==================== design 1
**src/rtl/instr_mem_loader_if.sv**
```systemverilog
// Byte-stream source and instruction-memory write port for the loader.
// The master side is the loader; the slave side is the host/memory.
interface instr_mem_loader_if;
    logic        s_valid;
    logic [7:0]  s_data;
    logic        s_ready;
    logic [7:0]  mem_addr;
    logic [31:0] mem_data;
    logic        mem_wren;

    modport master (
        input  s_valid, s_data,
        output s_ready, mem_addr, mem_data, mem_wren
    );

    modport slave (
        output s_valid, s_data,
        input  s_ready, mem_addr, mem_data, mem_wren
    );
endinterface

```
**src/rtl/instr_mem_loader.sv**
```systemverilog
// Loads a little-endian byte stream into instruction memory word by word,
// holding the CPU in reset and accumulating a mod-2^32 checksum.
module instr_mem_loader (
    input  logic                      MAX10_CLK1_50,
    input  logic                      reset,
    input  logic                      start,
    input  logic [7:0]                load_len,
    instr_mem_loader_if.master        bus,
    output logic                      cpu_hold,
    output logic                      busy,
    output logic                      done,
    output logic [31:0]               checksum
);

    typedef enum logic [1:0] {
        IDLE,
        RECV,
        WRITE,
        DONE
    } state_t;

    state_t      r_state;
    state_t      w_next;
    logic [7:0]  r_len;
    logic [7:0]  r_idx;
    logic [1:0]  r_bcnt;
    logic [31:0] r_word;
    logic [31:0] r_sum;
    logic        w_take;
    logic        w_last;

    assign w_take   = bus.s_valid & bus.s_ready;
    assign w_last   = (r_idx == r_len);
    assign busy     = cpu_hold;
    assign checksum = r_sum;

    always_ff @(posedge MAX10_CLK1_50) begin
        if (reset) begin
            r_state <= IDLE;
        end else begin
            r_state <= w_next;
        end
    end

    always_comb begin
        w_next       = r_state;
        bus.s_ready  = 1'b0;
        bus.mem_wren = 1'b0;
        bus.mem_addr = 8'h00;
        bus.mem_data = 32'h0;
        cpu_hold     = 1'b1;
        done         = 1'b0;
        unique case (r_state)
            IDLE: begin
                cpu_hold = 1'b0;
                if (start) begin
                    w_next = RECV;
                end
            end
            RECV: begin
                bus.s_ready = 1'b1;
                if (bus.s_valid && (r_bcnt == 2'd3)) begin
                    w_next = WRITE;
                end
            end
            WRITE: begin
                bus.mem_wren = 1'b1;
                bus.mem_addr = r_idx;
                bus.mem_data = r_word;
                w_next       = w_last ? DONE : RECV;
            end
            DONE: begin
                done   = 1'b1;
                w_next = IDLE;
            end
        endcase
    end

    // Word index stops at the latched length, so 255 never wraps to 0.
    always_ff @(posedge MAX10_CLK1_50) begin
        if (reset) begin
            r_len  <= 8'h00;
            r_idx  <= 8'h00;
            r_bcnt <= 2'd0;
            r_word <= 32'h0;
            r_sum  <= 32'h0;
        end else begin
            if ((r_state == IDLE) && start) begin
                r_len  <= load_len;
                r_idx  <= 8'h00;
                r_bcnt <= 2'd0;
                r_sum  <= 32'h0;
            end
            if (w_take) begin
                r_word[{r_bcnt, 3'b000} +: 8] <= bus.s_data;
                r_bcnt                        <= r_bcnt + 2'd1;
            end
            if (r_state == WRITE) begin
                r_sum <= r_sum + r_word;
                if (!w_last) begin
                    r_idx <= r_idx + 8'd1;
                end
            end
        end
    end

endmodule
```
**src/flat_wrapper.sv**
```systemverilog
// flat-port wrapper written by rule: the top's interface ports become plain ports
module instr_mem_loader_flat 
  (MAX10_CLK1_50, reset, start, load_len, cpu_hold, busy, done, checksum, bus_s_valid, bus_s_data, bus_s_ready, bus_mem_addr, bus_mem_data, bus_mem_wren);
  instr_mem_loader_if bus_i ();
  input  logic MAX10_CLK1_50;
  input  logic reset;
  input  logic start;
  input  logic [7:0] load_len;
  output logic cpu_hold;
  output logic busy;
  output logic done;
  output logic [31:0] checksum;
  input wire logic [$bits(bus_i.s_valid)-1:0] bus_s_valid;
  input wire logic [$bits(bus_i.s_data)-1:0] bus_s_data;
  output wire logic [$bits(bus_i.s_ready)-1:0] bus_s_ready;
  output wire logic [$bits(bus_i.mem_addr)-1:0] bus_mem_addr;
  output wire logic [$bits(bus_i.mem_data)-1:0] bus_mem_data;
  output wire logic [$bits(bus_i.mem_wren)-1:0] bus_mem_wren;
  assign bus_i.s_valid = bus_s_valid;
  assign bus_i.s_data = bus_s_data;
  assign bus_s_ready = bus_i.s_ready;
  assign bus_mem_addr = bus_i.mem_addr;
  assign bus_mem_data = bus_i.mem_data;
  assign bus_mem_wren = bus_i.mem_wren;
  instr_mem_loader u_core (.MAX10_CLK1_50(MAX10_CLK1_50), .reset(reset), .start(start), .load_len(load_len), .bus(bus_i), .cpu_hold(cpu_hold), .busy(busy), .done(done), .checksum(checksum));
endmodule
```
**config.mk**
```make
export PLATFORM = sky130hd
export DESIGN_NAME = instr_mem_loader_flat
export DESIGN_NICKNAME = d
export VERILOG_FILES = /design/src/rtl/instr_mem_loader_if.sv /design/src/rtl/instr_mem_loader.sv /design/src/flat_wrapper.sv
export SDC_FILE = /design/constraint.sdc
export NUM_CORES = 1
export LEC_CHECK = 0
export CORE_UTILIZATION = 44
export DETAILED_ROUTE_END_ITERATION = 16
export PLACE_DENSITY = 0.76
export SLEW_MARGIN = 20
export SYNTH_ARGS = -nofsm -noshare
export SYNTH_HDL_FRONTEND = slang
export SYNTH_SLANG_ARGS = --single-unit
```
**constraint.sdc**
```tcl
create_clock -name MAX10_CLK1_50 -period 2.7 [get_ports MAX10_CLK1_50]
set_input_delay 0.54 -clock MAX10_CLK1_50 [delete_from_list [all_inputs] [get_ports MAX10_CLK1_50]]
set_output_delay 0.54 -clock MAX10_CLK1_50 [all_outputs]
set_load 0.01 [all_outputs]
```
==================== design 2
### config.mk
export PLATFORM = sky130hd
export DESIGN_NAME = dc_tag_comparator_flat
export DESIGN_NICKNAME = d
export VERILOG_FILES = /design/src/rtl/dc_pkg.sv /design/src/rtl/dc_tag_comparator_if.sv /design/src/rtl/dc_sync_fifo.sv /design/src/rtl/dc_tag_comparator.sv /design/src/flat_wrapper.sv
export SDC_FILE = /design/constraint.sdc
export NUM_CORES = 2
export LEC_CHECK = 0
export ABC_AREA = 1
export CAP_MARGIN = 20
export CORE_AREA = 2 2 757 759
export DETAILED_ROUTE_END_ITERATION = 7
export DIE_AREA = 0 0 759 761
export PLACE_DENSITY = 0.3
export REMOVE_ABC_BUFFERS = 1
export SLEW_MARGIN = 30
export SYNTH_ARGS = -nofsm -noshare
export SYNTH_HDL_FRONTEND = slang
export SYNTH_SLANG_ARGS = --single-unit
### constraint.sdc
create_clock -name clk -period 4.7 [get_ports clk]
set_input_delay 1.175 -clock clk [delete_from_list [all_inputs] [get_ports clk]]
set_output_delay 1.175 -clock clk [all_outputs]
set_load 0.05 [all_outputs]
### src/rtl/dc_pkg.sv
// Shared widths, metadata layout, request record and output-state encoding for
// the DRAM-cache tag comparator.
package dc_pkg;

  localparam int ID_W      = 16;
  localparam int TAG_W     = 32;
  localparam int INDEX_W   = 26;
  localparam int DATA_W    = 512;
  localparam int META_W    = 64;
  localparam int REQ_DEPTH = 4;

  // TAG_S word layout: {valid, dirty, tag[31:0], don't-care[29:0]}
  localparam int VALID_BIT = 63;
  localparam int DIRTY_BIT = 62;
  localparam int TAG_MSB   = 61;
  localparam int TAG_LSB   = 30;

  typedef struct packed {
    logic [ID_W-1:0]    id;
    logic [TAG_W-1:0]   tag;
    logic [INDEX_W-1:0] index;
    logic               wr;
  } req_t;

  typedef enum logic [1:0] {
    ST_IDLE   = 2'd0,
    ST_HOLD_R = 2'd1,
    ST_HOLD_W = 2'd2,
    ST_HOLD_M = 2'd3
  } state_t;

endpackage

### src/rtl/dc_tag_comparator_if.sv
// Bundles the request, memory R, processor R, write-hit, miss and status
// signals of the tag comparator. slave = comparator side, master = its environment.
interface dc_tag_comparator_if;
  import dc_pkg::*;

  // Every channel uses valid/ready: a transfer happens on a cycle where both are
  // high; the sender holds valid and payload stable until then, and ready may
  // depend combinationally on valid.
  logic                     req_valid_i;
  logic                     req_ready_o;
  logic [ID_W-1:0]          req_id_i;
  logic [TAG_W-1:0]         req_tag_i;
  logic [INDEX_W-1:0]       req_index_i;
  logic                     req_wr_i;

  logic [ID_W-1:0]          m_rid_i;
  logic [META_W+DATA_W-1:0] m_rdata_i;
  logic                     m_rvalid_i;
  logic                     m_rready_o;

  logic [ID_W-1:0]          rid_o;
  logic [DATA_W-1:0]        rdata_o;
  logic                     rvalid_o;
  logic                     rready_i;

  logic [ID_W-1:0]          whit_id_o;
  logic [INDEX_W-1:0]       whit_index_o;
  logic                     whit_valid_o;
  logic                     whit_ready_i;

  logic [ID_W-1:0]          miss_id_o;
  logic                     miss_wr_o;
  logic [TAG_W-1:0]         miss_tag_o;
  logic [INDEX_W-1:0]       miss_index_o;
  logic                     miss_vdirty_o;
  logic [TAG_W-1:0]         miss_vtag_o;
  logic [DATA_W-1:0]        miss_vdata_o;
  logic                     miss_valid_o;
  logic                     miss_ready_i;

  logic                     id_err_o;
  logic [31:0]              hit_cnt_o;
  logic [31:0]              miss_cnt_o;
  state_t                   dbg_state_o;

  modport slave (
    input  req_valid_i, req_id_i, req_tag_i, req_index_i, req_wr_i,
    output req_ready_o,
    input  m_rid_i, m_rdata_i, m_rvalid_i,
    output m_rready_o,
    output rid_o, rdata_o, rvalid_o,
    input  rready_i,
    output whit_id_o, whit_index_o, whit_valid_o,
    input  whit_ready_i,
    output miss_id_o, miss_wr_o, miss_tag_o, miss_index_o, miss_vdirty_o,
    output miss_vtag_o, miss_vdata_o, miss_valid_o,
    input  miss_ready_i,
    output id_err_o, hit_cnt_o, miss_cnt_o, dbg_state_o
  );

  modport master (
    output req_valid_i, req_id_i, req_tag_i, req_index_i, req_wr_i,
    input  req_ready_o,
    output m_rid_i, m_rdata_i, m_rvalid_i,
    input  m_rready_o,
    input  rid_o, rdata_o, rvalid_o,
    output rready_i,
    input  whit_id_o, whit_index_o, whit_valid_o,
    output whit_ready_i,
    input  miss_id_o, miss_wr_o, miss_tag_o, miss_index_o, miss_vdirty_o,
    input  miss_vtag_o, miss_vdata_o, miss_valid_o,
    output miss_ready_i,
    input  id_err_o, hit_cnt_o, miss_cnt_o, dbg_state_o
  );

endinterface

### src/rtl/dc_sync_fifo.sv
// Registered-storage synchronous FIFO; DEPTH must be a power of two >= 2.
// A write while full is taken only if a read happens in the same cycle.
module dc_sync_fifo #(
  parameter int WIDTH = 8,
  parameter int DEPTH = 4
) (
  input  logic             clk,
  input  logic             rst,
  input  logic             wr_en,
  input  logic [WIDTH-1:0] wr_data,
  input  logic             rd_en,
  output logic [WIDTH-1:0] rd_data,
  output logic             full,
  output logic             empty
);

  localparam int            AW       = $clog2(DEPTH);
  localparam logic [AW-1:0] PTR_ONE  = (AW)'(1);
  localparam logic [AW:0]   CNT_ONE  = (AW+1)'(1);
  localparam logic [AW:0]   CNT_FULL = (AW+1)'(DEPTH);

  logic [WIDTH-1:0] mem_q [DEPTH];
  logic [AW-1:0]    wr_ptr_q;
  logic [AW-1:0]    rd_ptr_q;
  logic [AW:0]      count_q;
  logic             do_wr;
  logic             do_rd;

  assign empty   = (count_q == '0);
  assign full    = (count_q == CNT_FULL);
  assign do_rd   = rd_en && !empty;
  assign do_wr   = wr_en && (!full || do_rd);
  assign rd_data = mem_q[rd_ptr_q];

  always_ff @(posedge clk) begin
    if (rst) begin
      wr_ptr_q <= '0;
      rd_ptr_q <= '0;
      count_q  <= '0;
    end else begin
      if (do_wr) wr_ptr_q <= wr_ptr_q + PTR_ONE;
      if (do_rd) rd_ptr_q <= rd_ptr_q + PTR_ONE;
      if (do_wr && !do_rd) begin
        count_q <= count_q + CNT_ONE;
      end else if (do_rd && !do_wr) begin
        count_q <= count_q - CNT_ONE;
      end
    end
  end

  // Storage needs no reset: a slot is only read after it has been written.
  always_ff @(posedge clk) begin
    if (do_wr) mem_q[wr_ptr_q] <= wr_data;
  end

endmodule

### src/rtl/dc_tag_comparator.sv
// Pairs each DRAM-cache R beat with its queued request, decides hit/miss and
// hands the registered result to exactly one of R, write-hit or miss.
module dc_tag_comparator
  import dc_pkg::*;
(
  input logic               clk,
  input logic               rst,
  dc_tag_comparator_if.slave bus
);

  req_t                push_req;
  req_t                head;
  logic                fifo_full;
  logic                fifo_empty;
  logic                push;
  logic                pop;

  logic [META_W-1:0]   meta;
  logic [DATA_W-1:0]   line;
  logic [TAG_LSB-1:0]  meta_unused;
  logic                meta_valid;
  logic                meta_dirty;
  logic [TAG_W-1:0]    meta_tag;
  logic                hit;

  state_t              state_q;
  state_t              state_d;
  logic                out_done;
  logic                m_rready;
  logic                accept;

  logic [ID_W-1:0]     rid_q;
  logic [DATA_W-1:0]   rdata_q;
  logic [ID_W-1:0]     whit_id_q;
  logic [INDEX_W-1:0]  whit_index_q;
  logic [ID_W-1:0]     miss_id_q;
  logic                miss_wr_q;
  logic [TAG_W-1:0]    miss_tag_q;
  logic [INDEX_W-1:0]  miss_index_q;
  logic                miss_vdirty_q;
  logic [TAG_W-1:0]    miss_vtag_q;
  logic [DATA_W-1:0]   miss_vdata_q;
  logic                id_err_q;
  logic [31:0]         hit_cnt_q;
  logic [31:0]         miss_cnt_q;

  assign push_req = {bus.req_id_i, bus.req_tag_i, bus.req_index_i, bus.req_wr_i};
  assign push     = bus.req_valid_i && !fifo_full;
  assign pop      = accept;

  dc_sync_fifo #(
    .WIDTH ($bits(req_t)),
    .DEPTH (REQ_DEPTH)
  ) u_req_fifo (
    .clk     (clk),
    .rst     (rst),
    .wr_en   (push),
    .wr_data (push_req),
    .rd_en   (pop),
    .rd_data (head),
    .full    (fifo_full),
    .empty   (fifo_empty)
  );

  assign meta        = bus.m_rdata_i[META_W+DATA_W-1:DATA_W];
  assign line        = bus.m_rdata_i[DATA_W-1:0];
  assign meta_valid  = meta[VALID_BIT];
  assign meta_dirty  = meta[DIRTY_BIT];
  assign meta_tag    = meta[TAG_MSB:TAG_LSB];
  assign meta_unused = meta[TAG_LSB-1:0];
  assign hit         = meta_valid && (meta_tag == head.tag);

  always_ff @(posedge clk) begin
    if (rst) state_q <= ST_IDLE;
    else     state_q <= state_d;
  end

  // A new beat is taken while idle or in the same cycle the held result leaves,
  // which keeps one beat per cycle when the consumer is always ready.
  always_comb begin
    state_d  = state_q;
    out_done = 1'b0;
    case (state_q)
      ST_HOLD_R: out_done = bus.rready_i;
      ST_HOLD_W: out_done = bus.whit_ready_i;
      ST_HOLD_M: out_done = bus.miss_ready_i;
      default:   out_done = 1'b0;
    endcase
    m_rready = !fifo_empty && ((state_q == ST_IDLE) || out_done);
    accept   = bus.m_rvalid_i && m_rready;
    if (accept) begin
      if (!hit)         state_d = ST_HOLD_M;
      else if (head.wr) state_d = ST_HOLD_W;
      else              state_d = ST_HOLD_R;
    end else if (out_done) begin
      state_d = ST_IDLE;
    end
  end

  always_ff @(posedge clk) begin
    if (rst) begin
      rid_q         <= '0;
      rdata_q       <= '0;
      whit_id_q     <= '0;
      whit_index_q  <= '0;
      miss_id_q     <= '0;
      miss_wr_q     <= 1'b0;
      miss_tag_q    <= '0;
      miss_index_q  <= '0;
      miss_vdirty_q <= 1'b0;
      miss_vtag_q   <= '0;
      miss_vdata_q  <= '0;
    end else if (accept) begin
      if (hit && !head.wr) begin
        rid_q   <= head.id;
        rdata_q <= line;
      end
      if (hit && head.wr) begin
        whit_id_q    <= head.id;
        whit_index_q <= head.index;
      end
      if (!hit) begin
        miss_id_q     <= head.id;
        miss_wr_q     <= head.wr;
        miss_tag_q    <= head.tag;
        miss_index_q  <= head.index;
        miss_vdirty_q <= meta_valid && meta_dirty;
        miss_vtag_q   <= meta_tag;
        miss_vdata_q  <= line;
      end
    end
  end

  // The returned ID is only a consistency check; the head entry stays authoritative.
  always_ff @(posedge clk) begin
    if (rst) begin
      id_err_q   <= 1'b0;
      hit_cnt_q  <= '0;
      miss_cnt_q <= '0;
    end else if (accept) begin
      if (bus.m_rid_i != head.id) id_err_q <= 1'b1;
      if (hit) hit_cnt_q  <= hit_cnt_q + 32'd1;
      else     miss_cnt_q <= miss_cnt_q + 32'd1;
    end
  end

  assign bus.req_ready_o   = !fifo_full;
  assign bus.m_rready_o    = m_rready;

  assign bus.rid_o         = rid_q;
  assign bus.rdata_o       = rdata_q;
  assign bus.rvalid_o      = (state_q == ST_HOLD_R);

  assign bus.whit_id_o     = whit_id_q;
  assign bus.whit_index_o  = whit_index_q;
  assign bus.whit_valid_o  = (state_q == ST_HOLD_W);

  assign bus.miss_id_o     = miss_id_q;
  assign bus.miss_wr_o     = miss_wr_q;
  assign bus.miss_tag_o    = miss_tag_q;
  assign bus.miss_index_o  = miss_index_q;
  assign bus.miss_vdirty_o = miss_vdirty_q;
  assign bus.miss_vtag_o   = miss_vtag_q;
  assign bus.miss_vdata_o  = miss_vdata_q;
  assign bus.miss_valid_o  = (state_q == ST_HOLD_M);

  assign bus.id_err_o      = id_err_q;
  assign bus.hit_cnt_o     = hit_cnt_q;
  assign bus.miss_cnt_o    = miss_cnt_q;
  assign bus.dbg_state_o   = state_q;

endmodule

### src/flat_wrapper.sv
// flat-port wrapper written by rule: the top's interface ports become plain ports
module dc_tag_comparator_flat import dc_pkg::*;
  (clk, rst, bus_req_valid_i, bus_req_id_i, bus_req_tag_i, bus_req_index_i, bus_req_wr_i, bus_req_ready_o, bus_m_rid_i, bus_m_rdata_i, bus_m_rvalid_i, bus_m_rready_o, bus_rid_o, bus_rdata_o, bus_rvalid_o, bus_rready_i, bus_whit_id_o, bus_whit_index_o, bus_whit_valid_o, bus_whit_ready_i, bus_miss_id_o, bus_miss_wr_o, bus_miss_tag_o, bus_miss_index_o, bus_miss_vdirty_o, bus_miss_vtag_o, bus_miss_vdata_o, bus_miss_valid_o, bus_miss_ready_i, bus_id_err_o, bus_hit_cnt_o, bus_miss_cnt_o, bus_dbg_state_o);
  dc_tag_comparator_if bus_i ();
  input logic clk;
  input logic rst;
  input wire logic [$bits(bus_i.req_valid_i)-1:0] bus_req_valid_i;
  input wire logic [$bits(bus_i.req_id_i)-1:0] bus_req_id_i;
  input wire logic [$bits(bus_i.req_tag_i)-1:0] bus_req_tag_i;
  input wire logic [$bits(bus_i.req_index_i)-1:0] bus_req_index_i;
  input wire logic [$bits(bus_i.req_wr_i)-1:0] bus_req_wr_i;
  output wire logic [$bits(bus_i.req_ready_o)-1:0] bus_req_ready_o;
  input wire logic [$bits(bus_i.m_rid_i)-1:0] bus_m_rid_i;
  input wire logic [$bits(bus_i.m_rdata_i)-1:0] bus_m_rdata_i;
  input wire logic [$bits(bus_i.m_rvalid_i)-1:0] bus_m_rvalid_i;
  output wire logic [$bits(bus_i.m_rready_o)-1:0] bus_m_rready_o;
  output wire logic [$bits(bus_i.rid_o)-1:0] bus_rid_o;
  output wire logic [$bits(bus_i.rdata_o)-1:0] bus_rdata_o;
  output wire logic [$bits(bus_i.rvalid_o)-1:0] bus_rvalid_o;
  input wire logic [$bits(bus_i.rready_i)-1:0] bus_rready_i;
  output wire logic [$bits(bus_i.whit_id_o)-1:0] bus_whit_id_o;
  output wire logic [$bits(bus_i.whit_index_o)-1:0] bus_whit_index_o;
  output wire logic [$bits(bus_i.whit_valid_o)-1:0] bus_whit_valid_o;
  input wire logic [$bits(bus_i.whit_ready_i)-1:0] bus_whit_ready_i;
  output wire logic [$bits(bus_i.miss_id_o)-1:0] bus_miss_id_o;
  output wire logic [$bits(bus_i.miss_wr_o)-1:0] bus_miss_wr_o;
  output wire logic [$bits(bus_i.miss_tag_o)-1:0] bus_miss_tag_o;
  output wire logic [$bits(bus_i.miss_index_o)-1:0] bus_miss_index_o;
  output wire logic [$bits(bus_i.miss_vdirty_o)-1:0] bus_miss_vdirty_o;
  output wire logic [$bits(bus_i.miss_vtag_o)-1:0] bus_miss_vtag_o;
  output wire logic [$bits(bus_i.miss_vdata_o)-1:0] bus_miss_vdata_o;
  output wire logic [$bits(bus_i.miss_valid_o)-1:0] bus_miss_valid_o;
  input wire logic [$bits(bus_i.miss_ready_i)-1:0] bus_miss_ready_i;
  output wire logic [$bits(bus_i.id_err_o)-1:0] bus_id_err_o;
  output wire logic [$bits(bus_i.hit_cnt_o)-1:0] bus_hit_cnt_o;
  output wire logic [$bits(bus_i.miss_cnt_o)-1:0] bus_miss_cnt_o;
  output wire logic [$bits(bus_i.dbg_state_o)-1:0] bus_dbg_state_o;
  assign bus_i.req_valid_i = bus_req_valid_i;
  assign bus_i.req_id_i = bus_req_id_i;
  assign bus_i.req_tag_i = bus_req_tag_i;
  assign bus_i.req_index_i = bus_req_index_i;
  assign bus_i.req_wr_i = bus_req_wr_i;
  assign bus_req_ready_o = bus_i.req_ready_o;
  assign bus_i.m_rid_i = bus_m_rid_i;
  assign bus_i.m_rdata_i = bus_m_rdata_i;
  assign bus_i.m_rvalid_i = bus_m_rvalid_i;
  assign bus_m_rready_o = bus_i.m_rready_o;
  assign bus_rid_o = bus_i.rid_o;
  assign bus_rdata_o = bus_i.rdata_o;
  assign bus_rvalid_o = bus_i.rvalid_o;
  assign bus_i.rready_i = bus_rready_i;
  assign bus_whit_id_o = bus_i.whit_id_o;
  assign bus_whit_index_o = bus_i.whit_index_o;
  assign bus_whit_valid_o = bus_i.whit_valid_o;
  assign bus_i.whit_ready_i = bus_whit_ready_i;
  assign bus_miss_id_o = bus_i.miss_id_o;
  assign bus_miss_wr_o = bus_i.miss_wr_o;
  assign bus_miss_tag_o = bus_i.miss_tag_o;
  assign bus_miss_index_o = bus_i.miss_index_o;
  assign bus_miss_vdirty_o = bus_i.miss_vdirty_o;
  assign bus_miss_vtag_o = bus_i.miss_vtag_o;
  assign bus_miss_vdata_o = bus_i.miss_vdata_o;
  assign bus_miss_valid_o = bus_i.miss_valid_o;
  assign bus_i.miss_ready_i = bus_miss_ready_i;
  assign bus_id_err_o = bus_i.id_err_o;
  assign bus_hit_cnt_o = bus_i.hit_cnt_o;
  assign bus_miss_cnt_o = bus_i.miss_cnt_o;
  assign bus_dbg_state_o = bus_i.dbg_state_o;
  dc_tag_comparator u_core (.clk(clk), .rst(rst), .bus(bus_i));
endmodule
==================== design 3
--- config.mk ---
export PLATFORM = sky130hd
export DESIGN_NAME = inst_fetch_unit
export DESIGN_NICKNAME = d
export VERILOG_FILES = /design/src/rtl/inst_fetch_unit_pkg.sv /design/src/rtl/inst_fetch_unit_hold_buffer.sv /design/src/rtl/inst_fetch_unit.sv
export SDC_FILE = /design/constraint.sdc
export NUM_CORES = 1
export LEC_CHECK = 0
export CAP_MARGIN = 25
export CORE_ASPECT_RATIO = 0.75
export CORE_MARGIN = 2
export CORE_UTILIZATION = 30
export CTS_CLUSTER_SIZE = 24
export DETAILED_ROUTE_END_ITERATION = 10
export PLACE_DENSITY = 0.51
export SLEW_MARGIN = 40
export SYNTH_ARGS = -nofsm -noshare
export SYNTH_HDL_FRONTEND = slang
export SYNTH_SLANG_ARGS = --single-unit
--- constraint.sdc ---
create_clock -name clk -period 5.5 [get_ports clk]
set_input_delay 1.1 -clock clk [delete_from_list [all_inputs] [get_ports clk]]
set_output_delay 1.1 -clock clk [all_outputs]
set_load 0.005 [all_outputs]
--- src/rtl/inst_fetch_unit_pkg.sv ---
// Shared fetch-stage definitions: reset vector, sequential step and the
// fetch packet handed to decode.
package inst_fetch_unit_pkg;

    localparam logic [31:0] RESET_PC_DEFAULT = 32'hBFC0_0000;
    localparam logic [31:0] PC_STEP_DEFAULT  = 32'd4;

    typedef struct packed {
        logic        valid;
        logic [31:0] pc;
        logic [31:0] inst;
        logic        adel;
    } fetch_pkt_t;

    function automatic logic pc_misaligned(input logic [31:0] pc);
        return (pc[1:0] != 2'b00);
    endfunction

endpackage

--- src/rtl/inst_fetch_unit_hold_buffer.sv ---
// Single-entry packet store that keeps a stalled packet stable while the
// RAM keeps re-reading the next address underneath it.
module inst_hold_buffer
    import inst_fetch_unit_pkg::*;
(
    input  logic       clk,
    input  logic       rst,
    input  logic       i_capture,
    input  logic       i_clear,
    input  fetch_pkt_t i_pkt,
    output fetch_pkt_t o_pkt
);

    logic        r_valid;
    logic [31:0] r_pc;
    logic [31:0] r_inst;

    always_ff @(posedge clk or posedge rst) begin
        if (rst) begin
            r_valid <= 1'b0;
            r_pc    <= 32'd0;
            r_inst  <= 32'd0;
        end else if (i_clear) begin
            r_valid <= 1'b0;
        end else if (i_capture && !r_valid && i_pkt.valid) begin
            // Only the first stalled cycle captures; later cycles would
            // load the re-read of the following address.
            r_valid <= 1'b1;
            r_pc    <= i_pkt.pc;
            r_inst  <= i_pkt.inst;
        end
    end

    always_comb begin
        o_pkt = i_pkt;
        if (r_valid) begin
            o_pkt.valid = 1'b1;
            o_pkt.pc    = r_pc;
            o_pkt.inst  = r_inst;
            o_pkt.adel  = pc_misaligned(r_pc);
        end
    end

endmodule

--- src/rtl/inst_fetch_unit.sv ---
// Instruction fetch stage: owns the PC, drives the RAM instruction port and
// pairs the 1-cycle read data with its PC for decode.
module inst_fetch_unit
    import inst_fetch_unit_pkg::*;
#(
    parameter logic [31:0] RESET_PC = RESET_PC_DEFAULT,
    parameter logic [31:0] PC_STEP  = PC_STEP_DEFAULT
) (
    input  logic        clk,
    input  logic        rst,
    input  logic        stall,
    input  logic        redirect_valid,
    input  logic [31:0] redirect_pc,
    output logic [31:0] inst_addr,
    input  logic [31:0] inst_data,
    output logic        if_valid,
    output logic [31:0] if_pc,
    output logic [31:0] if_inst,
    output logic        if_adel
);

    logic [31:0] r_pc;
    logic [31:0] r_resp_pc;
    logic        r_resp_valid;

    fetch_pkt_t  w_resp_pkt;
    fetch_pkt_t  w_out_pkt;
    logic        w_capture;
    logic        w_clear;

    assign inst_addr = redirect_valid ? redirect_pc : r_pc;

    always_ff @(posedge clk or posedge rst) begin
        if (rst) begin
            r_pc         <= RESET_PC;
            r_resp_pc    <= 32'd0;
            r_resp_valid <= 1'b0;
        end else if (redirect_valid) begin
            r_pc         <= redirect_pc + PC_STEP;
            r_resp_pc    <= redirect_pc;
            r_resp_valid <= 1'b1;
        end else if (stall) begin
            // PC holds; the RAM re-reads it so the response is fresh on release.
            r_resp_pc    <= r_pc;
            r_resp_valid <= 1'b1;
        end else begin
            r_pc         <= r_pc + PC_STEP;
            r_resp_pc    <= r_pc;
            r_resp_valid <= 1'b1;
        end
    end

    always_comb begin
        w_resp_pkt.valid = r_resp_valid;
        w_resp_pkt.pc    = r_resp_pc;
        w_resp_pkt.inst  = inst_data;
        w_resp_pkt.adel  = r_resp_valid & pc_misaligned(r_resp_pc);
    end

    assign w_capture = stall & ~redirect_valid;
    assign w_clear   = redirect_valid | ~stall;

    inst_hold_buffer u_hold (
        .clk       (clk),
        .rst       (rst),
        .i_capture (w_capture),
        .i_clear   (w_clear),
        .i_pkt     (w_resp_pkt),
        .o_pkt     (w_out_pkt)
    );

    assign if_valid = w_out_pkt.valid;
    assign if_pc    = w_out_pkt.pc;
    assign if_inst  = w_out_pkt.inst;
    assign if_adel  = w_out_pkt.valid & w_out_pkt.adel;

endmodule


==> notes/layouts.md <==
Pictures saved along the way, in no particular order.

The metal 3 layer.
panel A
Bar = 50 µm.
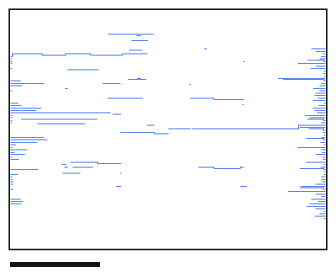
panel B
Bar = 200 µm.
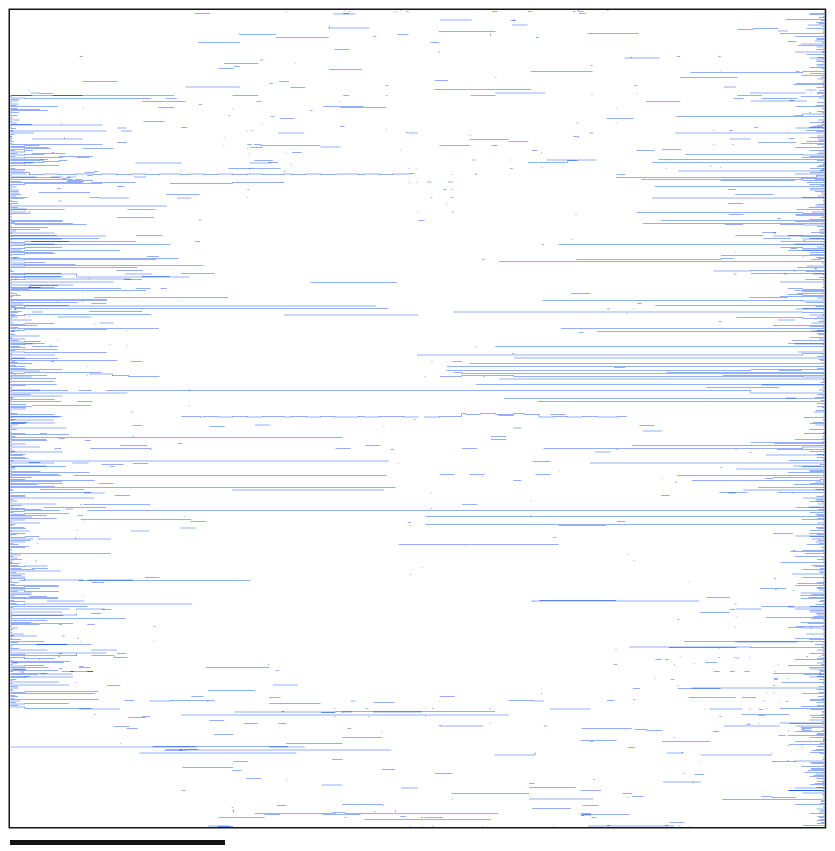
panel C
Bar = 20 µm.
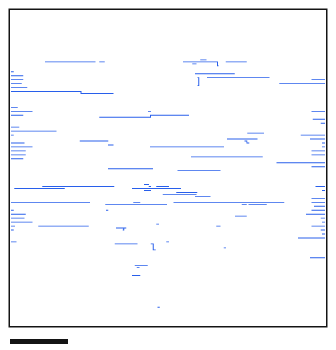
The one with the smallest die is panel C.
Panel C comes from design 1.
Panel A comes from design 3.
Panel B comes from design 2.

Key to panel A:
main direction	horizontal
nets with wire on the layer	121
share of all routed wire	6.2%
wire length on this layer	1,150 µm

design_1/placed.png
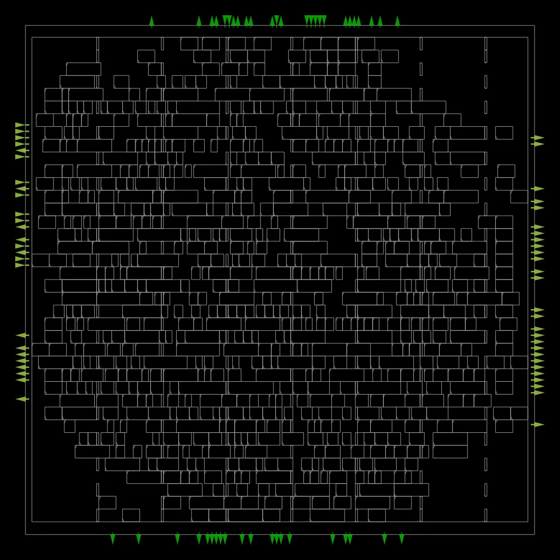
area of the core: 10,900 µm²
post-route non-filler standard cell count: 887
fraction of the core area covered by cells at the end of the flow: 61.4%
Layout fillers: 960
tap cells: 140

==> summary.txt, design 1 <==
impl run done, here's what came out: maximum number of pins on one net before global-route repair 54, cell with the biggest individual delay on the critical path sky130_fd_sc_hd__dfxtp_2, cell at the root of the clock tree sky130_fd_sc_hd__clkbuf_16, leakage power figure 2.69 nW, total number of sequential cells 84, inverters 13, die footprint 11,800 µm², sum of buffers and inverters on the critical path 1, floorplan die height 109 µm, final hold violations 0, post-layout min period 2.67 ns, number of max-slew violations in the final report 0, worst clock skew 0.0101 ns, worst hold path endpoint u_core.r_len[0], Synth Area in Compound Gates 23.1%, worst-case clock buffer depth 2, family with the most delay on the worst path AND-OR/OR-AND gates, category of the critical setup timing path reg2reg, number of antenna violations at the first check in global routing 0, portion of the layout cell area used by non-clock buffers 18.5%, routability congestion estimate from global placement 0.922, number of warnings in the stage logs 31, number of setup buffers added after CTS 3, outcome completed, post-synth design cell area 5000 µm², Yosys reg bits 84, Final Worst Setup Slack 0.0305 ns, number of combinational gates with multiple inputs 500, top cells by instance count after synthesis 84 x sky130_fd_sc_hd__dfxtp_1, 79 x sky130_fd_sc_hd__a21oi_1, 73 x sky130_fd_sc_hd__nand2_1, 55 x sky130_fd_sc_hd__nor2_1, 46 x sky130_fd_sc_hd__nand3_1, critical hold path startpoint u_core.r_len[0], Non-clk bufs 134, beginning of the critical path u_core.checksum[0], post-cts hold buffer count 0, main kind of combinational logic by area simple AND/OR/NAND/NOR gates, hold path depth 2, starting DRC count in detailed routing 224, path depth of the worst reg2reg path 13, global router's overall resource usage 24.0%, highest-count cells in the layout ignoring fill and taps 95 x sky130_fd_sc_hd__clkdlybuf4s50_1, 80 x sky130_fd_sc_hd__dfxtp_1, 74 x sky130_fd_sc_hd__a21oi_1, mean instance size in the synthesized netlist 7.95 µm², worst hold slack after final layout 0.477 ns, flip-flop cell with the highest count after synthesis sky130_fd_sc_hd__dfxtp_1, relative area of clock buffers and inverters in the final design 4.32%, FA/HA/MAJ Cells, Area Fraction 9.66%, crit path max fanout 4, Initial Utilization 45.7%, Net count, final 800, worst slew slack as a fraction of its limit 31.6%, number of detailed-route iterations in the first pass 5, area fraction in and, or, nand and nor cells after synthesis 23.7%, number of max-cap violations 0, Req. time, crit path 2.94 ns, average routed wire per standard cell 15.8 µm
## design 1: power by group
part	total (W)	switching, W	internal (W)	leakage, nW
Combinational	0.000174	0.000103	0.0000714	1.87
Clock	0.00120	0.000506	0.000698	0.138
Sequential	0.00126	0.0000123	0.00125	0.681
## design 1: flip-flops by register name, summed over array words and instances, names as in the netlist
register         flops
u_core.checksum     32
u_core.r_idx         8
u_core.r_bcnt        2
u_core.r_len         8
u_core.r_state       2
u_core.r_word       32
## design 1: layer usage
metal | track usage, % | wire (µm)
met1 | 30.6 | 6200
met3 | 3.86 | 701
met4 | 8.59 | 236
met5 | 0 | 0
met2 | 40.9 | 6830
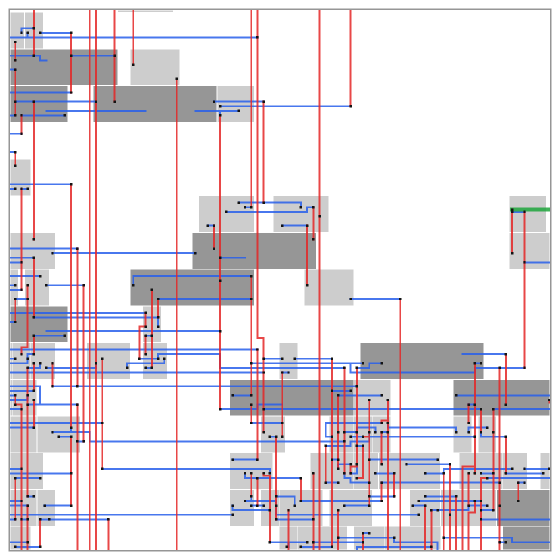
design_3/closeup.png
Window x 67 to 107, y 20 to 60 µm. Cells in gray, sequential cells in the stronger gray; small squares are vias.
color	layer
red	M2
green	M3
blue	M1
most frequent	nand2_1 (7), dfrtp_1 (7)
sequential cells in the window	7
cells with their middle in the window	51
netlist names of flops here include	r_pc (5)

==> summary.txt, design 3 <==
impl run done, here's what came out: area post-placement 8510 µm², final hold violations 0, number of CTS-inserted buffers 17, multi-input gate share of total cell area 34.2%, vias in the first global route 5,061, Late-Pin Clk Latency 0.43 ns, Req. time, crit path 4.40 ns, grt ovf 0, number of setup buffers added after CTS 0, clock transition at the registers of the reported paths 0.06 ns, cell at the root of the clock tree sky130_fd_sc_hd__clkbuf_16, Comb area 3130 µm², post-detail-place hpwl 12.9 mm, transition time at the pin with the least slew margin 0.822 ns, total internal power 0.00231 W, Final ANT Viol Nets 0, worst clock skew 0.00774 ns, total number of sequential cells 130, hold path depth 2, leakage power figure 3.63 nW, outcome completed, multiplexer area fraction after synthesis 27.5%, FA/HA/MAJ Cells, Area Fraction 0.191%, switching portion of total power 26.0%, Initial Utilization 30.8%, worst slew slack as a fraction of its limit 44.7%
## design 3: final timing paths
path,startpoint,slack [ns],to
setup reg to reg,r_pc[4],3.29,r_pc[27]
min in group asynchronous,rst,1.21,u_hold.r_inst[5]
setup / recovery,redirect_valid,1.36,inst_addr[25]
max in group asynchronous,rst,3.34,r_pc[13]
hold reg to reg,r_pc[25],0.48,r_pc[25]
hold / removal,r_pc[25],0.48,r_pc[25]
## design 3: flip-flops by register name (all words and copies together), names as in the netlist
signal          cells
r_pc               32
r_resp_pc          32
u_hold.r_inst      32
u_hold.r_pc        32
r_resp_valid        1
u_hold.r_valid      1
design_2/placed.png
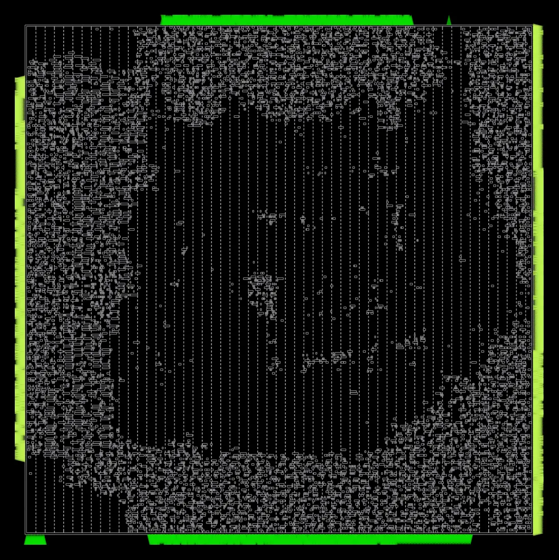
total number of sequential cells: 1,566
fraction of area in registers: 35.0%
area of the core: 570,000 µm²
tap cells: 7,560
Layout fillers: 64,900

==> summary.txt, design 2 <==
impl run done, here's what came out: flip-flop cell with the highest count after synthesis sky130_fd_sc_hd__dfxtp_1, fraction of layout cells with a size suffix above 1 7.10%, post-layout total power 0.0542 W, Detailed Route WL 446 mm, number of antenna violations at the first check in global routing 172, Req. time, crit path 5.50 ns, std cell rows 278, I/O Buffers 1,905, critical hold path startpoint u_core.u_req_fifo.rd_ptr_q[1], category of the critical setup timing path reg2reg, kind of end point of the critical path register, Post-synth seq share 56.1%, family with the most delay on the worst path simple AND/OR/NAND/NOR gates, met1 Usage GRT 17.0%, post-layout min period 3.90 ns, total setup violations reported at the end of the flow 0, Peak supply drop 0.000333 V, sum of buffers and inverters on the critical path 6, sinks on the clock net 1,566, placement-stage worst setup slack 0.0269 ns, outcome completed, final std cell area, no fill 98,300 µm², number of warnings in the stage logs 59, multi-input gate share of total cell area 22.7%, worst path arrival time 4.70 ns, worst slew slack as a fraction of its limit 29.2%, antenna diode instance count 43
## design 2: final timing paths
path	endpoint	cells after the start
setup reg to reg	u_core.bus.miss_vdata_o[247]	20
setup / recovery	u_core.bus.miss_vdata_o[247]	20
hold / removal	register	1
hold reg to reg	register	1
## design 2: where the power goes
| part | internal (W) | switching, W | leakage (nW) |
|---|---|---|---|
| clock | 0.00997 | 0.00733 | 3.56 |
| combinational | 0.00579 | 0.0143 | 23.1 |
| sequential | 0.0158 | 0.00106 | 13.1 |

==================== design 4
design_4/placed.png
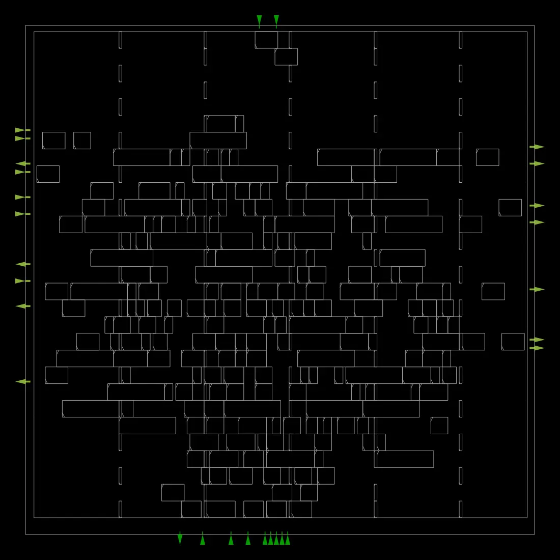

--- src/rtl/divider_pkg.sv ---
// Shared types and constants for the sequential restoring divider.
// Holds the FSM state encoding, default width and the saturated quotient pattern.
package divider_pkg;

    typedef enum logic [1:0] {
        IDLE = 2'd0,
        BUSY = 2'd1,
        DONE = 2'd2
    } state_t;

    localparam int DIV_WIDTH_DEFAULT = 4;

    // All-ones pattern; users slice the low WIDTH bits for the saturated quotient.
    localparam logic [31:0] QUO_SAT_ALL = '1;

endpackage

--- src/rtl/div_step.sv ---
// One restoring-division step: shift in a dividend bit, trial-subtract, restore on borrow.
// Combinational, zero latency; no flow control (driven by the divider_seq FSM).
// No backpressure of its own.
module div_step #(
    parameter int WIDTH = 4
) (
    input  logic [WIDTH-1:0] rem_in,
    input  logic [WIDTH-1:0] divisor,
    input  logic             dvd_bit,
    output logic [WIDTH-1:0] rem_out,
    output logic             q_bit
);

    // WIDTH+1 bits so the bit shifted out of the remainder is never lost.
    logic [WIDTH:0] part;

    always_comb begin
        part    = {rem_in, dvd_bit};
        q_bit   = (part >= {1'b0, divisor});
        rem_out = q_bit ? WIDTH'(part - {1'b0, divisor}) : part[WIDTH-1:0];
    end

endmodule

--- src/rtl/divider_seq.sv ---
// Iterative unsigned restoring divider, 2*WIDTH / WIDTH -> WIDTH quotient + remainder.
// Latency: out_valid WIDTH+1 edges after accept (1 edge for error results, or divisor==1 with DIVIDER_FASTPATH_EN).
// Backpressure: one op in flight; result held until out_ready, in_ready low from accept until drain.
module divider_seq
    import divider_pkg::*;
#(
    parameter int WIDTH = DIV_WIDTH_DEFAULT
) (
    input  logic               clk,
    input  logic               rst_n,
    input  logic               in_valid,
    output logic               in_ready,
    input  logic [2*WIDTH-1:0] dividend,
    input  logic [WIDTH-1:0]   divisor,
    output logic               out_valid,
    input  logic               out_ready,
    output logic [WIDTH-1:0]   quotient,
    output logic [WIDTH-1:0]   remainder,
    output logic               div_by_zero,
    output logic               overflow
);

    localparam int CW = $clog2(WIDTH + 1);
    localparam logic [WIDTH-1:0] QUO_SAT = QUO_SAT_ALL[WIDTH-1:0];

    state_t           state;
    logic [WIDTH-1:0] dvd_lo;
    logic [WIDTH-1:0] dvs;
    logic [CW-1:0]    cnt;
    logic [WIDTH-1:0] step_rem;
    logic             step_q;

    // remainder doubles as the partial remainder and quotient as the quotient shift register.
    div_step #(.WIDTH(WIDTH)) u_step (
        .rem_in  (remainder),
        .divisor (dvs),
        .dvd_bit (dvd_lo[WIDTH-1]),
        .rem_out (step_rem),
        .q_bit   (step_q)
    );

    always_ff @(posedge clk or negedge rst_n) begin
        if (!rst_n) begin
            state       <= IDLE;
            in_ready    <= 1'b1;
            out_valid   <= 1'b0;
            quotient    <= '0;
            remainder   <= '0;
            div_by_zero <= 1'b0;
            overflow    <= 1'b0;
            dvd_lo      <= '0;
            dvs         <= '0;
            cnt         <= '0;
        end else begin
            case (state)
                IDLE: begin
                    if (in_valid && in_ready) begin
                        dvs    <= divisor;
                        dvd_lo <= dividend[WIDTH-1:0];
                        cnt    <= CW'(WIDTH);
                        if (divisor == '0) begin
                            div_by_zero <= 1'b1;
                            overflow    <= 1'b0;
                            quotient    <= QUO_SAT;
                            remainder   <= dividend[WIDTH-1:0];
                            state       <= DONE;
                            in_ready    <= 1'b0;
                            out_valid   <= 1'b1;
                        end else if (dividend[2*WIDTH-1:WIDTH] >= divisor) begin
                            div_by_zero <= 1'b0;
                            overflow    <= 1'b1;
                            quotient    <= QUO_SAT;
                            remainder   <= dividend[WIDTH-1:0];
                            state       <= DONE;
                            in_ready    <= 1'b0;
                            out_valid   <= 1'b1;
`ifdef DIVIDER_FASTPATH_EN
                        end else if (divisor == WIDTH'(1)) begin
                            // High half is zero here, so the quotient is just the low half.
                            div_by_zero <= 1'b0;
                            overflow    <= 1'b0;
                            quotient    <= dividend[WIDTH-1:0];
                            remainder   <= '0;
                            state       <= DONE;
                            in_ready    <= 1'b0;
                            out_valid   <= 1'b1;
`endif
                        end else begin
                            div_by_zero <= 1'b0;
                            overflow    <= 1'b0;
                            quotient    <= '0;
                            remainder   <= dividend[2*WIDTH-1:WIDTH];
                            state       <= BUSY;
                            in_ready    <= 1'b0;
                        end
                    end
                end
                BUSY: begin
                    remainder <= step_rem;
                    quotient  <= (quotient << 1) | WIDTH'(step_q);
                    dvd_lo    <= dvd_lo << 1;
                    cnt       <= cnt - CW'(1);
                    if (cnt == CW'(1)) begin
                        state     <= DONE;
                        out_valid <= 1'b1;
                    end
                end
                DONE: begin
                    if (out_ready) begin
                        state     <= IDLE;
                        out_valid <= 1'b0;
                        in_ready  <= 1'b1;
                    end
                end
                default: begin
                    state     <= IDLE;
                    out_valid <= 1'b0;
                    in_ready  <= 1'b1;
                end
            endcase
        end
    end

endmodule

--- config.mk ---
export PLATFORM = sky130hd
export DESIGN_NAME = divider_seq
export DESIGN_NICKNAME = d
export VERILOG_FILES = /design/src/rtl/divider_pkg.sv /design/src/rtl/div_step.sv /design/src/rtl/divider_seq.sv
export SDC_FILE = /design/constraint.sdc
export NUM_CORES = 1
export LEC_CHECK = 0
export CORE_UTILIZATION = 25
export CTS_CLUSTER_SIZE = 16
export DETAILED_ROUTE_END_ITERATION = 10
export SETUP_SLACK_MARGIN = 0.15
export SLEW_MARGIN = 0
export SYNTH_ARGS = -nofsm -noshare
export SYNTH_HDL_FRONTEND = slang
export SYNTH_HIERARCHICAL = 1
export SYNTH_SLANG_ARGS = --single-unit
--- constraint.sdc ---
create_clock -name clk -period 2.2 [get_ports clk]
set_input_delay 0.55 -clock clk [delete_from_list [all_inputs] [get_ports clk]]
set_output_delay 0.55 -clock clk [all_outputs]
set_load 0.005 [all_outputs]
==================== design 5
## config.mk

```make
export PLATFORM = sky130hd
export DESIGN_NAME = brpred_gshare
export DESIGN_NICKNAME = d
export VERILOG_FILES = /design/src/rtl/brpred_pkg.sv /design/src/rtl/brpred_ghr.sv /design/src/rtl/brpred_gshare.sv
export SDC_FILE = /design/constraint.sdc
export NUM_CORES = 1
export LEC_CHECK = 0
export CELL_PAD_IN_SITES_DETAIL_PLACEMENT = 0
export CELL_PAD_IN_SITES_GLOBAL_PLACEMENT = 1
export CORE_ASPECT_RATIO = 1.5
export CORE_MARGIN = 1
export CORE_UTILIZATION = 37
export CTS_BUF_LIST = sky130_fd_sc_hd__clkbuf_4
export CTS_CLUSTER_DIAMETER = 30
export CTS_CLUSTER_SIZE = 40
export DETAILED_ROUTE_END_ITERATION = 10
export PLACE_DENSITY = 0.94
export REMOVE_ABC_BUFFERS = 1
export SLEW_MARGIN = 20
export SYNTH_ARGS = -nofsm -noshare
export SYNTH_HDL_FRONTEND = slang
export SYNTH_SLANG_ARGS = --single-unit
```

## constraint.sdc

```tcl
create_clock -name clk -period 2.5 [get_ports clk]
set_input_delay 0.5 -clock clk [delete_from_list [all_inputs] [get_ports clk]]
set_output_delay 0.5 -clock clk [all_outputs]
set_load 0.01 [all_outputs]
```

## src/rtl/brpred_pkg.sv

```systemverilog
// Shared definitions for the gshare branch predictor: counter encodings,
// the reset-value default and the saturating counter step.
package brpred_pkg;

    localparam int unsigned CNT_W_MAX        = 4;
    localparam int unsigned CNT_BITS_DEFAULT = 2;
    localparam int unsigned STAT_W           = 16;

    typedef enum logic [1:0] {
        CNT_STRONG_NT = 2'd0,
        CNT_WEAK_NT   = 2'd1,
        CNT_WEAK_T    = 2'd2,
        CNT_STRONG_T  = 2'd3
    } cnt2_e;

    // Weakly-taken midpoint for a counter of the given width.
    function automatic int unsigned cnt_init_default(input int unsigned cnt_bits);
        return 32'd1 << (cnt_bits - 1);
    endfunction

    function automatic logic [CNT_W_MAX-1:0] cnt_sat_step(
        input logic [CNT_W_MAX-1:0] cnt,
        input logic                 up,
        input int unsigned          cnt_bits
    );
        logic [CNT_W_MAX-1:0] cnt_max;
        cnt_max = CNT_W_MAX'((32'd1 << cnt_bits) - 32'd1);
        if (up) begin
            return (cnt == cnt_max) ? cnt : cnt + 1'b1;
        end
        return (cnt == '0) ? cnt : cnt - 1'b1;
    endfunction

endpackage

```

## src/rtl/brpred_ghr.sv

```systemverilog
// Speculative and architectural global history registers with mispredict
// recovery; drives the speculative history zero-extended to the index width.
module brpred_ghr
    import brpred_pkg::*;
#(
    parameter int unsigned HIST_LEN = 3,
    parameter int unsigned IDX_W    = 3
) (
    input  logic             clk,
    input  logic             rst_n,
    input  logic             pred_valid_i,
    input  logic             pred_taken_i,
    input  logic             upd_valid_i,
    input  logic             upd_taken_i,
    input  logic             upd_mispred_i,
    output logic [IDX_W-1:0] hist_o
);

    generate
        if (HIST_LEN > 0) begin : g_hist
            logic [HIST_LEN-1:0] spec_q;
            logic [HIST_LEN-1:0] arch_q;
            logic [HIST_LEN-1:0] spec_next;
            logic [HIST_LEN-1:0] arch_next;
            logic [HIST_LEN:0]   arch_shift;
            logic [HIST_LEN:0]   spec_shift;

            always_comb begin
                arch_shift = {arch_q, upd_taken_i};
                spec_shift = {spec_q, pred_taken_i};
                arch_next  = arch_shift[HIST_LEN-1:0];
                // NOTE: every always_comb output gets a default first so no path infers a latch.
                spec_next  = spec_q;
                // A resolved mispredict rewinds speculation to the true history.
                if (upd_valid_i && upd_mispred_i) begin
                    spec_next = arch_next;
                end else if (pred_valid_i) begin
                    spec_next = spec_shift[HIST_LEN-1:0];
                end
            end

            // NOTE: state uses non-blocking assignments so every flop samples pre-edge values.
            always_ff @(posedge clk) begin
                if (!rst_n) begin
                    spec_q <= '0;
                    arch_q <= '0;
                end else begin
                    spec_q <= spec_next;
                    if (upd_valid_i) begin
                        arch_q <= arch_next;
                    end
                end
            end

            assign hist_o = IDX_W'(spec_q);
        end else begin : g_no_hist
            logic unused_hist_inputs;
            assign unused_hist_inputs = ^{clk, rst_n, pred_valid_i, pred_taken_i,
                                          upd_valid_i, upd_taken_i, upd_mispred_i};
            assign hist_o = '0;
        end
    endgenerate

endmodule

```

## src/rtl/brpred_gshare.sv

```systemverilog
// Gshare branch predictor: PC-xor-history indexed table of saturating
// counters, combinational prediction, resolved-branch training and stats.
module brpred_gshare
    import brpred_pkg::*;
#(
    parameter int unsigned NUM_INDEX_BIT = 3,
    parameter int unsigned HIST_LEN      = 3,
    parameter int unsigned CNT_BITS      = CNT_BITS_DEFAULT,
    parameter int unsigned CNT_INIT      = cnt_init_default(CNT_BITS)
) (
    input  logic                     clk,
    input  logic                     rst_n,
    input  logic                     pred_valid_i,
    input  logic [31:0]              pred_pc_i,
    output logic                     pred_taken_o,
    output logic [NUM_INDEX_BIT-1:0] pred_idx_o,
    input  logic                     upd_valid_i,
    input  logic [NUM_INDEX_BIT-1:0] upd_idx_i,
    input  logic                     upd_taken_i,
    input  logic                     upd_mispred_i,
    output logic [STAT_W-1:0]        stat_pred_o,
    output logic [STAT_W-1:0]        stat_miss_o
);

    localparam int unsigned NUM_ENTRIES = 1 << NUM_INDEX_BIT;

    logic [CNT_BITS-1:0]      pht_q [NUM_ENTRIES];
    logic [CNT_BITS-1:0]      upd_cnt_next;
    logic [NUM_INDEX_BIT-1:0] hist;
    logic [STAT_W-1:0]        stat_pred_q;
    logic [STAT_W-1:0]        stat_miss_q;
    logic                     unused_pc_bits;

    brpred_ghr #(
        .HIST_LEN (HIST_LEN),
        .IDX_W    (NUM_INDEX_BIT)
    ) u_ghr (
        .clk           (clk),
        .rst_n         (rst_n),
        .pred_valid_i  (pred_valid_i),
        .pred_taken_i  (pred_taken_o),
        .upd_valid_i   (upd_valid_i),
        .upd_taken_i   (upd_taken_i),
        .upd_mispred_i (upd_mispred_i),
        .hist_o        (hist)
    );

    assign pred_idx_o     = pred_pc_i[NUM_INDEX_BIT+1:2] ^ hist;
    assign pred_taken_o   = pred_valid_i & pht_q[pred_idx_o][CNT_BITS-1];
    assign unused_pc_bits = ^{pred_pc_i[31:NUM_INDEX_BIT+2], pred_pc_i[1:0]};
    assign upd_cnt_next   = CNT_BITS'(cnt_sat_step(CNT_W_MAX'(pht_q[upd_idx_i]),
                                                   upd_taken_i, CNT_BITS));

    // NOTE: the table is flops rather than RAM, so it can be reset and read asynchronously;
    // the read above therefore sees the pre-update counter on a same-index write.
    always_ff @(posedge clk) begin
        if (!rst_n) begin
            for (int i = 0; i < NUM_ENTRIES; i++) begin
                pht_q[i] <= CNT_BITS'(CNT_INIT);
            end
        end else if (upd_valid_i) begin
            pht_q[upd_idx_i] <= upd_cnt_next;
        end
    end

    always_ff @(posedge clk) begin
        if (!rst_n) begin
            stat_pred_q <= '0;
            stat_miss_q <= '0;
        end else if (upd_valid_i) begin
            if (stat_pred_q != '1) begin
                stat_pred_q <= stat_pred_q + 1'b1;
            end
            if (upd_mispred_i && stat_miss_q != '1) begin
                stat_miss_q <= stat_miss_q + 1'b1;
            end
        end
    end

    assign stat_pred_o = stat_pred_q;
    assign stat_miss_o = stat_miss_q;

endmodule

```

==================== design 6
<file path="src/rtl/dmem_arb_pkg.sv">
// Shared types and encodings for the two-port DataMemory arbiter.
package dmem_arb_pkg;

  typedef enum logic [1:0] {
    IDLE  = 2'd0,
    LOCK0 = 2'd1,
    LOCK1 = 2'd2
  } arb_state_e;

  localparam logic MEM_READ  = 1'b0;
  localparam logic MEM_WRITE = 1'b1;

  localparam logic [1:0] OWNER_NONE = 2'b00;
  localparam logic [1:0] OWNER_P0   = 2'b01;
  localparam logic [1:0] OWNER_P1   = 2'b10;

  function automatic logic [1:0] owner_of(input arb_state_e s);
    logic [1:0] o;
    o = OWNER_NONE;
    case (s)
      LOCK0:   o = OWNER_P0;
      LOCK1:   o = OWNER_P1;
      default: o = OWNER_NONE;
    endcase
    return o;
  endfunction

endpackage

</file>
<file path="src/rtl/dmem_rr_pick.sv">
// Combinational two-way round-robin pick; on a tie the port that did not win last is chosen.
module dmem_rr_pick
  import dmem_arb_pkg::*;
(
  input  logic req0,
  input  logic req1,
  input  logic last,
  output logic pick0,
  output logic pick1
);

  // last == 1 means port 1 won most recently, so port 0 takes a tie
  always_comb begin
    pick0 = req0 & (~req1 | last);
    pick1 = req1 & (~req0 | ~last);
  end

endmodule

</file>
<file path="src/rtl/dmem_arbiter.sv">
// Two-port arbiter/sequencer for the single-port DataMemory with round-robin and bounded lock bursts.
module dmem_arbiter
  import dmem_arb_pkg::*;
#(
  parameter int ADDR_W   = 8,
  parameter int DATA_W   = 16,
  parameter int MAX_LOCK = 8
) (
  input  logic              clk,
  input  logic              rst_n,
  input  logic              r0_req,
  input  logic              r0_we,
  input  logic              r0_lock,
  input  logic [ADDR_W-1:0] r0_addr,
  input  logic [DATA_W-1:0] r0_wdata,
  output logic              r0_gnt,
  output logic              r0_rvalid,
  output logic [DATA_W-1:0] r0_rdata,
  input  logic              r1_req,
  input  logic              r1_we,
  input  logic              r1_lock,
  input  logic [ADDR_W-1:0] r1_addr,
  input  logic [DATA_W-1:0] r1_wdata,
  output logic              r1_gnt,
  output logic              r1_rvalid,
  output logic [DATA_W-1:0] r1_rdata,
  output logic              mem_rw,
  output logic [ADDR_W-1:0] mem_addr,
  output logic [DATA_W-1:0] mem_wdata,
  input  logic [DATA_W-1:0] mem_rdata,
  output logic [1:0]        owner
);

  localparam int unsigned CNT_W = $clog2(MAX_LOCK + 1);
  localparam logic [CNT_W-1:0] CNT_MAX = CNT_W'(MAX_LOCK);
  localparam logic [CNT_W-1:0] CNT_ONE = CNT_W'(1);

  arb_state_e       state, state_nxt;
  logic             last, last_nxt;
  logic [CNT_W-1:0] lock_cnt, lock_cnt_nxt;
  logic             pick0, pick1;
  logic             g0, g1;

  dmem_rr_pick u_pick (
    .req0  (r0_req),
    .req1  (r1_req),
    .last  (last),
    .pick0 (pick0),
    .pick1 (pick1)
  );

  always_ff @(posedge clk or negedge rst_n) begin
    if (!rst_n) begin
      state    <= IDLE;
      last     <= 1'b1;
      lock_cnt <= '0;
    end else begin
      state    <= state_nxt;
      last     <= last_nxt;
      lock_cnt <= lock_cnt_nxt;
    end
  end

  always_comb begin
    state_nxt    = state;
    last_nxt     = last;
    lock_cnt_nxt = lock_cnt;
    g0           = 1'b0;
    g1           = 1'b0;
    // grants are suppressed while reset is asserted, even with requests pending
    if (rst_n) begin
      case (state)
        IDLE: begin
          g0 = pick0;
          g1 = pick1;
          if (g0) begin
            last_nxt = 1'b0;
            if (r0_lock) begin
              state_nxt    = LOCK0;
              lock_cnt_nxt = CNT_ONE;
            end
          end else if (g1) begin
            last_nxt = 1'b1;
            if (r1_lock) begin
              state_nxt    = LOCK1;
              lock_cnt_nxt = CNT_ONE;
            end
          end
        end
        LOCK0: begin
          g0           = r0_req;
          lock_cnt_nxt = lock_cnt + CNT_ONE;
          if (g0) last_nxt = 1'b0;
          if (!r0_lock || lock_cnt == CNT_MAX) begin
            state_nxt    = IDLE;
            lock_cnt_nxt = '0;
          end
        end
        LOCK1: begin
          g1           = r1_req;
          lock_cnt_nxt = lock_cnt + CNT_ONE;
          if (g1) last_nxt = 1'b1;
          if (!r1_lock || lock_cnt == CNT_MAX) begin
            state_nxt    = IDLE;
            lock_cnt_nxt = '0;
          end
        end
        default: begin
          state_nxt    = IDLE;
          lock_cnt_nxt = '0;
        end
      endcase
    end
  end

  always_comb begin
    mem_rw    = MEM_READ;
    mem_addr  = '0;
    mem_wdata = '0;
    if (g0) begin
      mem_rw    = r0_we;
      mem_addr  = r0_addr;
      mem_wdata = r0_wdata;
    end else if (g1) begin
      mem_rw    = r1_we;
      mem_addr  = r1_addr;
      mem_wdata = r1_wdata;
    end
  end

  always_ff @(posedge clk or negedge rst_n) begin
    if (!rst_n) begin
      r0_rvalid <= 1'b0;
      r1_rvalid <= 1'b0;
    end else begin
      r0_rvalid <= g0 & (r0_we == MEM_READ);
      r1_rvalid <= g1 & (r1_we == MEM_READ);
    end
  end

  assign r0_gnt   = g0;
  assign r1_gnt   = g1;
  assign r0_rdata = mem_rdata;
  assign r1_rdata = mem_rdata;
  assign owner    = owner_of(state);

endmodule

</file>
<file path="config.mk">
export PLATFORM = sky130hd
export DESIGN_NAME = dmem_arbiter
export DESIGN_NICKNAME = d
export VERILOG_FILES = /design/src/rtl/dmem_arb_pkg.sv /design/src/rtl/dmem_rr_pick.sv /design/src/rtl/dmem_arbiter.sv
export SDC_FILE = /design/constraint.sdc
export NUM_CORES = 1
export LEC_CHECK = 0
export ABC_AREA = 1
export CAP_MARGIN = 20
export CELL_PAD_IN_SITES_DETAIL_PLACEMENT = 1
export CELL_PAD_IN_SITES_GLOBAL_PLACEMENT = 1
export CORE_ASPECT_RATIO = 2
export CORE_UTILIZATION = 19
export CTS_BUF_LIST = sky130_fd_sc_hd__clkbuf_2 sky130_fd_sc_hd__clkbuf_4 sky130_fd_sc_hd__clkbuf_8
export CTS_CLUSTER_DIAMETER = 60
export CTS_CLUSTER_SIZE = 14
export DETAILED_ROUTE_END_ITERATION = 16
export PLACE_DENSITY_LB_ADDON = 0.1
export SYNTH_ARGS = -nofsm -noshare
export SYNTH_HDL_FRONTEND = slang
export SYNTH_SLANG_ARGS = --single-unit
</file>
<file path="constraint.sdc">
create_clock -name clk -period 4.5 [get_ports clk]
set_input_delay 0.675 -clock clk [delete_from_list [all_inputs] [get_ports clk]]
set_output_delay 0.675 -clock clk [all_outputs]
set_load 0.01 [all_outputs]
</file>
design_5/placed.png
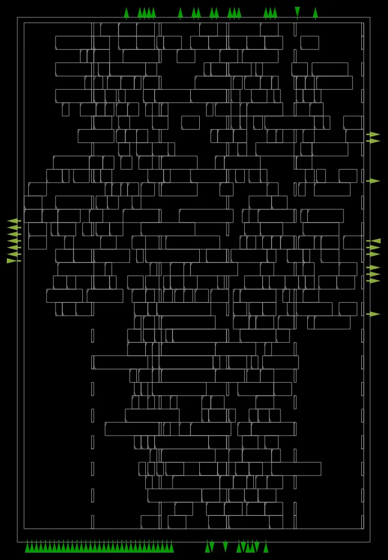
std cell rows: 38
Layout fillers: 675
fraction of the core area covered by cells at the end of the flow: 48.8%

==> summary.txt, design 5 <==
impl run done, here's what came out: outcome completed, worst clock skew 0.0254 ns, total number of sequential cells 53, register share of total power 57.6%, antenna diode instance count 0, global router's overall resource usage 16.6%, Final ANT Viol Nets 0, top cells by instance count after synthesis 40 x sky130_fd_sc_hd__nor2_1, 37 x sky130_fd_sc_hd__dfxtp_1, 29 x sky130_fd_sc_hd__nand2_1, 16 x sky130_fd_sc_hd__edfxtp_1, 13 x sky130_fd_sc_hd__xor2_1, startpoint type of the worst setup path primary input, Synth Area in Compound Gates 8.25%, Detailed Route WL 5.98 mm, path depth of the worst reg2reg path 6, worst slew slack as a fraction of its limit 66.7%, switching portion of total power 23.9%, top routing layer in use met4, fraction of met2 tracks used by global routing 32.0%, FA/HA/MAJ Cells, Area Fraction 2.43%, area of the core 7180 µm², category of the critical setup timing path in2out, post-synth design cell area 2730 µm², I/O Buffers 47, relative area of clock buffers and inverters in the final design 2.32%, beginning of the critical path pred_pc_i[4], Combinational Power Share 12.2%, met1 Usage GRT 17.6%, maximum number of pins on one net before global-route repair 22, portion of the layout cell area used by non-clock buffers 17.1%, total length of routed met2 wires 3.36 mm, multi-input gate share of total cell area 41.0%, sum of buffers and inverters on the critical path 3, kind of end point of the critical path output pin, hold path depth 2, highest-count logic cell in the final layout sky130_fd_sc_hd__clkdlybuf4s50_1, Late-Pin Clk Latency 0.37 ns, routing layer with the top usage in global route met2, fraction of synthesized cell area in xor and xnor cells 7.97%, met1 WL 2.36 mm, final std cell area, no fill 3510 µm², FF/Latch Area 1220 µm², Non-clk bufs 65, H-tree depth reported by CTS 2, Peak supply drop 0.000280 V, Avg Vias per Cell 5.11, first-pass GRT wire length 10.0 mm, fraction of layout cells with a size suffix above 1 13.3%, maximum clock frequency 422 MHz, PwrDens 456 nW/µm², clock transition at the registers of the reported paths 0.13 ns, vias in the first global route 2,209, number of warnings in the stage logs 54, placement-stage worst setup slack -0.547 ns, worst hold path endpoint u_ghr.g_hist.arch_q[1], RSZ-0062 raised after global routing no, Net count, final 387, routability congestion estimate from global placement 0.817, number of cell instances after yosys synthesis 282, relative contribution of the clock network to total power 30.3%, number of CTS-inserted buffers 5, worst path arrival time 1.87 ns, die width 72.1 µm, post-layout total power 0.00160 W, flip-flops with a built-in enable 16, area fraction in and, or, nand and nor cells after synthesis 26.3%, leakage power figure 1.21 nW, mean instance size in the synthesized netlist 9.68 µm², post-synthesis cell count 282
## design 5: timing repair
action / 4_1_cts / 5_1_grt
buffers inserted: 3 / 0
gates resized: 9 / 4
endpoints found under the setup margin: 1 / 1
pin swaps: 2 / 2
## design 5: power groups by stage
stage	clock network [W]	logic, W	registers, W
global placement	0	0.000181	0.000936
detailed placement	0	0.000184	0.000938
global route	0.000534	0.000211	0.000923
CTS	0.000498	0.000192	0.000920
finish	0.000483	0.000194	0.000920
floorplan	0	0.0000796	0.000936
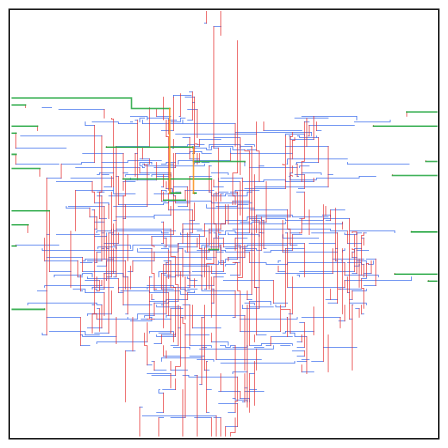
design_4/layers.png
color	layer	wire length
green	M3	158 µm
blue	M1	1,930 µm
red	M2	1,770 µm
orange	M4	25.2 µm

About design_4/placed.png:
post-route non-filler standard cell count: 293
fraction of area in registers: 28.7%
area of the core: 6310 µm²
Layout fillers: 658

==> summary.txt, design 4 <==
impl run done, here's what came out: fraction of synthesized cell area in xor and xnor cells 0.539%, category of the critical setup timing path in2reg, RSZ-0062 raised after global routing no, starting DRC count in detailed routing 79, relative contribution of the clock network to total power 32.2%, post-synth design cell area 1620 µm², sequential power 0.000459 W, Req. time, crit path 2.36 ns, switching portion of total power 23.8%, number of warnings printed during yosys synthesis 6, Critical Path Stages 6, std cell rows 29, critical hold path startpoint dvs[3], post-layout total power 0.000858 W, highest-count logic cell in the final layout sky130_fd_sc_hd__buf_4, Post-synth area hogs sky130_fd_sc_hd__dfrtp_1 37%, sky130_fd_sc_hd__ha_1 7.7%, sky130_fd_sc_hd__nand2_1 4.6%, beginning of the critical path dividend[6], area post-placement 2090 µm², startpoint type of the worst setup path primary input, Comb area 905 µm², H-tree depth reported by CTS 1, main kind of combinational logic by area AND-OR/OR-AND gates, Avg Vias per Cell 4.78, area growth from synthesis to layout 34.9%, post-cts hold buffer count 0, Post-synth seq share 38.6%, leakage power figure 1.05 nW, Reg-to-Reg End remainder[2], TritonCTS clock tree yes, detailed-route via count 1,401, grt ovf 0, routability congestion estimate from global placement 0.772, PwrDens 392 nW/µm², post-detail-place hpwl 2.93 mm, cell with the biggest individual delay on the critical path sky130_fd_sc_hd__clkdlybuf4s50_1, total length of routed met2 wires 1.77 mm, fraction of the core area covered by cells at the end of the flow 34.7%, outcome completed, crit path max fanout 3, Peak supply drop 0.000298 V, die width 82.6 µm, Largest Pwr Group registers, routed length on met3 158 µm, hold path depth 2, number of warnings in the stage logs 27, Final Worst Setup Slack 0.207 ns, fraction of layout cells with a size suffix above 1 23.1%, Yosys reg bits 25, average routed wire per standard cell 13.2 µm, placement-stage worst setup slack -0.343 ns, sum of buffers and inverters on the critical path 1, met1 Usage GRT 17.3%, critical path cell sequence clkdlybuf4s50_1 > ha_1 > o211ai_1 > o21ai_2 > o311a_1 > mux2_4, transition time at the pin with the least slew margin 0.504 ns
-- design 4: final cells by class --
cell class	count	area share, %
Inverter	13	2.23
Sequential cell	25	28.7
Timing Repair Buffer	54	21.4
Multi-Input combinational cell	120	41.3
Clock buffer	4	2.06
Tap cell	77	4.40
-- design 4: sequential cells by signal (all words and copies together) (netlist names) --
register	flops
state	2
cnt	3
quotient	4
out_valid	1
div_by_zero	1
overflow	1
in_ready	1
remainder	4
dvs	4
dvd_lo	4
design_6/layers.png
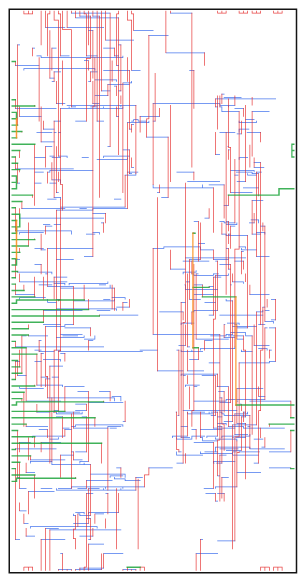
color	layer	wire length
red	M2	2,540 µm
blue	M1	1,600 µm
orange	M4	59.8 µm
green	M3	314 µm

==> summary.txt, design 6 <==
impl run done, here's what came out: cell with the biggest individual delay on the critical path sky130_fd_sc_hd__clkdlybuf4s50_1, area fraction in and, or, nand and nor cells after synthesis 42.7%, total length of routed met2 wires 2.54 mm, Synth async-reset ratio 100%, H-tree depth reported by CTS 1, Largest Pwr Group combinational logic, vias in the first global route 1,542, Yosys top cell area share 20.4%, outcome completed, Placed Instances 350, category of the critical setup timing path in2out, Final Worst Setup Slack 0.991 ns, post-synthesis cell count 213, Layout fillers 877, Logic power comb 0.000576 W, highest-count cells in the layout ignoring fill and taps 86 x sky130_fd_sc_hd__clkdlybuf4s50_1, 72 x sky130_fd_sc_hd__nand2_1, 29 x sky130_fd_sc_hd__nand3_1, post-synth net total 292, Yosys chip area 1330 µm², top cells by instance count after synthesis 72 x sky130_fd_sc_hd__nand2_1, 32 x sky130_fd_sc_hd__buf_4, 29 x sky130_fd_sc_hd__nand3_1, 20 x sky130_fd_sc_hd__inv_1, 11 x sky130_fd_sc_hd__nand2_2, family with the most delay on the worst path buffers and inverters, met1 Usage GRT 12.2%, flip-flops with a built-in enable 0, Req. time, crit path 3.83 ns, Min-Delay Path Class reg2reg, sum of buffers and inverters on the critical path 3, routing layer with the top usage in global route met2, std cell rows 42, Comb area 714 µm², Initial Utilization 19.9%, inverters 22, Synth Area in Compound Gates 3.87%, Post-synth seq share 17.1%, total number of sequential cells 9, Sum Neg Setup Slack 0 ns, Biggest Area Class buffers, met1 WL 1.60 mm, cell at the root of the clock tree sky130_fd_sc_hd__clkbuf_8, number of detailed-route iterations in the first pass 2, Non-clk bufs 87, post-synth cell types 22
design 6: worst paths after layout:
kind | to | cells after the start | slack, ns | start
max | mem_wdata[2] | 10 | 0.99 | r0_req
min | last | 2 | 0.52 | last
max reg2reg | state[1] | 7 | 2.76 | state[0]
min reg2reg | last | 2 | 0.52 | last
max in group asynchronous | last | 2 | 3.51 | rst_n
min in group asynchronous | state[0] | 2 | 0.75 | rst_n
design 6: registers in the layout, summed over array words and instances, names as in the netlist:
signal	count
last	1
r0_rvalid	1
r1_rvalid	1
lock_cnt	4
state	2

## Gallery

The metal 3 layer.
Bar = 20 µm.
image #1
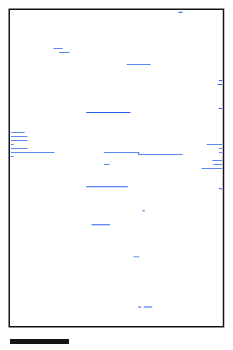
image #2
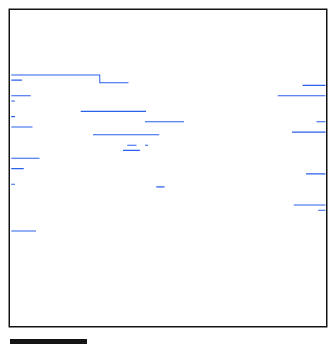
image #3
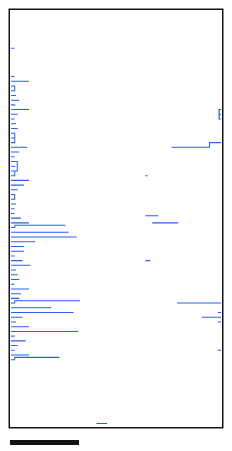
For design 6, see image #3.
For design 4, see image #2.
For design 5, see image #1.

Key to image #2:
share of all routed wire	4.1%
longest straight run	23.0 µm
nets with wire on the layer	21


==================== design 7
design_7/placed.png
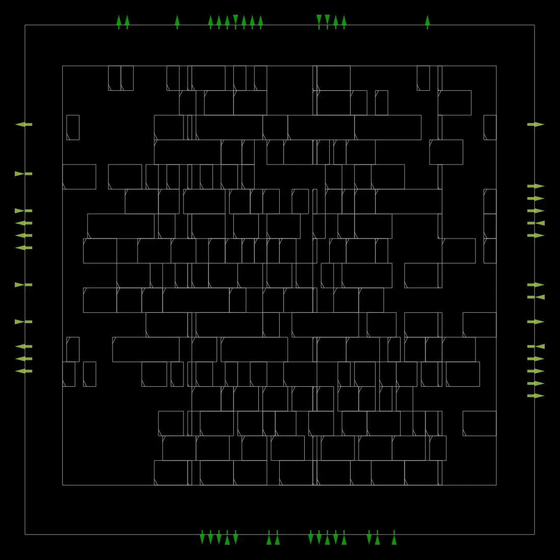

<file path="config.mk">
export PLATFORM = sky130hd
export DESIGN_NAME = control_seq_flat
export DESIGN_NICKNAME = d
export VERILOG_FILES = /design/src/rtl/control_seq_if.sv /design/src/rtl/control_seq.sv /design/src/flat_wrapper.sv
export SDC_FILE = /design/constraint.sdc
export NUM_CORES = 1
export LEC_CHECK = 0
export CAP_MARGIN = 20
export CORE_MARGIN = 4
export CORE_UTILIZATION = 41
export CTS_CLUSTER_DIAMETER = 60
export DETAILED_ROUTE_END_ITERATION = 10
export GPL_ROUTABILITY_DRIVEN = 1
export HOLD_SLACK_MARGIN = 0.15
export PLACE_DENSITY = 0.87
export SYNTH_ARGS = -nofsm -noshare
export SYNTH_HDL_FRONTEND = slang
export SYNTH_SLANG_ARGS = --single-unit
</file>
<file path="constraint.sdc">
create_clock -name clk_main -period 3.9 [get_ports clk_main]
set_clock_uncertainty 0.2 [all_clocks]
set_input_delay 0.39 -clock clk_main [delete_from_list [all_inputs] [get_ports clk_main]]
set_output_delay 0.39 -clock clk_main [all_outputs]
set_load 0.01 [all_outputs]
</file>
<file path="src/rtl/control_seq_if.sv">
// Memory-side bus of the fetch/decode/execute sequencer: address plus read/write request
// and a single ready handshake shared by instruction fetch and data access.
interface control_seq_if #(
  parameter int PC_W = 8
);
  logic [PC_W-1:0] pc;
  logic            mem_rd;
  logic            mem_wr;
  logic            mem_ready;

  modport master (
    output pc,
    output mem_rd,
    output mem_wr,
    input  mem_ready
  );

  modport slave (
    input  pc,
    input  mem_rd,
    input  mem_wr,
    output mem_ready
  );
endinterface

</file>
<file path="src/rtl/control_seq.sv">
// Multi-cycle fetch/decode/execute sequencer owning the PC and driving datapath controls.
// Optional retired-instruction counter enabled by defining CTRL_ICOUNT_EN.
//
// state  | meaning
// -------+-------------------------------------------------------------
// IDLE   | waiting for run
// FETCH  | reading instruction word at pc; IL on mem_ready
// DECODE | instruction register outputs settle
// EXEC   | per-opcode controls; LD/ST hold here until mem_ready
// HALT   | frozen until reset
module control_seq #(
  parameter int              PC_W     = 8,
  parameter logic [PC_W-1:0] RESET_PC = '0
) (
  input  logic                 clk_main,
  input  logic                 reset,
  control_seq_if.master        mem,
  input  logic                 run,
  input  logic [3:0]           opcode,
  input  logic [3:0]           SA,
  input  logic [3:0]           SB,
  input  logic                 zero,
  output logic                 IL,
  output logic                 RW,
  output logic [3:0]           FS,
  output logic                 MB,
  output logic                 MD,
  output logic                 halted,
  output logic [2:0]           state_dbg,
  output logic [15:0]          icount
);

  typedef enum logic [2:0] {
    S_IDLE   = 3'd0,
    S_FETCH  = 3'd1,
    S_DECODE = 3'd2,
    S_EXEC   = 3'd3,
    S_HALT   = 3'd4
  } state_t;

  localparam logic [3:0] OP_ADD  = 4'h1;
  localparam logic [3:0] OP_SUB  = 4'h2;
  localparam logic [3:0] OP_AND  = 4'h3;
  localparam logic [3:0] OP_OR   = 4'h4;
  localparam logic [3:0] OP_XOR  = 4'h5;
  localparam logic [3:0] OP_NOT  = 4'h6;
  localparam logic [3:0] OP_MOV  = 4'h7;
  localparam logic [3:0] OP_LDI  = 4'h8;
  localparam logic [3:0] OP_LD   = 4'h9;
  localparam logic [3:0] OP_ST   = 4'hA;
  localparam logic [3:0] OP_BRZ  = 4'hB;
  localparam logic [3:0] OP_JMP  = 4'hC;
  localparam logic [3:0] OP_HALT = 4'hF;

  localparam logic [3:0]      FS_SUB  = 4'h2;
  localparam logic [3:0]      FS_PASS = 4'h7;
  localparam logic [PC_W-1:0] PC_ONE  = PC_W'(1);

  state_t          state;
  logic [PC_W-1:0] pc_q;
  logic            mem_rd_c;
  logic            mem_wr_c;
  logic            exec_done;
  logic            take_branch;
  logic            retire;
  logic [PC_W-1:0] branch_target;

  // {SA,SB} is an 8-bit absolute target, resized to the PC width
  assign branch_target = PC_W'({SA, SB});
  assign retire        = (state == S_EXEC) && exec_done;

  always_ff @(posedge clk_main) begin
    if (reset) begin
      state <= S_IDLE;
      pc_q  <= RESET_PC;
    end else begin
      case (state)
        S_IDLE: begin
          if (run) state <= S_FETCH;
        end
        S_FETCH: begin
          if (mem.mem_ready) begin
            pc_q  <= pc_q + PC_ONE;
            state <= S_DECODE;
          end
        end
        S_DECODE: begin
          state <= S_EXEC;
        end
        S_EXEC: begin
          if (take_branch) pc_q <= branch_target;
          if (exec_done) state <= (opcode == OP_HALT) ? S_HALT : S_FETCH;
        end
        S_HALT: begin
          state <= S_HALT;
        end
        default: begin
          state <= S_IDLE;
        end
      endcase
    end
  end

  always_comb begin
    IL          = 1'b0;
    RW          = 1'b0;
    FS          = 4'h0;
    MB          = 1'b0;
    MD          = 1'b0;
    mem_rd_c    = 1'b0;
    mem_wr_c    = 1'b0;
    exec_done   = 1'b0;
    take_branch = 1'b0;
    case (state)
      S_FETCH: begin
        mem_rd_c = 1'b1;
        IL       = mem.mem_ready;
      end
      S_EXEC: begin
        exec_done = 1'b1;
        case (opcode)
          OP_ADD, OP_SUB, OP_AND, OP_OR, OP_XOR, OP_NOT: begin
            RW = 1'b1;
            FS = opcode;
          end
          OP_MOV: begin
            RW = 1'b1;
            FS = FS_PASS;
          end
          OP_LDI: begin
            RW = 1'b1;
            MB = 1'b1;
            FS = FS_PASS;
          end
          OP_LD: begin
            // write-back only on the cycle the read data is actually valid
            mem_rd_c  = 1'b1;
            MD        = 1'b1;
            RW        = mem.mem_ready;
            exec_done = mem.mem_ready;
          end
          OP_ST: begin
            mem_wr_c  = 1'b1;
            exec_done = mem.mem_ready;
          end
          OP_BRZ: begin
            FS          = FS_SUB;
            take_branch = zero;
          end
          OP_JMP: begin
            take_branch = 1'b1;
          end
          default: begin
          end
        endcase
      end
      default: begin
      end
    endcase
  end

  assign mem.pc     = pc_q;
  assign mem.mem_rd = mem_rd_c;
  assign mem.mem_wr = mem_wr_c;
  assign halted     = (state == S_HALT);
  assign state_dbg  = state;

`ifdef CTRL_ICOUNT_EN
  logic [15:0] icount_q;

  always_ff @(posedge clk_main) begin
    if (reset) begin
      icount_q <= 16'h0000;
    end else if (retire) begin
      icount_q <= icount_q + 16'd1;
    end
  end

  assign icount = icount_q;
`else
  assign icount = 16'h0000;
`endif

endmodule

</file>
<file path="src/flat_wrapper.sv">
// flat-port wrapper written by rule: the top's interface ports become plain ports
module control_seq_flat 
#(
  parameter int              PC_W     = 8,
  parameter logic [PC_W-1:0] RESET_PC = '0
)
  (clk_main, reset, run, opcode, SA, SB, zero, IL, RW, FS, MB, MD, halted, state_dbg, icount, mem_pc, mem_mem_rd, mem_mem_wr, mem_mem_ready);
  control_seq_if #(.PC_W(PC_W)) mem_i ();
  input  logic clk_main;
  input  logic reset;
  input  logic run;
  input  logic [3:0] opcode;
  input  logic [3:0] SA;
  input  logic [3:0] SB;
  input  logic zero;
  output logic IL;
  output logic RW;
  output logic [3:0] FS;
  output logic MB;
  output logic MD;
  output logic halted;
  output logic [2:0] state_dbg;
  output logic [15:0] icount;
  output wire logic [$bits(mem_i.pc)-1:0] mem_pc;
  output wire logic [$bits(mem_i.mem_rd)-1:0] mem_mem_rd;
  output wire logic [$bits(mem_i.mem_wr)-1:0] mem_mem_wr;
  input wire logic [$bits(mem_i.mem_ready)-1:0] mem_mem_ready;
  assign mem_pc = mem_i.pc;
  assign mem_mem_rd = mem_i.mem_rd;
  assign mem_mem_wr = mem_i.mem_wr;
  assign mem_i.mem_ready = mem_mem_ready;
  control_seq #(.PC_W(PC_W), .RESET_PC(RESET_PC)) u_core (.clk_main(clk_main), .reset(reset), .mem(mem_i), .run(run), .opcode(opcode), .SA(SA), .SB(SB), .zero(zero), .IL(IL), .RW(RW), .FS(FS), .MB(MB), .MD(MD), .halted(halted), .state_dbg(state_dbg), .icount(icount));
endmodule
</file>
==================== design 8
### config.mk
export PLATFORM = sky130hd
export DESIGN_NAME = inst_encoder_loader
export DESIGN_NICKNAME = d
export VERILOG_FILES = /design/src/rtl/riscv_enc_pkg.sv /design/src/rtl/inst_field_pack.sv /design/src/rtl/inst_encoder_loader.sv
export SDC_FILE = /design/constraint.sdc
export NUM_CORES = 1
export LEC_CHECK = 0
export ABC_AREA = 1
export CORE_UTILIZATION = 41
export CTS_CLUSTER_SIZE = 12
export DETAILED_ROUTE_END_ITERATION = 6
export PLACE_DENSITY = 0.9
export SKIP_CTS_REPAIR_TIMING = 1
export SYNTH_ARGS = -nofsm -noshare
export SYNTH_HDL_FRONTEND = slang
export SYNTH_SLANG_ARGS = --single-unit
### constraint.sdc
create_clock -name clk -period 1.4 [get_ports clk]
set_input_delay 0.28 -clock clk [delete_from_list [all_inputs] [get_ports clk]]
set_output_delay 0.28 -clock clk [all_outputs]
set_load 0.01 [all_outputs]
### src/rtl/riscv_enc_pkg.sv
// Shared types and constants for the RV32I instruction encoder/loader.
package riscv_enc_pkg;

    typedef enum logic [2:0] {
        FMT_R = 3'd0,
        FMT_I = 3'd1,
        FMT_S = 3'd2,
        FMT_B = 3'd3,
        FMT_U = 3'd4,
        FMT_J = 3'd5
    } fmt_t;

    typedef enum logic [1:0] {
        ST_IDLE = 2'd0,
        ST_LOAD = 2'd1,
        ST_FULL = 2'd2
    } state_t;

    localparam logic [1:0] ERR_NONE  = 2'd0;
    localparam logic [1:0] ERR_RANGE = 2'd1;
    localparam logic [1:0] ERR_FMT   = 2'd2;
    localparam logic [1:0] ERR_ALIGN = 2'd3;

    localparam logic [6:0] OP_LOAD   = 7'h03;
    localparam logic [6:0] OP_IMM    = 7'h13;
    localparam logic [6:0] OP_AUIPC  = 7'h17;
    localparam logic [6:0] OP_STORE  = 7'h23;
    localparam logic [6:0] OP_OP     = 7'h33;
    localparam logic [6:0] OP_LUI    = 7'h37;
    localparam logic [6:0] OP_BRANCH = 7'h63;
    localparam logic [6:0] OP_JALR   = 7'h67;
    localparam logic [6:0] OP_JAL    = 7'h6F;
    localparam logic [6:0] OP_SYSTEM = 7'h73;

    localparam int IMM_I_MIN = -2048;
    localparam int IMM_I_MAX = 2047;
    localparam int IMM_B_MIN = -4096;
    localparam int IMM_B_MAX = 4094;
    localparam int IMM_J_MIN = -1048576;
    localparam int IMM_J_MAX = 1048574;

    // One decoded instruction's fields as presented on the input stream.
    typedef struct packed {
        logic [31:0] imm;
        logic [6:0]  funct7;
        logic [4:0]  rs2;
        logic [4:0]  rs1;
        logic [2:0]  funct3;
        logic [4:0]  rd;
        logic [6:0]  opcode;
    } inst_fields_t;

endpackage

### src/rtl/inst_field_pack.sv
// Combinational packer: decoded fields + format -> RV32I word, with
// immediate range/alignment and reserved-format flags.
module inst_field_pack
    import riscv_enc_pkg::*;
(
    input  logic [2:0]   fmt,
    input  inst_fields_t fields,
    output logic [31:0]  word,
    output logic         fmt_bad,
    output logic         range_bad,
    output logic         align_bad
);

    logic signed [31:0] simm;
    assign simm = $signed(fields.imm);

    always_comb begin
        word      = '0;
        fmt_bad   = 1'b0;
        range_bad = 1'b0;
        align_bad = 1'b0;
        case (fmt)
            FMT_R: word = {fields.funct7, fields.rs2, fields.rs1, fields.funct3,
                           fields.rd, fields.opcode};
            FMT_I: begin
                word      = {fields.imm[11:0], fields.rs1, fields.funct3, fields.rd,
                             fields.opcode};
                range_bad = (simm < IMM_I_MIN) || (simm > IMM_I_MAX);
            end
            FMT_S: begin
                word      = {fields.imm[11:5], fields.rs2, fields.rs1, fields.funct3,
                             fields.imm[4:0], fields.opcode};
                range_bad = (simm < IMM_I_MIN) || (simm > IMM_I_MAX);
            end
            FMT_B: begin
                word      = {fields.imm[12], fields.imm[10:5], fields.rs2, fields.rs1,
                             fields.funct3, fields.imm[4:1], fields.imm[11], fields.opcode};
                range_bad = (simm < IMM_B_MIN) || (simm > IMM_B_MAX);
                align_bad = fields.imm[0];
            end
            FMT_U: begin
                word      = {fields.imm[31:12], fields.rd, fields.opcode};
                range_bad = |fields.imm[11:0];
            end
            FMT_J: begin
                word      = {fields.imm[20], fields.imm[10:1], fields.imm[11],
                             fields.imm[19:12], fields.rd, fields.opcode};
                range_bad = (simm < IMM_J_MIN) || (simm > IMM_J_MAX);
                align_bad = fields.imm[0];
            end
            default: fmt_bad = 1'b1;
        endcase
    end

endmodule

### src/rtl/inst_encoder_loader.sv
// Packs streamed instruction fields into RV32I words and writes them to IMEM.
// ENC_RANGE_CHECK_EN enables immediate range/alignment rejection.
module inst_encoder_loader
    import riscv_enc_pkg::*;
#(
    parameter int unsigned IMEM_AW   = 14,
    parameter int unsigned BASE_ADDR = 0
) (
    input  logic               clk,
    input  logic               rst_n,
    input  logic               start,
    input  logic               in_valid,
    output logic               in_ready,
    input  logic [2:0]         in_fmt,
    input  logic [6:0]         in_opcode,
    input  logic [4:0]         in_rd,
    input  logic [4:0]         in_rs1,
    input  logic [4:0]         in_rs2,
    input  logic [2:0]         in_funct3,
    input  logic [6:0]         in_funct7,
    input  logic [31:0]        in_imm,
    output logic               imem_we,
    input  logic               imem_ready,
    output logic [IMEM_AW-1:0] imem_addr,
    output logic [31:0]        imem_din,
    output logic               full,
    output logic               err,
    output logic [1:0]         err_code,
    output logic [IMEM_AW:0]   count
);

    localparam int unsigned        CNT_W     = IMEM_AW + 1;
    localparam logic [IMEM_AW-1:0] ADDR_LAST = '1;
    localparam logic [IMEM_AW-1:0] ADDR_BASE = IMEM_AW'(BASE_ADDR);
`ifdef ENC_RANGE_CHECK_EN
    localparam logic RANGE_CHECK = 1'b1;
`else
    localparam logic RANGE_CHECK = 1'b0;
`endif

    state_t       state, state_nxt;
    inst_fields_t fields;
    logic [31:0]  word;
    logic         fmt_bad, range_bad, align_bad;
    logic         accept, wr_done, last, reject;
    logic [1:0]   rej_code;

    assign fields.imm    = in_imm;
    assign fields.funct7 = in_funct7;
    assign fields.rs2    = in_rs2;
    assign fields.rs1    = in_rs1;
    assign fields.funct3 = in_funct3;
    assign fields.rd     = in_rd;
    assign fields.opcode = in_opcode;

    inst_field_pack u_pack (
        .fmt       (in_fmt),
        .fields    (fields),
        .word      (word),
        .fmt_bad   (fmt_bad),
        .range_bad (range_bad),
        .align_bad (align_bad)
    );

    assign accept  = in_valid & in_ready;
    assign wr_done = imem_we & imem_ready;
    assign last    = (imem_addr == ADDR_LAST);
    assign reject  = fmt_bad | (RANGE_CHECK & (range_bad | align_bad));

    always_comb begin
        rej_code = ERR_ALIGN;
        if (fmt_bad)        rej_code = ERR_FMT;
        else if (range_bad) rej_code = ERR_RANGE;
    end

    always_ff @(posedge clk or negedge rst_n) begin
        if (!rst_n) state <= ST_IDLE;
        else        state <= state_nxt;
    end

    always_comb begin
        state_nxt = state;
        if (start)                                      state_nxt = ST_LOAD;
        else if (state == ST_LOAD && wr_done && last)   state_nxt = ST_FULL;
    end

    // A write pending to the last address blocks intake so nothing is accepted past the end.
    always_comb begin
        in_ready = (state == ST_LOAD) & ~start & (~imem_we | (imem_ready & ~last));
    end

    always_ff @(posedge clk or negedge rst_n) begin
        if (!rst_n) begin
            imem_we   <= 1'b0;
            imem_addr <= ADDR_BASE;
            imem_din  <= '0;
            full      <= 1'b0;
            err       <= 1'b0;
            err_code  <= ERR_NONE;
            count     <= '0;
        end else if (start) begin
            imem_we   <= 1'b0;
            imem_addr <= ADDR_BASE;
            full      <= 1'b0;
            err       <= 1'b0;
            err_code  <= ERR_NONE;
            count     <= '0;
        end else begin
            if (wr_done) begin
                imem_we <= 1'b0;
                count   <= count + CNT_W'(1);
                if (last) full      <= 1'b1;
                else      imem_addr <= imem_addr + IMEM_AW'(1);
            end
            if (accept) begin
                if (reject) begin
                    err <= 1'b1;
                    if (err_code == ERR_NONE) err_code <= rej_code;
                end else begin
                    imem_we  <= 1'b1;
                    imem_din <= word;
                end
            end
        end
    end

endmodule

==================== design 9
### src/rtl/led_matrix_scan_driver.sv
// 8x8 bicolour LED matrix row scanner: requests each row bitmap, then drives row/column pins with dwell and blanking.
// Optional macro SCAN_BRIGHTNESS_EN adds a 3-bit brightness input that trims the lit part of each dwell.
module led_matrix_scan_driver #(
  parameter int WIDTH        = 8,
  parameter int BIT_OF_WIDTH = 3,
  parameter int DWELL_CYCLES = 1024,
  parameter int DWELL_BITS   = 10,
  parameter int BLANK_CYCLES = 16
) (
  input  logic                    clk,
  input  logic                    rst,
  input  logic                    enable,
`ifdef SCAN_BRIGHTNESS_EN
  input  logic [2:0]              brightness,
`endif
  input  logic [2*WIDTH-1:0]      row_data,
  output logic [BIT_OF_WIDTH-1:0] count,
  output logic [WIDTH-1:0]        row_sel,
  output logic [WIDTH-1:0]        col_red,
  output logic [WIDTH-1:0]        col_green,
  output logic                    frame_start
);

  typedef enum logic [1:0] {IDLE, REQ, DISPLAY, BLANK} state_t;

  localparam logic [DWELL_BITS-1:0]   REQ_LAST   = DWELL_BITS'(1);
  localparam logic [DWELL_BITS-1:0]   DWELL_LAST = DWELL_BITS'(DWELL_CYCLES - 1);
  localparam logic [DWELL_BITS-1:0]   BLANK_LAST = DWELL_BITS'(BLANK_CYCLES - 1);
  localparam logic [BIT_OF_WIDTH-1:0] ROW_LAST   = BIT_OF_WIDTH'(WIDTH - 1);
  localparam logic [WIDTH-1:0]        ALL_OFF    = '1;

  state_t                  state_q, state_d;
  logic [DWELL_BITS-1:0]   timer_q, timer_d;
  logic [BIT_OF_WIDTH-1:0] count_q, count_d;
  logic [WIDTH-1:0]        row_sel_q, row_sel_d;
  logic [WIDTH-1:0]        col_red_q, col_red_d;
  logic [WIDTH-1:0]        col_green_q, col_green_d;
  logic                    col_lit;

  always_comb begin
    state_d     = state_q;
    timer_d     = timer_q + 1'b1;
    count_d     = count_q;
    row_sel_d   = row_sel_q;
    col_red_d   = col_red_q;
    col_green_d = col_green_q;
    // Dropping enable blanks the pins at once but keeps the row so a re-enable resumes it.
    if (state_q != IDLE && !enable) begin
      state_d     = IDLE;
      timer_d     = '0;
      row_sel_d   = ALL_OFF;
      col_red_d   = '0;
      col_green_d = '0;
    end else begin
      case (state_q)
        IDLE: begin
          timer_d     = '0;
          row_sel_d   = ALL_OFF;
          col_red_d   = '0;
          col_green_d = '0;
          if (enable) state_d = REQ;
        end
        REQ: begin
          if (timer_q == REQ_LAST) begin
            state_d     = DISPLAY;
            timer_d     = '0;
            col_red_d   = row_data[WIDTH-1:0];
            col_green_d = row_data[2*WIDTH-1:WIDTH];
            row_sel_d   = ~(WIDTH'(1) << count_q);
          end
        end
        DISPLAY: begin
          if (timer_q == DWELL_LAST) begin
            state_d     = BLANK;
            timer_d     = '0;
            row_sel_d   = ALL_OFF;
            col_red_d   = '0;
            col_green_d = '0;
          end
        end
        BLANK: begin
          if (timer_q == BLANK_LAST) begin
            state_d = REQ;
            timer_d = '0;
            count_d = (count_q == ROW_LAST) ? '0 : count_q + 1'b1;
          end
        end
        default: state_d = IDLE;
      endcase
    end
  end

  always_ff @(posedge clk) begin
    if (rst) begin
      state_q     <= IDLE;
      timer_q     <= '0;
      count_q     <= '0;
      row_sel_q   <= ALL_OFF;
      col_red_q   <= '0;
      col_green_q <= '0;
    end else begin
      state_q     <= state_d;
      timer_q     <= timer_d;
      count_q     <= count_d;
      row_sel_q   <= row_sel_d;
      col_red_q   <= col_red_d;
      col_green_q <= col_green_d;
    end
  end

`ifdef SCAN_BRIGHTNESS_EN
  // Product (brightness+1)*DWELL_CYCLES reaches 8*DWELL_CYCLES, so keep one bit of headroom
  // for DWELL_CYCLES == 2**DWELL_BITS at full brightness.
  localparam int BW = DWELL_BITS + 4;
  logic [BW-1:0] lit_limit;
  always_comb begin
    lit_limit = ((BW'(brightness) + BW'(1)) * BW'(DWELL_CYCLES)) >> 3;
    col_lit   = (state_q != DISPLAY) || ({4'b0, timer_q} < lit_limit);
  end
`else
  assign col_lit = 1'b1;
`endif

  assign count       = count_q;
  assign row_sel     = row_sel_q;
  assign col_red     = col_lit ? col_red_q : '0;
  assign col_green   = col_lit ? col_green_q : '0;
  assign frame_start = (state_q == REQ) && (timer_q == '0) && (count_q == '0);

endmodule

### config.mk
export PLATFORM = sky130hd
export DESIGN_NAME = led_matrix_scan_driver
export DESIGN_NICKNAME = d
export VERILOG_FILES = /design/src/rtl/led_matrix_scan_driver.sv
export SDC_FILE = /design/constraint.sdc
export NUM_CORES = 1
export LEC_CHECK = 0
export CAP_MARGIN = 25
export CORE_ASPECT_RATIO = 1.25
export CORE_UTILIZATION = 32
export CTS_CLUSTER_DIAMETER = 80
export DETAILED_ROUTE_END_ITERATION = 12
export PLACE_DENSITY = 0.67
export SLEW_MARGIN = 20
export SYNTH_ARGS = -nofsm -noshare
export SYNTH_HDL_FRONTEND = slang
export SYNTH_SLANG_ARGS = --single-unit
### constraint.sdc
create_clock -name clk -period 2.6 [get_ports clk]
set_clock_uncertainty 0.05 [all_clocks]
set_input_delay 0.26 -clock clk [delete_from_list [all_inputs] [get_ports clk]]
set_output_delay 0.26 -clock clk [all_outputs]
set_load 0.03 [all_outputs]
==================== design 10
## config.mk

```make
export PLATFORM = sky130hd
export DESIGN_NAME = cmd_dispatcher
export DESIGN_NICKNAME = d
export VERILOG_FILES = /design/src/rtl/cmd_dispatcher.sv
export SDC_FILE = /design/constraint.sdc
export NUM_CORES = 1
export LEC_CHECK = 0
export ABC_AREA = 1
export CAP_MARGIN = 25
export CORE_MARGIN = 2
export CORE_UTILIZATION = 29
export DETAILED_ROUTE_END_ITERATION = 8
export SLEW_MARGIN = 20
export SYNTH_ARGS = -nofsm -noshare
export SYNTH_HDL_FRONTEND = slang
export SYNTH_SLANG_ARGS = --single-unit
```

## constraint.sdc

```tcl
create_clock -name clk -period 2.7 [get_ports clk]
set_input_delay 0.27 -clock clk [delete_from_list [all_inputs] [get_ports clk]]
set_output_delay 0.27 -clock clk [all_outputs]
set_load 0.05 [all_outputs]
```

## src/rtl/cmd_dispatcher.sv

```systemverilog
// Command dispatcher: holds one decoded command until its destination (and source, for
// COPY/ADD_VEC) are free in the busy scoreboard, then issues it over a valid/ready handshake.
module cmd_dispatcher #(
  parameter int unsigned UNIT_COUNT = 4,
  parameter int unsigned UNIT_ID_W  = 2,
  parameter int unsigned CNT_W      = 8
) (
  input  logic                  clk,
  input  logic                  rst,
  input  logic                  dec_valid,
  output logic                  dec_ready,
  input  logic [2:0]            dec_op,
  input  logic [1:0]            dec_comp,
  input  logic [UNIT_ID_W-1:0]  dec_unit_id,
  input  logic [UNIT_ID_W-1:0]  dec_src_unit_id,
  input  logic [1:0]            dec_err,
  output logic                  issue_valid,
  input  logic                  issue_ready,
  output logic [2:0]            issue_op,
  output logic [1:0]            issue_comp,
  output logic [UNIT_ID_W-1:0]  issue_unit_id,
  output logic [UNIT_ID_W-1:0]  issue_src_id,
  input  logic [UNIT_COUNT-1:0] unit_done,
  output logic [UNIT_COUNT-1:0] unit_busy,
  output logic                  err_pulse,
  output logic [CNT_W-1:0]      err_cnt,
  output logic [CNT_W-1:0]      stall_cnt,
  output logic                  all_idle
);

  typedef enum logic [1:0] {S_IDLE, S_WAIT, S_ISSUE} state_e;

  localparam logic [2:0] OP_NOP     = 3'b000;
  localparam logic [2:0] OP_COPY    = 3'b100;
  localparam logic [2:0] OP_ADD_VEC = 3'b101;

  state_e                state_q, state_d;
  logic [2:0]            op_q, op_d;
  logic [1:0]            comp_q, comp_d;
  logic [UNIT_ID_W-1:0]  unit_q, unit_d;
  logic [UNIT_ID_W-1:0]  src_q, src_d;
  logic                  issue_valid_q, issue_valid_d;
  logic [UNIT_COUNT-1:0] unit_busy_q, unit_busy_d;
  logic                  err_pulse_q, err_pulse_d;
  logic [CNT_W-1:0]      err_cnt_q, err_cnt_d;
  logic [CNT_W-1:0]      stall_cnt_q, stall_cnt_d;

  logic                  bad_cmd;
  logic                  handshake;
  logic                  hazard;
  logic [UNIT_COUNT-1:0] dst_mask;
  logic [UNIT_COUNT-1:0] src_mask;

  always_comb begin
    // NOTE: every always_comb target gets a default first so no path can infer a latch.
    state_d       = state_q;
    op_d          = op_q;
    comp_d        = comp_q;
    unit_d        = unit_q;
    src_d         = src_q;
    issue_valid_d = issue_valid_q;
    err_pulse_d   = 1'b0;
    err_cnt_d     = err_cnt_q;
    stall_cnt_d   = stall_cnt_q;

    bad_cmd   = (dec_err != 2'b00) || (32'(dec_unit_id) >= UNIT_COUNT) || (dec_op[2:1] == 2'b11);
    handshake = issue_valid_q && issue_ready;
    // Masks are built by shifting so an out-of-range ID simply yields an empty mask.
    dst_mask  = UNIT_COUNT'(1) << unit_q;
    src_mask  = UNIT_COUNT'(1) << src_q;
    hazard    = (|(unit_busy_q & dst_mask)) ||
                (((op_q == OP_COPY) || (op_q == OP_ADD_VEC)) && (|(unit_busy_q & src_mask)));

    // Set after clear so a same-cycle issue and done on one unit leaves it busy.
    unit_busy_d = (unit_busy_q & ~unit_done) | (handshake ? dst_mask : '0);

    case (state_q)
      S_IDLE: begin
        if (dec_valid) begin
          if (bad_cmd) begin
            err_pulse_d = 1'b1;
            if (err_cnt_q != '1) err_cnt_d = err_cnt_q + CNT_W'(1);
          end else if (dec_op != OP_NOP) begin
            op_d    = dec_op;
            comp_d  = dec_comp;
            unit_d  = dec_unit_id;
            src_d   = dec_src_unit_id;
            state_d = S_WAIT;
          end
        end
      end
      S_WAIT: begin
        if (hazard) begin
          if (stall_cnt_q != '1) stall_cnt_d = stall_cnt_q + CNT_W'(1);
        end else begin
          issue_valid_d = 1'b1;
          state_d       = S_ISSUE;
        end
      end
      S_ISSUE: begin
        if (handshake) begin
          issue_valid_d = 1'b0;
          state_d       = S_IDLE;
        end
      end
      default: state_d = S_IDLE;
    endcase
  end

  always_ff @(posedge clk) begin
    if (rst) begin
      // NOTE: holding registers are reset too, so no stale command is presented after reset.
      state_q       <= S_IDLE;
      op_q          <= '0;
      comp_q        <= '0;
      unit_q        <= '0;
      src_q         <= '0;
      issue_valid_q <= 1'b0;
      unit_busy_q   <= '0;
      err_pulse_q   <= 1'b0;
      err_cnt_q     <= '0;
      stall_cnt_q   <= '0;
    end else begin
      state_q       <= state_d;
      op_q          <= op_d;
      comp_q        <= comp_d;
      unit_q        <= unit_d;
      src_q         <= src_d;
      issue_valid_q <= issue_valid_d;
      unit_busy_q   <= unit_busy_d;
      err_pulse_q   <= err_pulse_d;
      err_cnt_q     <= err_cnt_d;
      stall_cnt_q   <= stall_cnt_d;
    end
  end

  assign dec_ready     = (state_q == S_IDLE);
  assign all_idle      = (state_q == S_IDLE) && (unit_busy_q == '0);
  assign issue_valid   = issue_valid_q;
  assign issue_op      = op_q;
  assign issue_comp    = comp_q;
  assign issue_unit_id = unit_q;
  assign issue_src_id  = src_q;
  assign unit_busy     = unit_busy_q;
  assign err_pulse     = err_pulse_q;
  assign err_cnt       = err_cnt_q;
  assign stall_cnt     = stall_cnt_q;

endmodule

```

design_7/ff_map.png
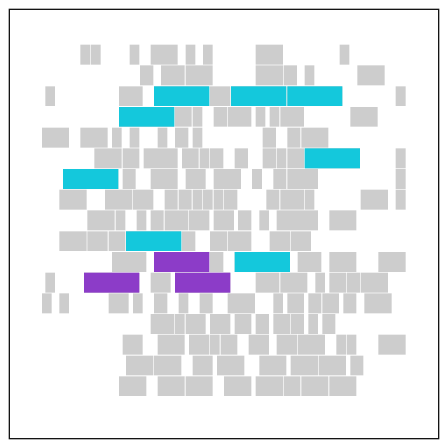
color	name in the netlist	sequential cells
purple	u_core.state_dbg	3
cyan	u_core.mem.pc	8

## Picture notes: design_7/placed.png
post-route non-filler standard cell count: 192
Layout fillers: 221
total number of sequential cells: 11

==> summary.txt, design 7 <==
impl run done, here's what came out: inverters 6, number of antenna violations at the first check in global routing 0, Logic power comb 0.0000693 W, RSZ-0062 raised after global routing no, antenna diode instance count 0, H-tree depth reported by CTS 1, sinks on the clock net 11, critical path cell sequence clkdlybuf4s50_1 > nand2b_1 > or2_2 > nor3_1 > or2_2 > clkdlybuf4s50_1, worst-case clock buffer depth 2, I/O Buffers 37, die footprint 3160 µm², number of warnings printed during yosys synthesis 0, vias in the first global route 899, Largest Pwr Group registers, detailed-route via count 1,051, register-to-register setup slack 2.04 ns, number of cell instances after yosys synthesis 129, total setup violations reported at the end of the flow 0, outcome completed, Comb area 616 µm², Biggest Area Class multi-input combinational cells, floorplan die height 56.2 µm, number of combinational gates with multiple inputs 105, Final ANT Viol Nets 0, maximum clock frequency 346 MHz, Yosys reg bits 11, met3 usage 6.50%, portion of the layout cell area used by non-clock buffers 29.1%, Avg Vias per Cell 5.47, number of max-slew violations in the final report 0, worst path arrival time 2.30 ns, number of CTS-inserted buffers 3, source of the worst register-to-register timing path u_core.state_dbg[1]
design 7: cell families (layout without fill, tap and decap cells):
family,count (synthesis),count (layout),share of synthesized area (%)
AND-OR/OR-AND,39,39,28.0
AND/OR/NAND/NOR,47,47,27.7
flip-flops,11,11,23.1
adder cells (fa/ha/maj),1,1,1.31
XOR/XNOR,1,1,0.920
buffers and inverters,29,48,18.5
other,1,17,0.394
design 7: flip-flops by register name, summed over array words and instances (netlist names):
signal,flops
u_core.state_dbg,3
u_core.mem.pc,8
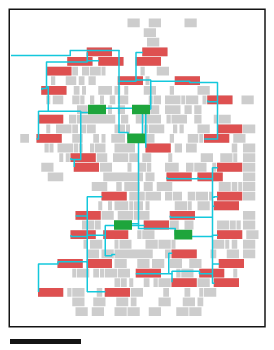
design_9/clock_wires.png
Bar = 20 µm.
[red] flip-flops | count: 39
[cyan] clock wires | length: 489 µm
[green] clock-net drivers | count: 5
routed clock nets	6

design_9/placed.png
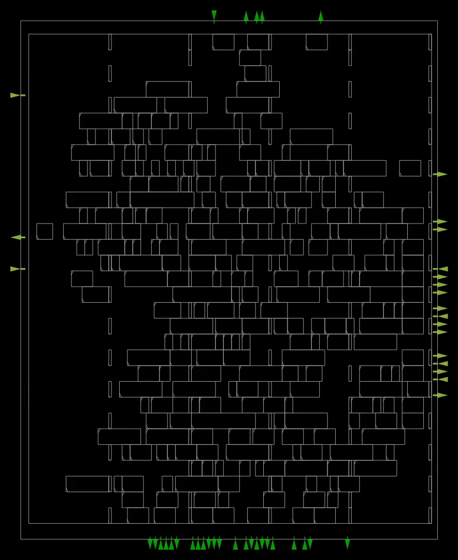
post-route non-filler standard cell count: 346
std cell rows: 31
area of the core: 5860 µm²
Layout fillers: 582

==> summary.txt, design 9 <==
impl run done, here's what came out: worst-case clock buffer depth 2, FA/HA/MAJ Cells, Area Fraction 9.61%, routed length on met3 129 µm, transition time at the pin with the least slew margin 0.353 ns, Critical Path Stages 5, outcome completed, crit path max fanout 6, critical path cell sequence ha_1 > nand3_1 > o41a_1 > a2111oi_4 > mux2_2, Initial Utilization 33.3%, startpoint type of the worst setup path register, fraction of the core area covered by cells at the end of the flow 45.4%, starting DRC count in detailed routing 33, termination of the worst setup path state_q[0], family with the most delay on the worst path AND-OR/OR-AND gates, category of the critical setup timing path reg2reg, H-tree depth reported by CTS 2, flip-flops with a built-in enable 0, maximum clock frequency 426 MHz, portion of the layout cell area used by non-clock buffers 19.2%, tap cells 82, critical hold path startpoint col_green[3], fraction of synthesized cell area in xor and xnor cells 3.14%, final std cell area, no fill 2660 µm², number of combinational gates with multiple inputs 152, post-cts hold buffer count 0, Biggest Area Class multi-input combinational cells, Post-synth area hogs sky130_fd_sc_hd__dfxtp_1 40%, sky130_fd_sc_hd__mux2i_1 13%, sky130_fd_sc_hd__ha_1 9.6%, number of warnings in the stage logs 37, FF/Latch Area 781 µm², fraction of area in registers 29.4%, total length of routed met2 wires 1.96 mm, Placed Instances 338, Comb area 1080 µm², floorplan die height 89.3 µm, number of clock-tree buffers in the layout 5, register-to-register setup slack 0.25 ns, Min-Delay Path Class reg2reg, die footprint 6420 µm², Synth Area in Compound Gates 5.57%, most popular library cell in the synthesized design by count sky130_fd_sc_hd__dfxtp_1, top cells by instance count after synthesis 39 x sky130_fd_sc_hd__dfxtp_1, 26 x sky130_fd_sc_hd__mux2i_1, 26 x sky130_fd_sc_hd__nor2_1, 24 x sky130_fd_sc_hd__nand2_1, 20 x sky130_fd_sc_hd__nand3_1, top routing layer in use met4, Final ANT Viol Nets 0, Sum Neg Setup Slack 0 ns, antenna diode instance count 0, met1 WL 1.78 mm, number of max-slew violations in the final report 0, multi-input gate share of total cell area 40.7%, number of antenna violations at the first check in global routing 0, post-synth top area cell sky130_fd_sc_hd__dfxtp_1, number of max-cap violations 0, Yosys reg bits 39, sum of buffers and inverters on the critical path 0
design 9: power by group:
group	internal (W)	switching (W)
Sequential	0.000654	0.0000343
Combinational	0.000362	0.000470
Clock	0.000383	0.000214
Total	0.00140	0.000719
design 9: stage by stage:
| step | hold WS (ns) | power [W] |
|---|---|---|
| floorplan | 0.282 | 0.00132 |
| global placement | 0.391 | 0.00154 |
| detailed placement | 0.397 | 0.00154 |
| CTS | 0.410 | 0.00215 |
| global route | 0.425 | 0.00224 |
| finish | 0.404 | 0.00212 |
design_10/layers.png
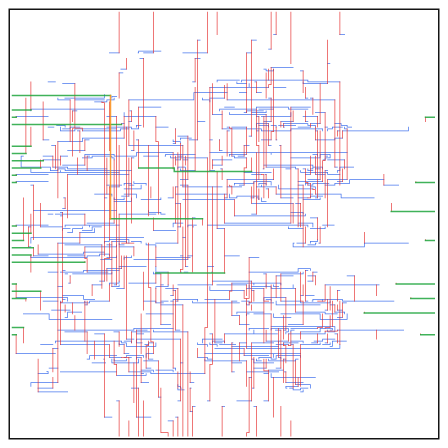
color	layer	wire length
red	M2	1,870 µm
blue	M1	1,920 µm
orange	M4	23.1 µm
green	M3	194 µm

design_10/m3.png
Bar = 20 µm.
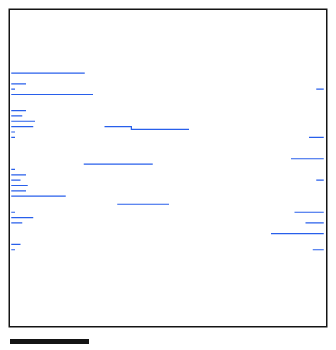
main direction	horizontal
longest straight run	20.5 µm

==> summary.txt, design 10 <==
impl run done, here's what came out: outcome completed, cell with the biggest individual delay on the critical path sky130_fd_sc_hd__clkdlybuf4s50_1, Initial Utilization 30.3%, Layout fillers 576, number of combinational gates with multiple inputs 160, die footprint 6450 µm², vias in the first global route 1,491, post-synth design cell area 1690 µm², Post-synth seq share 39.1%, main kind of combinational logic by area simple AND/OR/NAND/NOR gates, multi-input gate share of total cell area 36.5%, met1 Usage GRT 17.3%, worst-case clock buffer depth 2, number of max-slew violations in the final report 0, Logic power comb 0.000155 W, register-to-register setup slack 1.25 ns, switching component of the power 0.000287 W, detailed-route via count 1,619, startpoint type of the worst setup path register, sequential power 0.000510 W, family with the most delay on the worst path buffers and inverters, category of the critical setup timing path reg2out, flip-flop cell with the highest count after synthesis sky130_fd_sc_hd__dfxtp_1, maximum number of pins on one net before global-route repair 20, clock transition at the registers of the reported paths 0.07 ns, Reg-to-Reg End err_cnt[3], worst slew slack as a fraction of its limit 64.0%, Yosys chip area 1690 µm², first-pass GRT wire length 6.71 mm, number of design rule violations left after detail routing 0, sinks on the clock net 33, portion of the layout cell area used by non-clock buffers 21.9%, Late-Pin Clk Latency 0.28 ns, hold path depth 2, Final ANT Viol Nets 0, flip-flops with a built-in enable 0, crit path max fanout 5, floorplan die height 80.3 µm, transition time at the pin with the least slew margin 0.540 ns, Synth async-reset ratio 0%, total setup violations reported at the end of the flow 0, Largest Pwr Group registers, critical path cell sequence nor2_4 > nand2_1 > nor3_1 > clkdlybuf4s50_1
-- design 10: metrics by stage --
stage	instances	worst slack (ns)	utilization, %	area (µm²)	total power (W)
after floorplan	234	0.609	-	1690	0.000615
after global placement	352	0.899	40.6	2260	0.000676
after detailed placement	352	0.884	40.6	2260	0.000677
after CTS	360	0.568	42.4	2360	0.00110
after global routing	360	0.510	42.4	2360	0.00112
final	360	0.581	42.4	2360	0.00108
-- design 10: registers in the layout, indices dropped and copies added (netlist names) --
register,cells
issue_src_id,2
issue_valid,1
err_pulse,1
stall_cnt,8
issue_unit_id,2
issue_comp,2
unit_busy,4
err_cnt,8
issue_op,3
state_q,2
design_8/clock_wires.png
Bar = 20 µm.
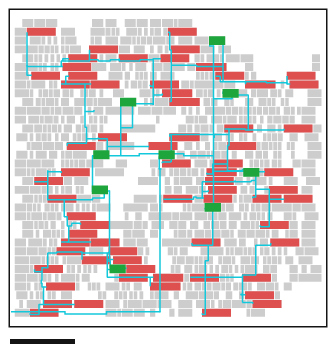
[cyan] clock wires | length: 944 µm
[red] flip-flops | count: 67
[green] clock-net drivers | count: 9
routed clock nets	10
flops lie	all over the die

design_8/placed.png
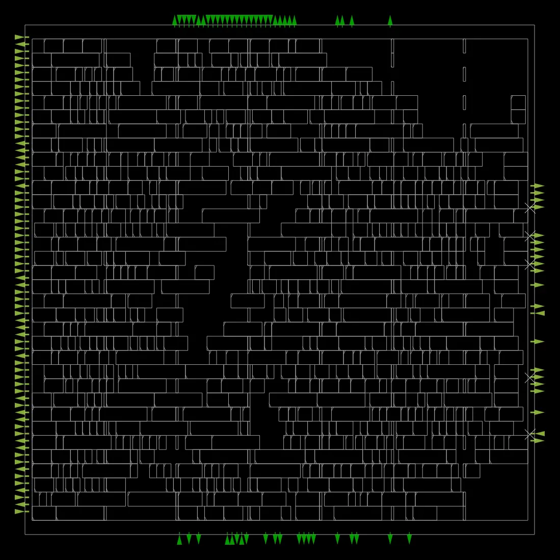
fraction of area in registers: 25.7%
tap cells: 108

==> summary.txt, design 8 <==
impl run done, here's what came out: flip-flop cell with the highest count after synthesis sky130_fd_sc_hd__dfrtp_1, highest-count logic cell in the final layout sky130_fd_sc_hd__nand2_1, met1 WL 5.19 mm, transition time at the pin with the least slew margin 0.552 ns, Late-Pin Clk Latency 0.35 ns, total setup violations reported at the end of the flow 53, post-route non-filler standard cell count 871, main kind of combinational logic by area simple AND/OR/NAND/NOR gates, Layout fillers 587, average routed wire per standard cell 15.5 µm, Yosys reg bits 67, failing checks DRC, setup timing, worst hold slack after final layout 0.471 ns, Peak supply drop 0.000557 V, maximum clock frequency 567 MHz, area of the core 8810 µm², total length of routed met2 wires 6.71 mm, Final Worst Setup Slack -0.363 ns, maximum number of pins on one net before global-route repair 68, area growth from synthesis to layout 74.0%, Synth Area in Compound Gates 6.01%, longest individual stage delay on the worst path 0.40 ns, Tcrit/Tclk final 126%, outcome finished, violations left, vias in the first global route 4,234, Placed Instances 826, H-tree depth reported by CTS 3, met3 usage 6.30%, Detailed Route WL 13.5 mm, sum of buffers and inverters on the critical path 2, number of design rule violations left after detail routing 5, Yosys chip area 3770 µm², RSZ-0062 raised after global routing yes, beginning of the critical path imem_addr[0], post-synth cell types 32, number of primary I/O pins 139, multiplexer area fraction after synthesis 0%, number of CTS-inserted buffers 9, worst-case clock buffer depth 2, final std cell area, no fill 6560 µm², leakage power figure 3.99 nW, Post-synth seq share 44.5%, worst path arrival time 1.48 ns, post-synth top area cell sky130_fd_sc_hd__dfrtp_1
-- design 8: report_power, final --
part	internal, W	switching, W	leakage, nW
combinational	0.000721	0.000637	3.02
clock	0.000830	0.000840	0.0881
sequential	0.00213	0.000121	0.884
total	0.00368	0.00160	3.99
-- design 8: cell type report --
type | count | area [µm²] | area share (%)
multi-input cells | 408 | 2040 | 31.2
flip-flops and latches | 67 | 1690 | 25.7
repair buffers | 226 | 2310 | 35.2
well taps | 108 | 135 | 2.06
inverters | 46 | 181 | 2.77
clock inverters | 7 | 77.6 | 1.18
clock buffers | 9 | 124 | 1.89

==> notes/layouts.md <==
Pictures saved along the way, in no particular order.

A small window of the routed layout.
Plate I
Window x 29 to 69, y 9 to 49 µm. Cells in gray, sequential cells in the stronger gray; small squares are vias.
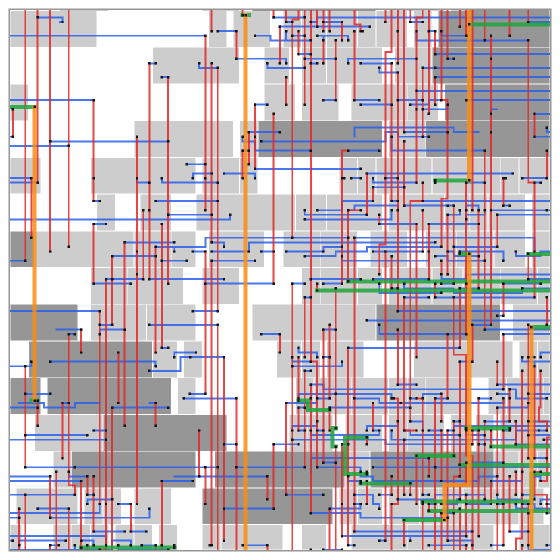
Plate II
Window x 16 to 56, y 7 to 47 µm. Cells in gray, sequential cells in the stronger gray; small squares are vias.
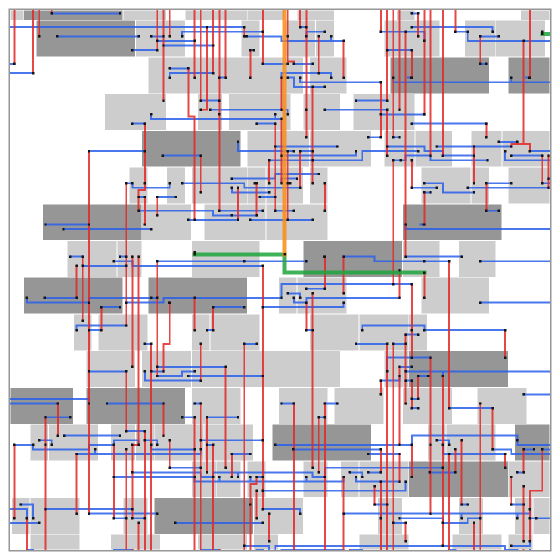
Plate III
Window x 20 to 60, y 4 to 44 µm. Cells in gray, sequential cells in the stronger gray; small squares are vias.
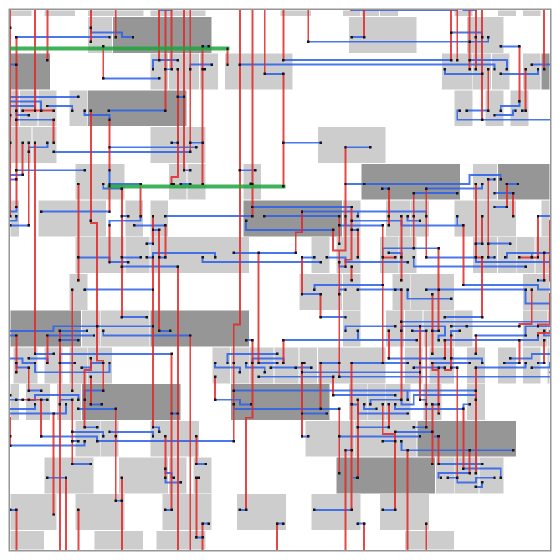
Plate I -> design 8
Plate III -> design 10
Plate II -> design 9

Key to Plate II:
color	layer
red	M2
blue	M1
green	M3
orange	M4
cells with their middle in the window	94
sequential cells in the window	14
netlist names of flops here include	col_red (7), col_green (2), row_sel (2)
most frequent	mux2i_1 (14), dfxtp_1 (14), nand2_1 (13)



==> notes/layouts.md <==
Pictures saved along the way, in no particular order.

Clock wires, drivers and flops.
Bar = 20 µm.
picture 1
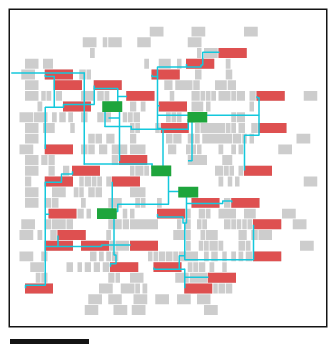
picture 2
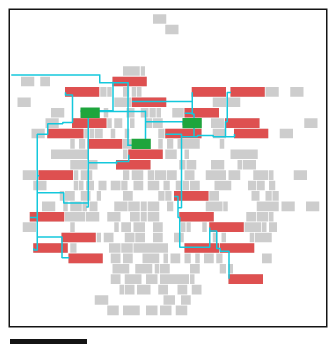
picture 3
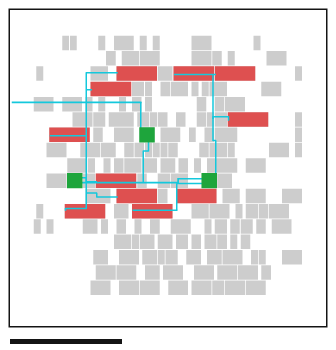
picture 4
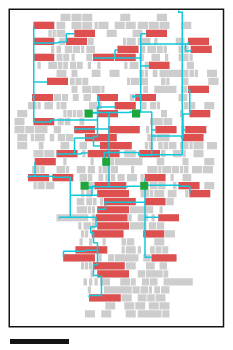
picture 5
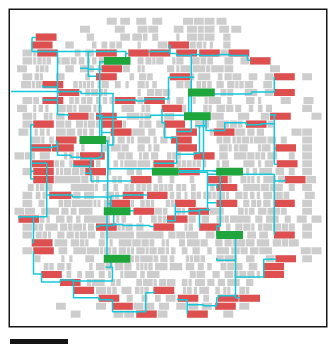
picture 6
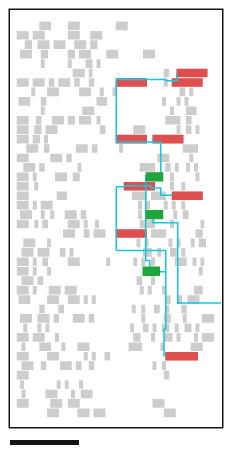
For design 4, see picture 2.
For design 10, see picture 1.
For design 6, see picture 6.
For design 7, see picture 3.
For design 1, see picture 5.
For design 5, see picture 4.
- most sequential cells: picture 5
- largest die: picture 5

Key to picture 6:
[cyan] clock wires | length: 229 µm
[red] flip-flops | count: 9
[green] clock-net drivers | count: 3
routed clock nets	4


==> gallery <==
Placement view.
(a)
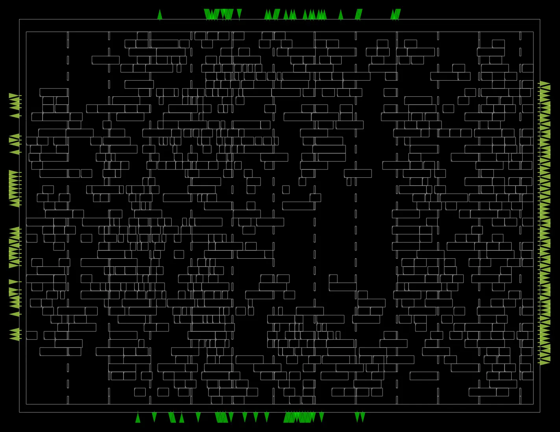
(b)
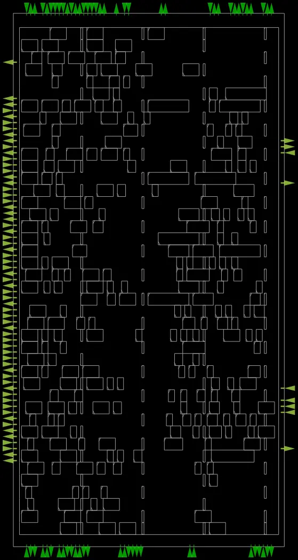
(c)
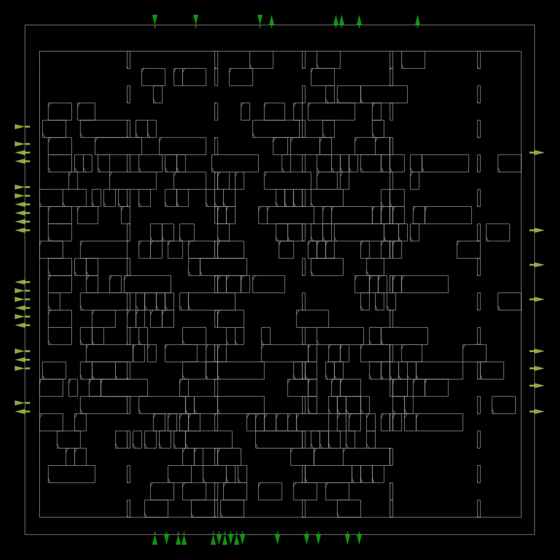
(a) comes from design 3.
(c) comes from design 10.
(b) comes from design 6.
Of these, fewest sequential cells: (b)
Of these, most sequential cells: (a)

Power is estimated from default activity; no workload was simulated.
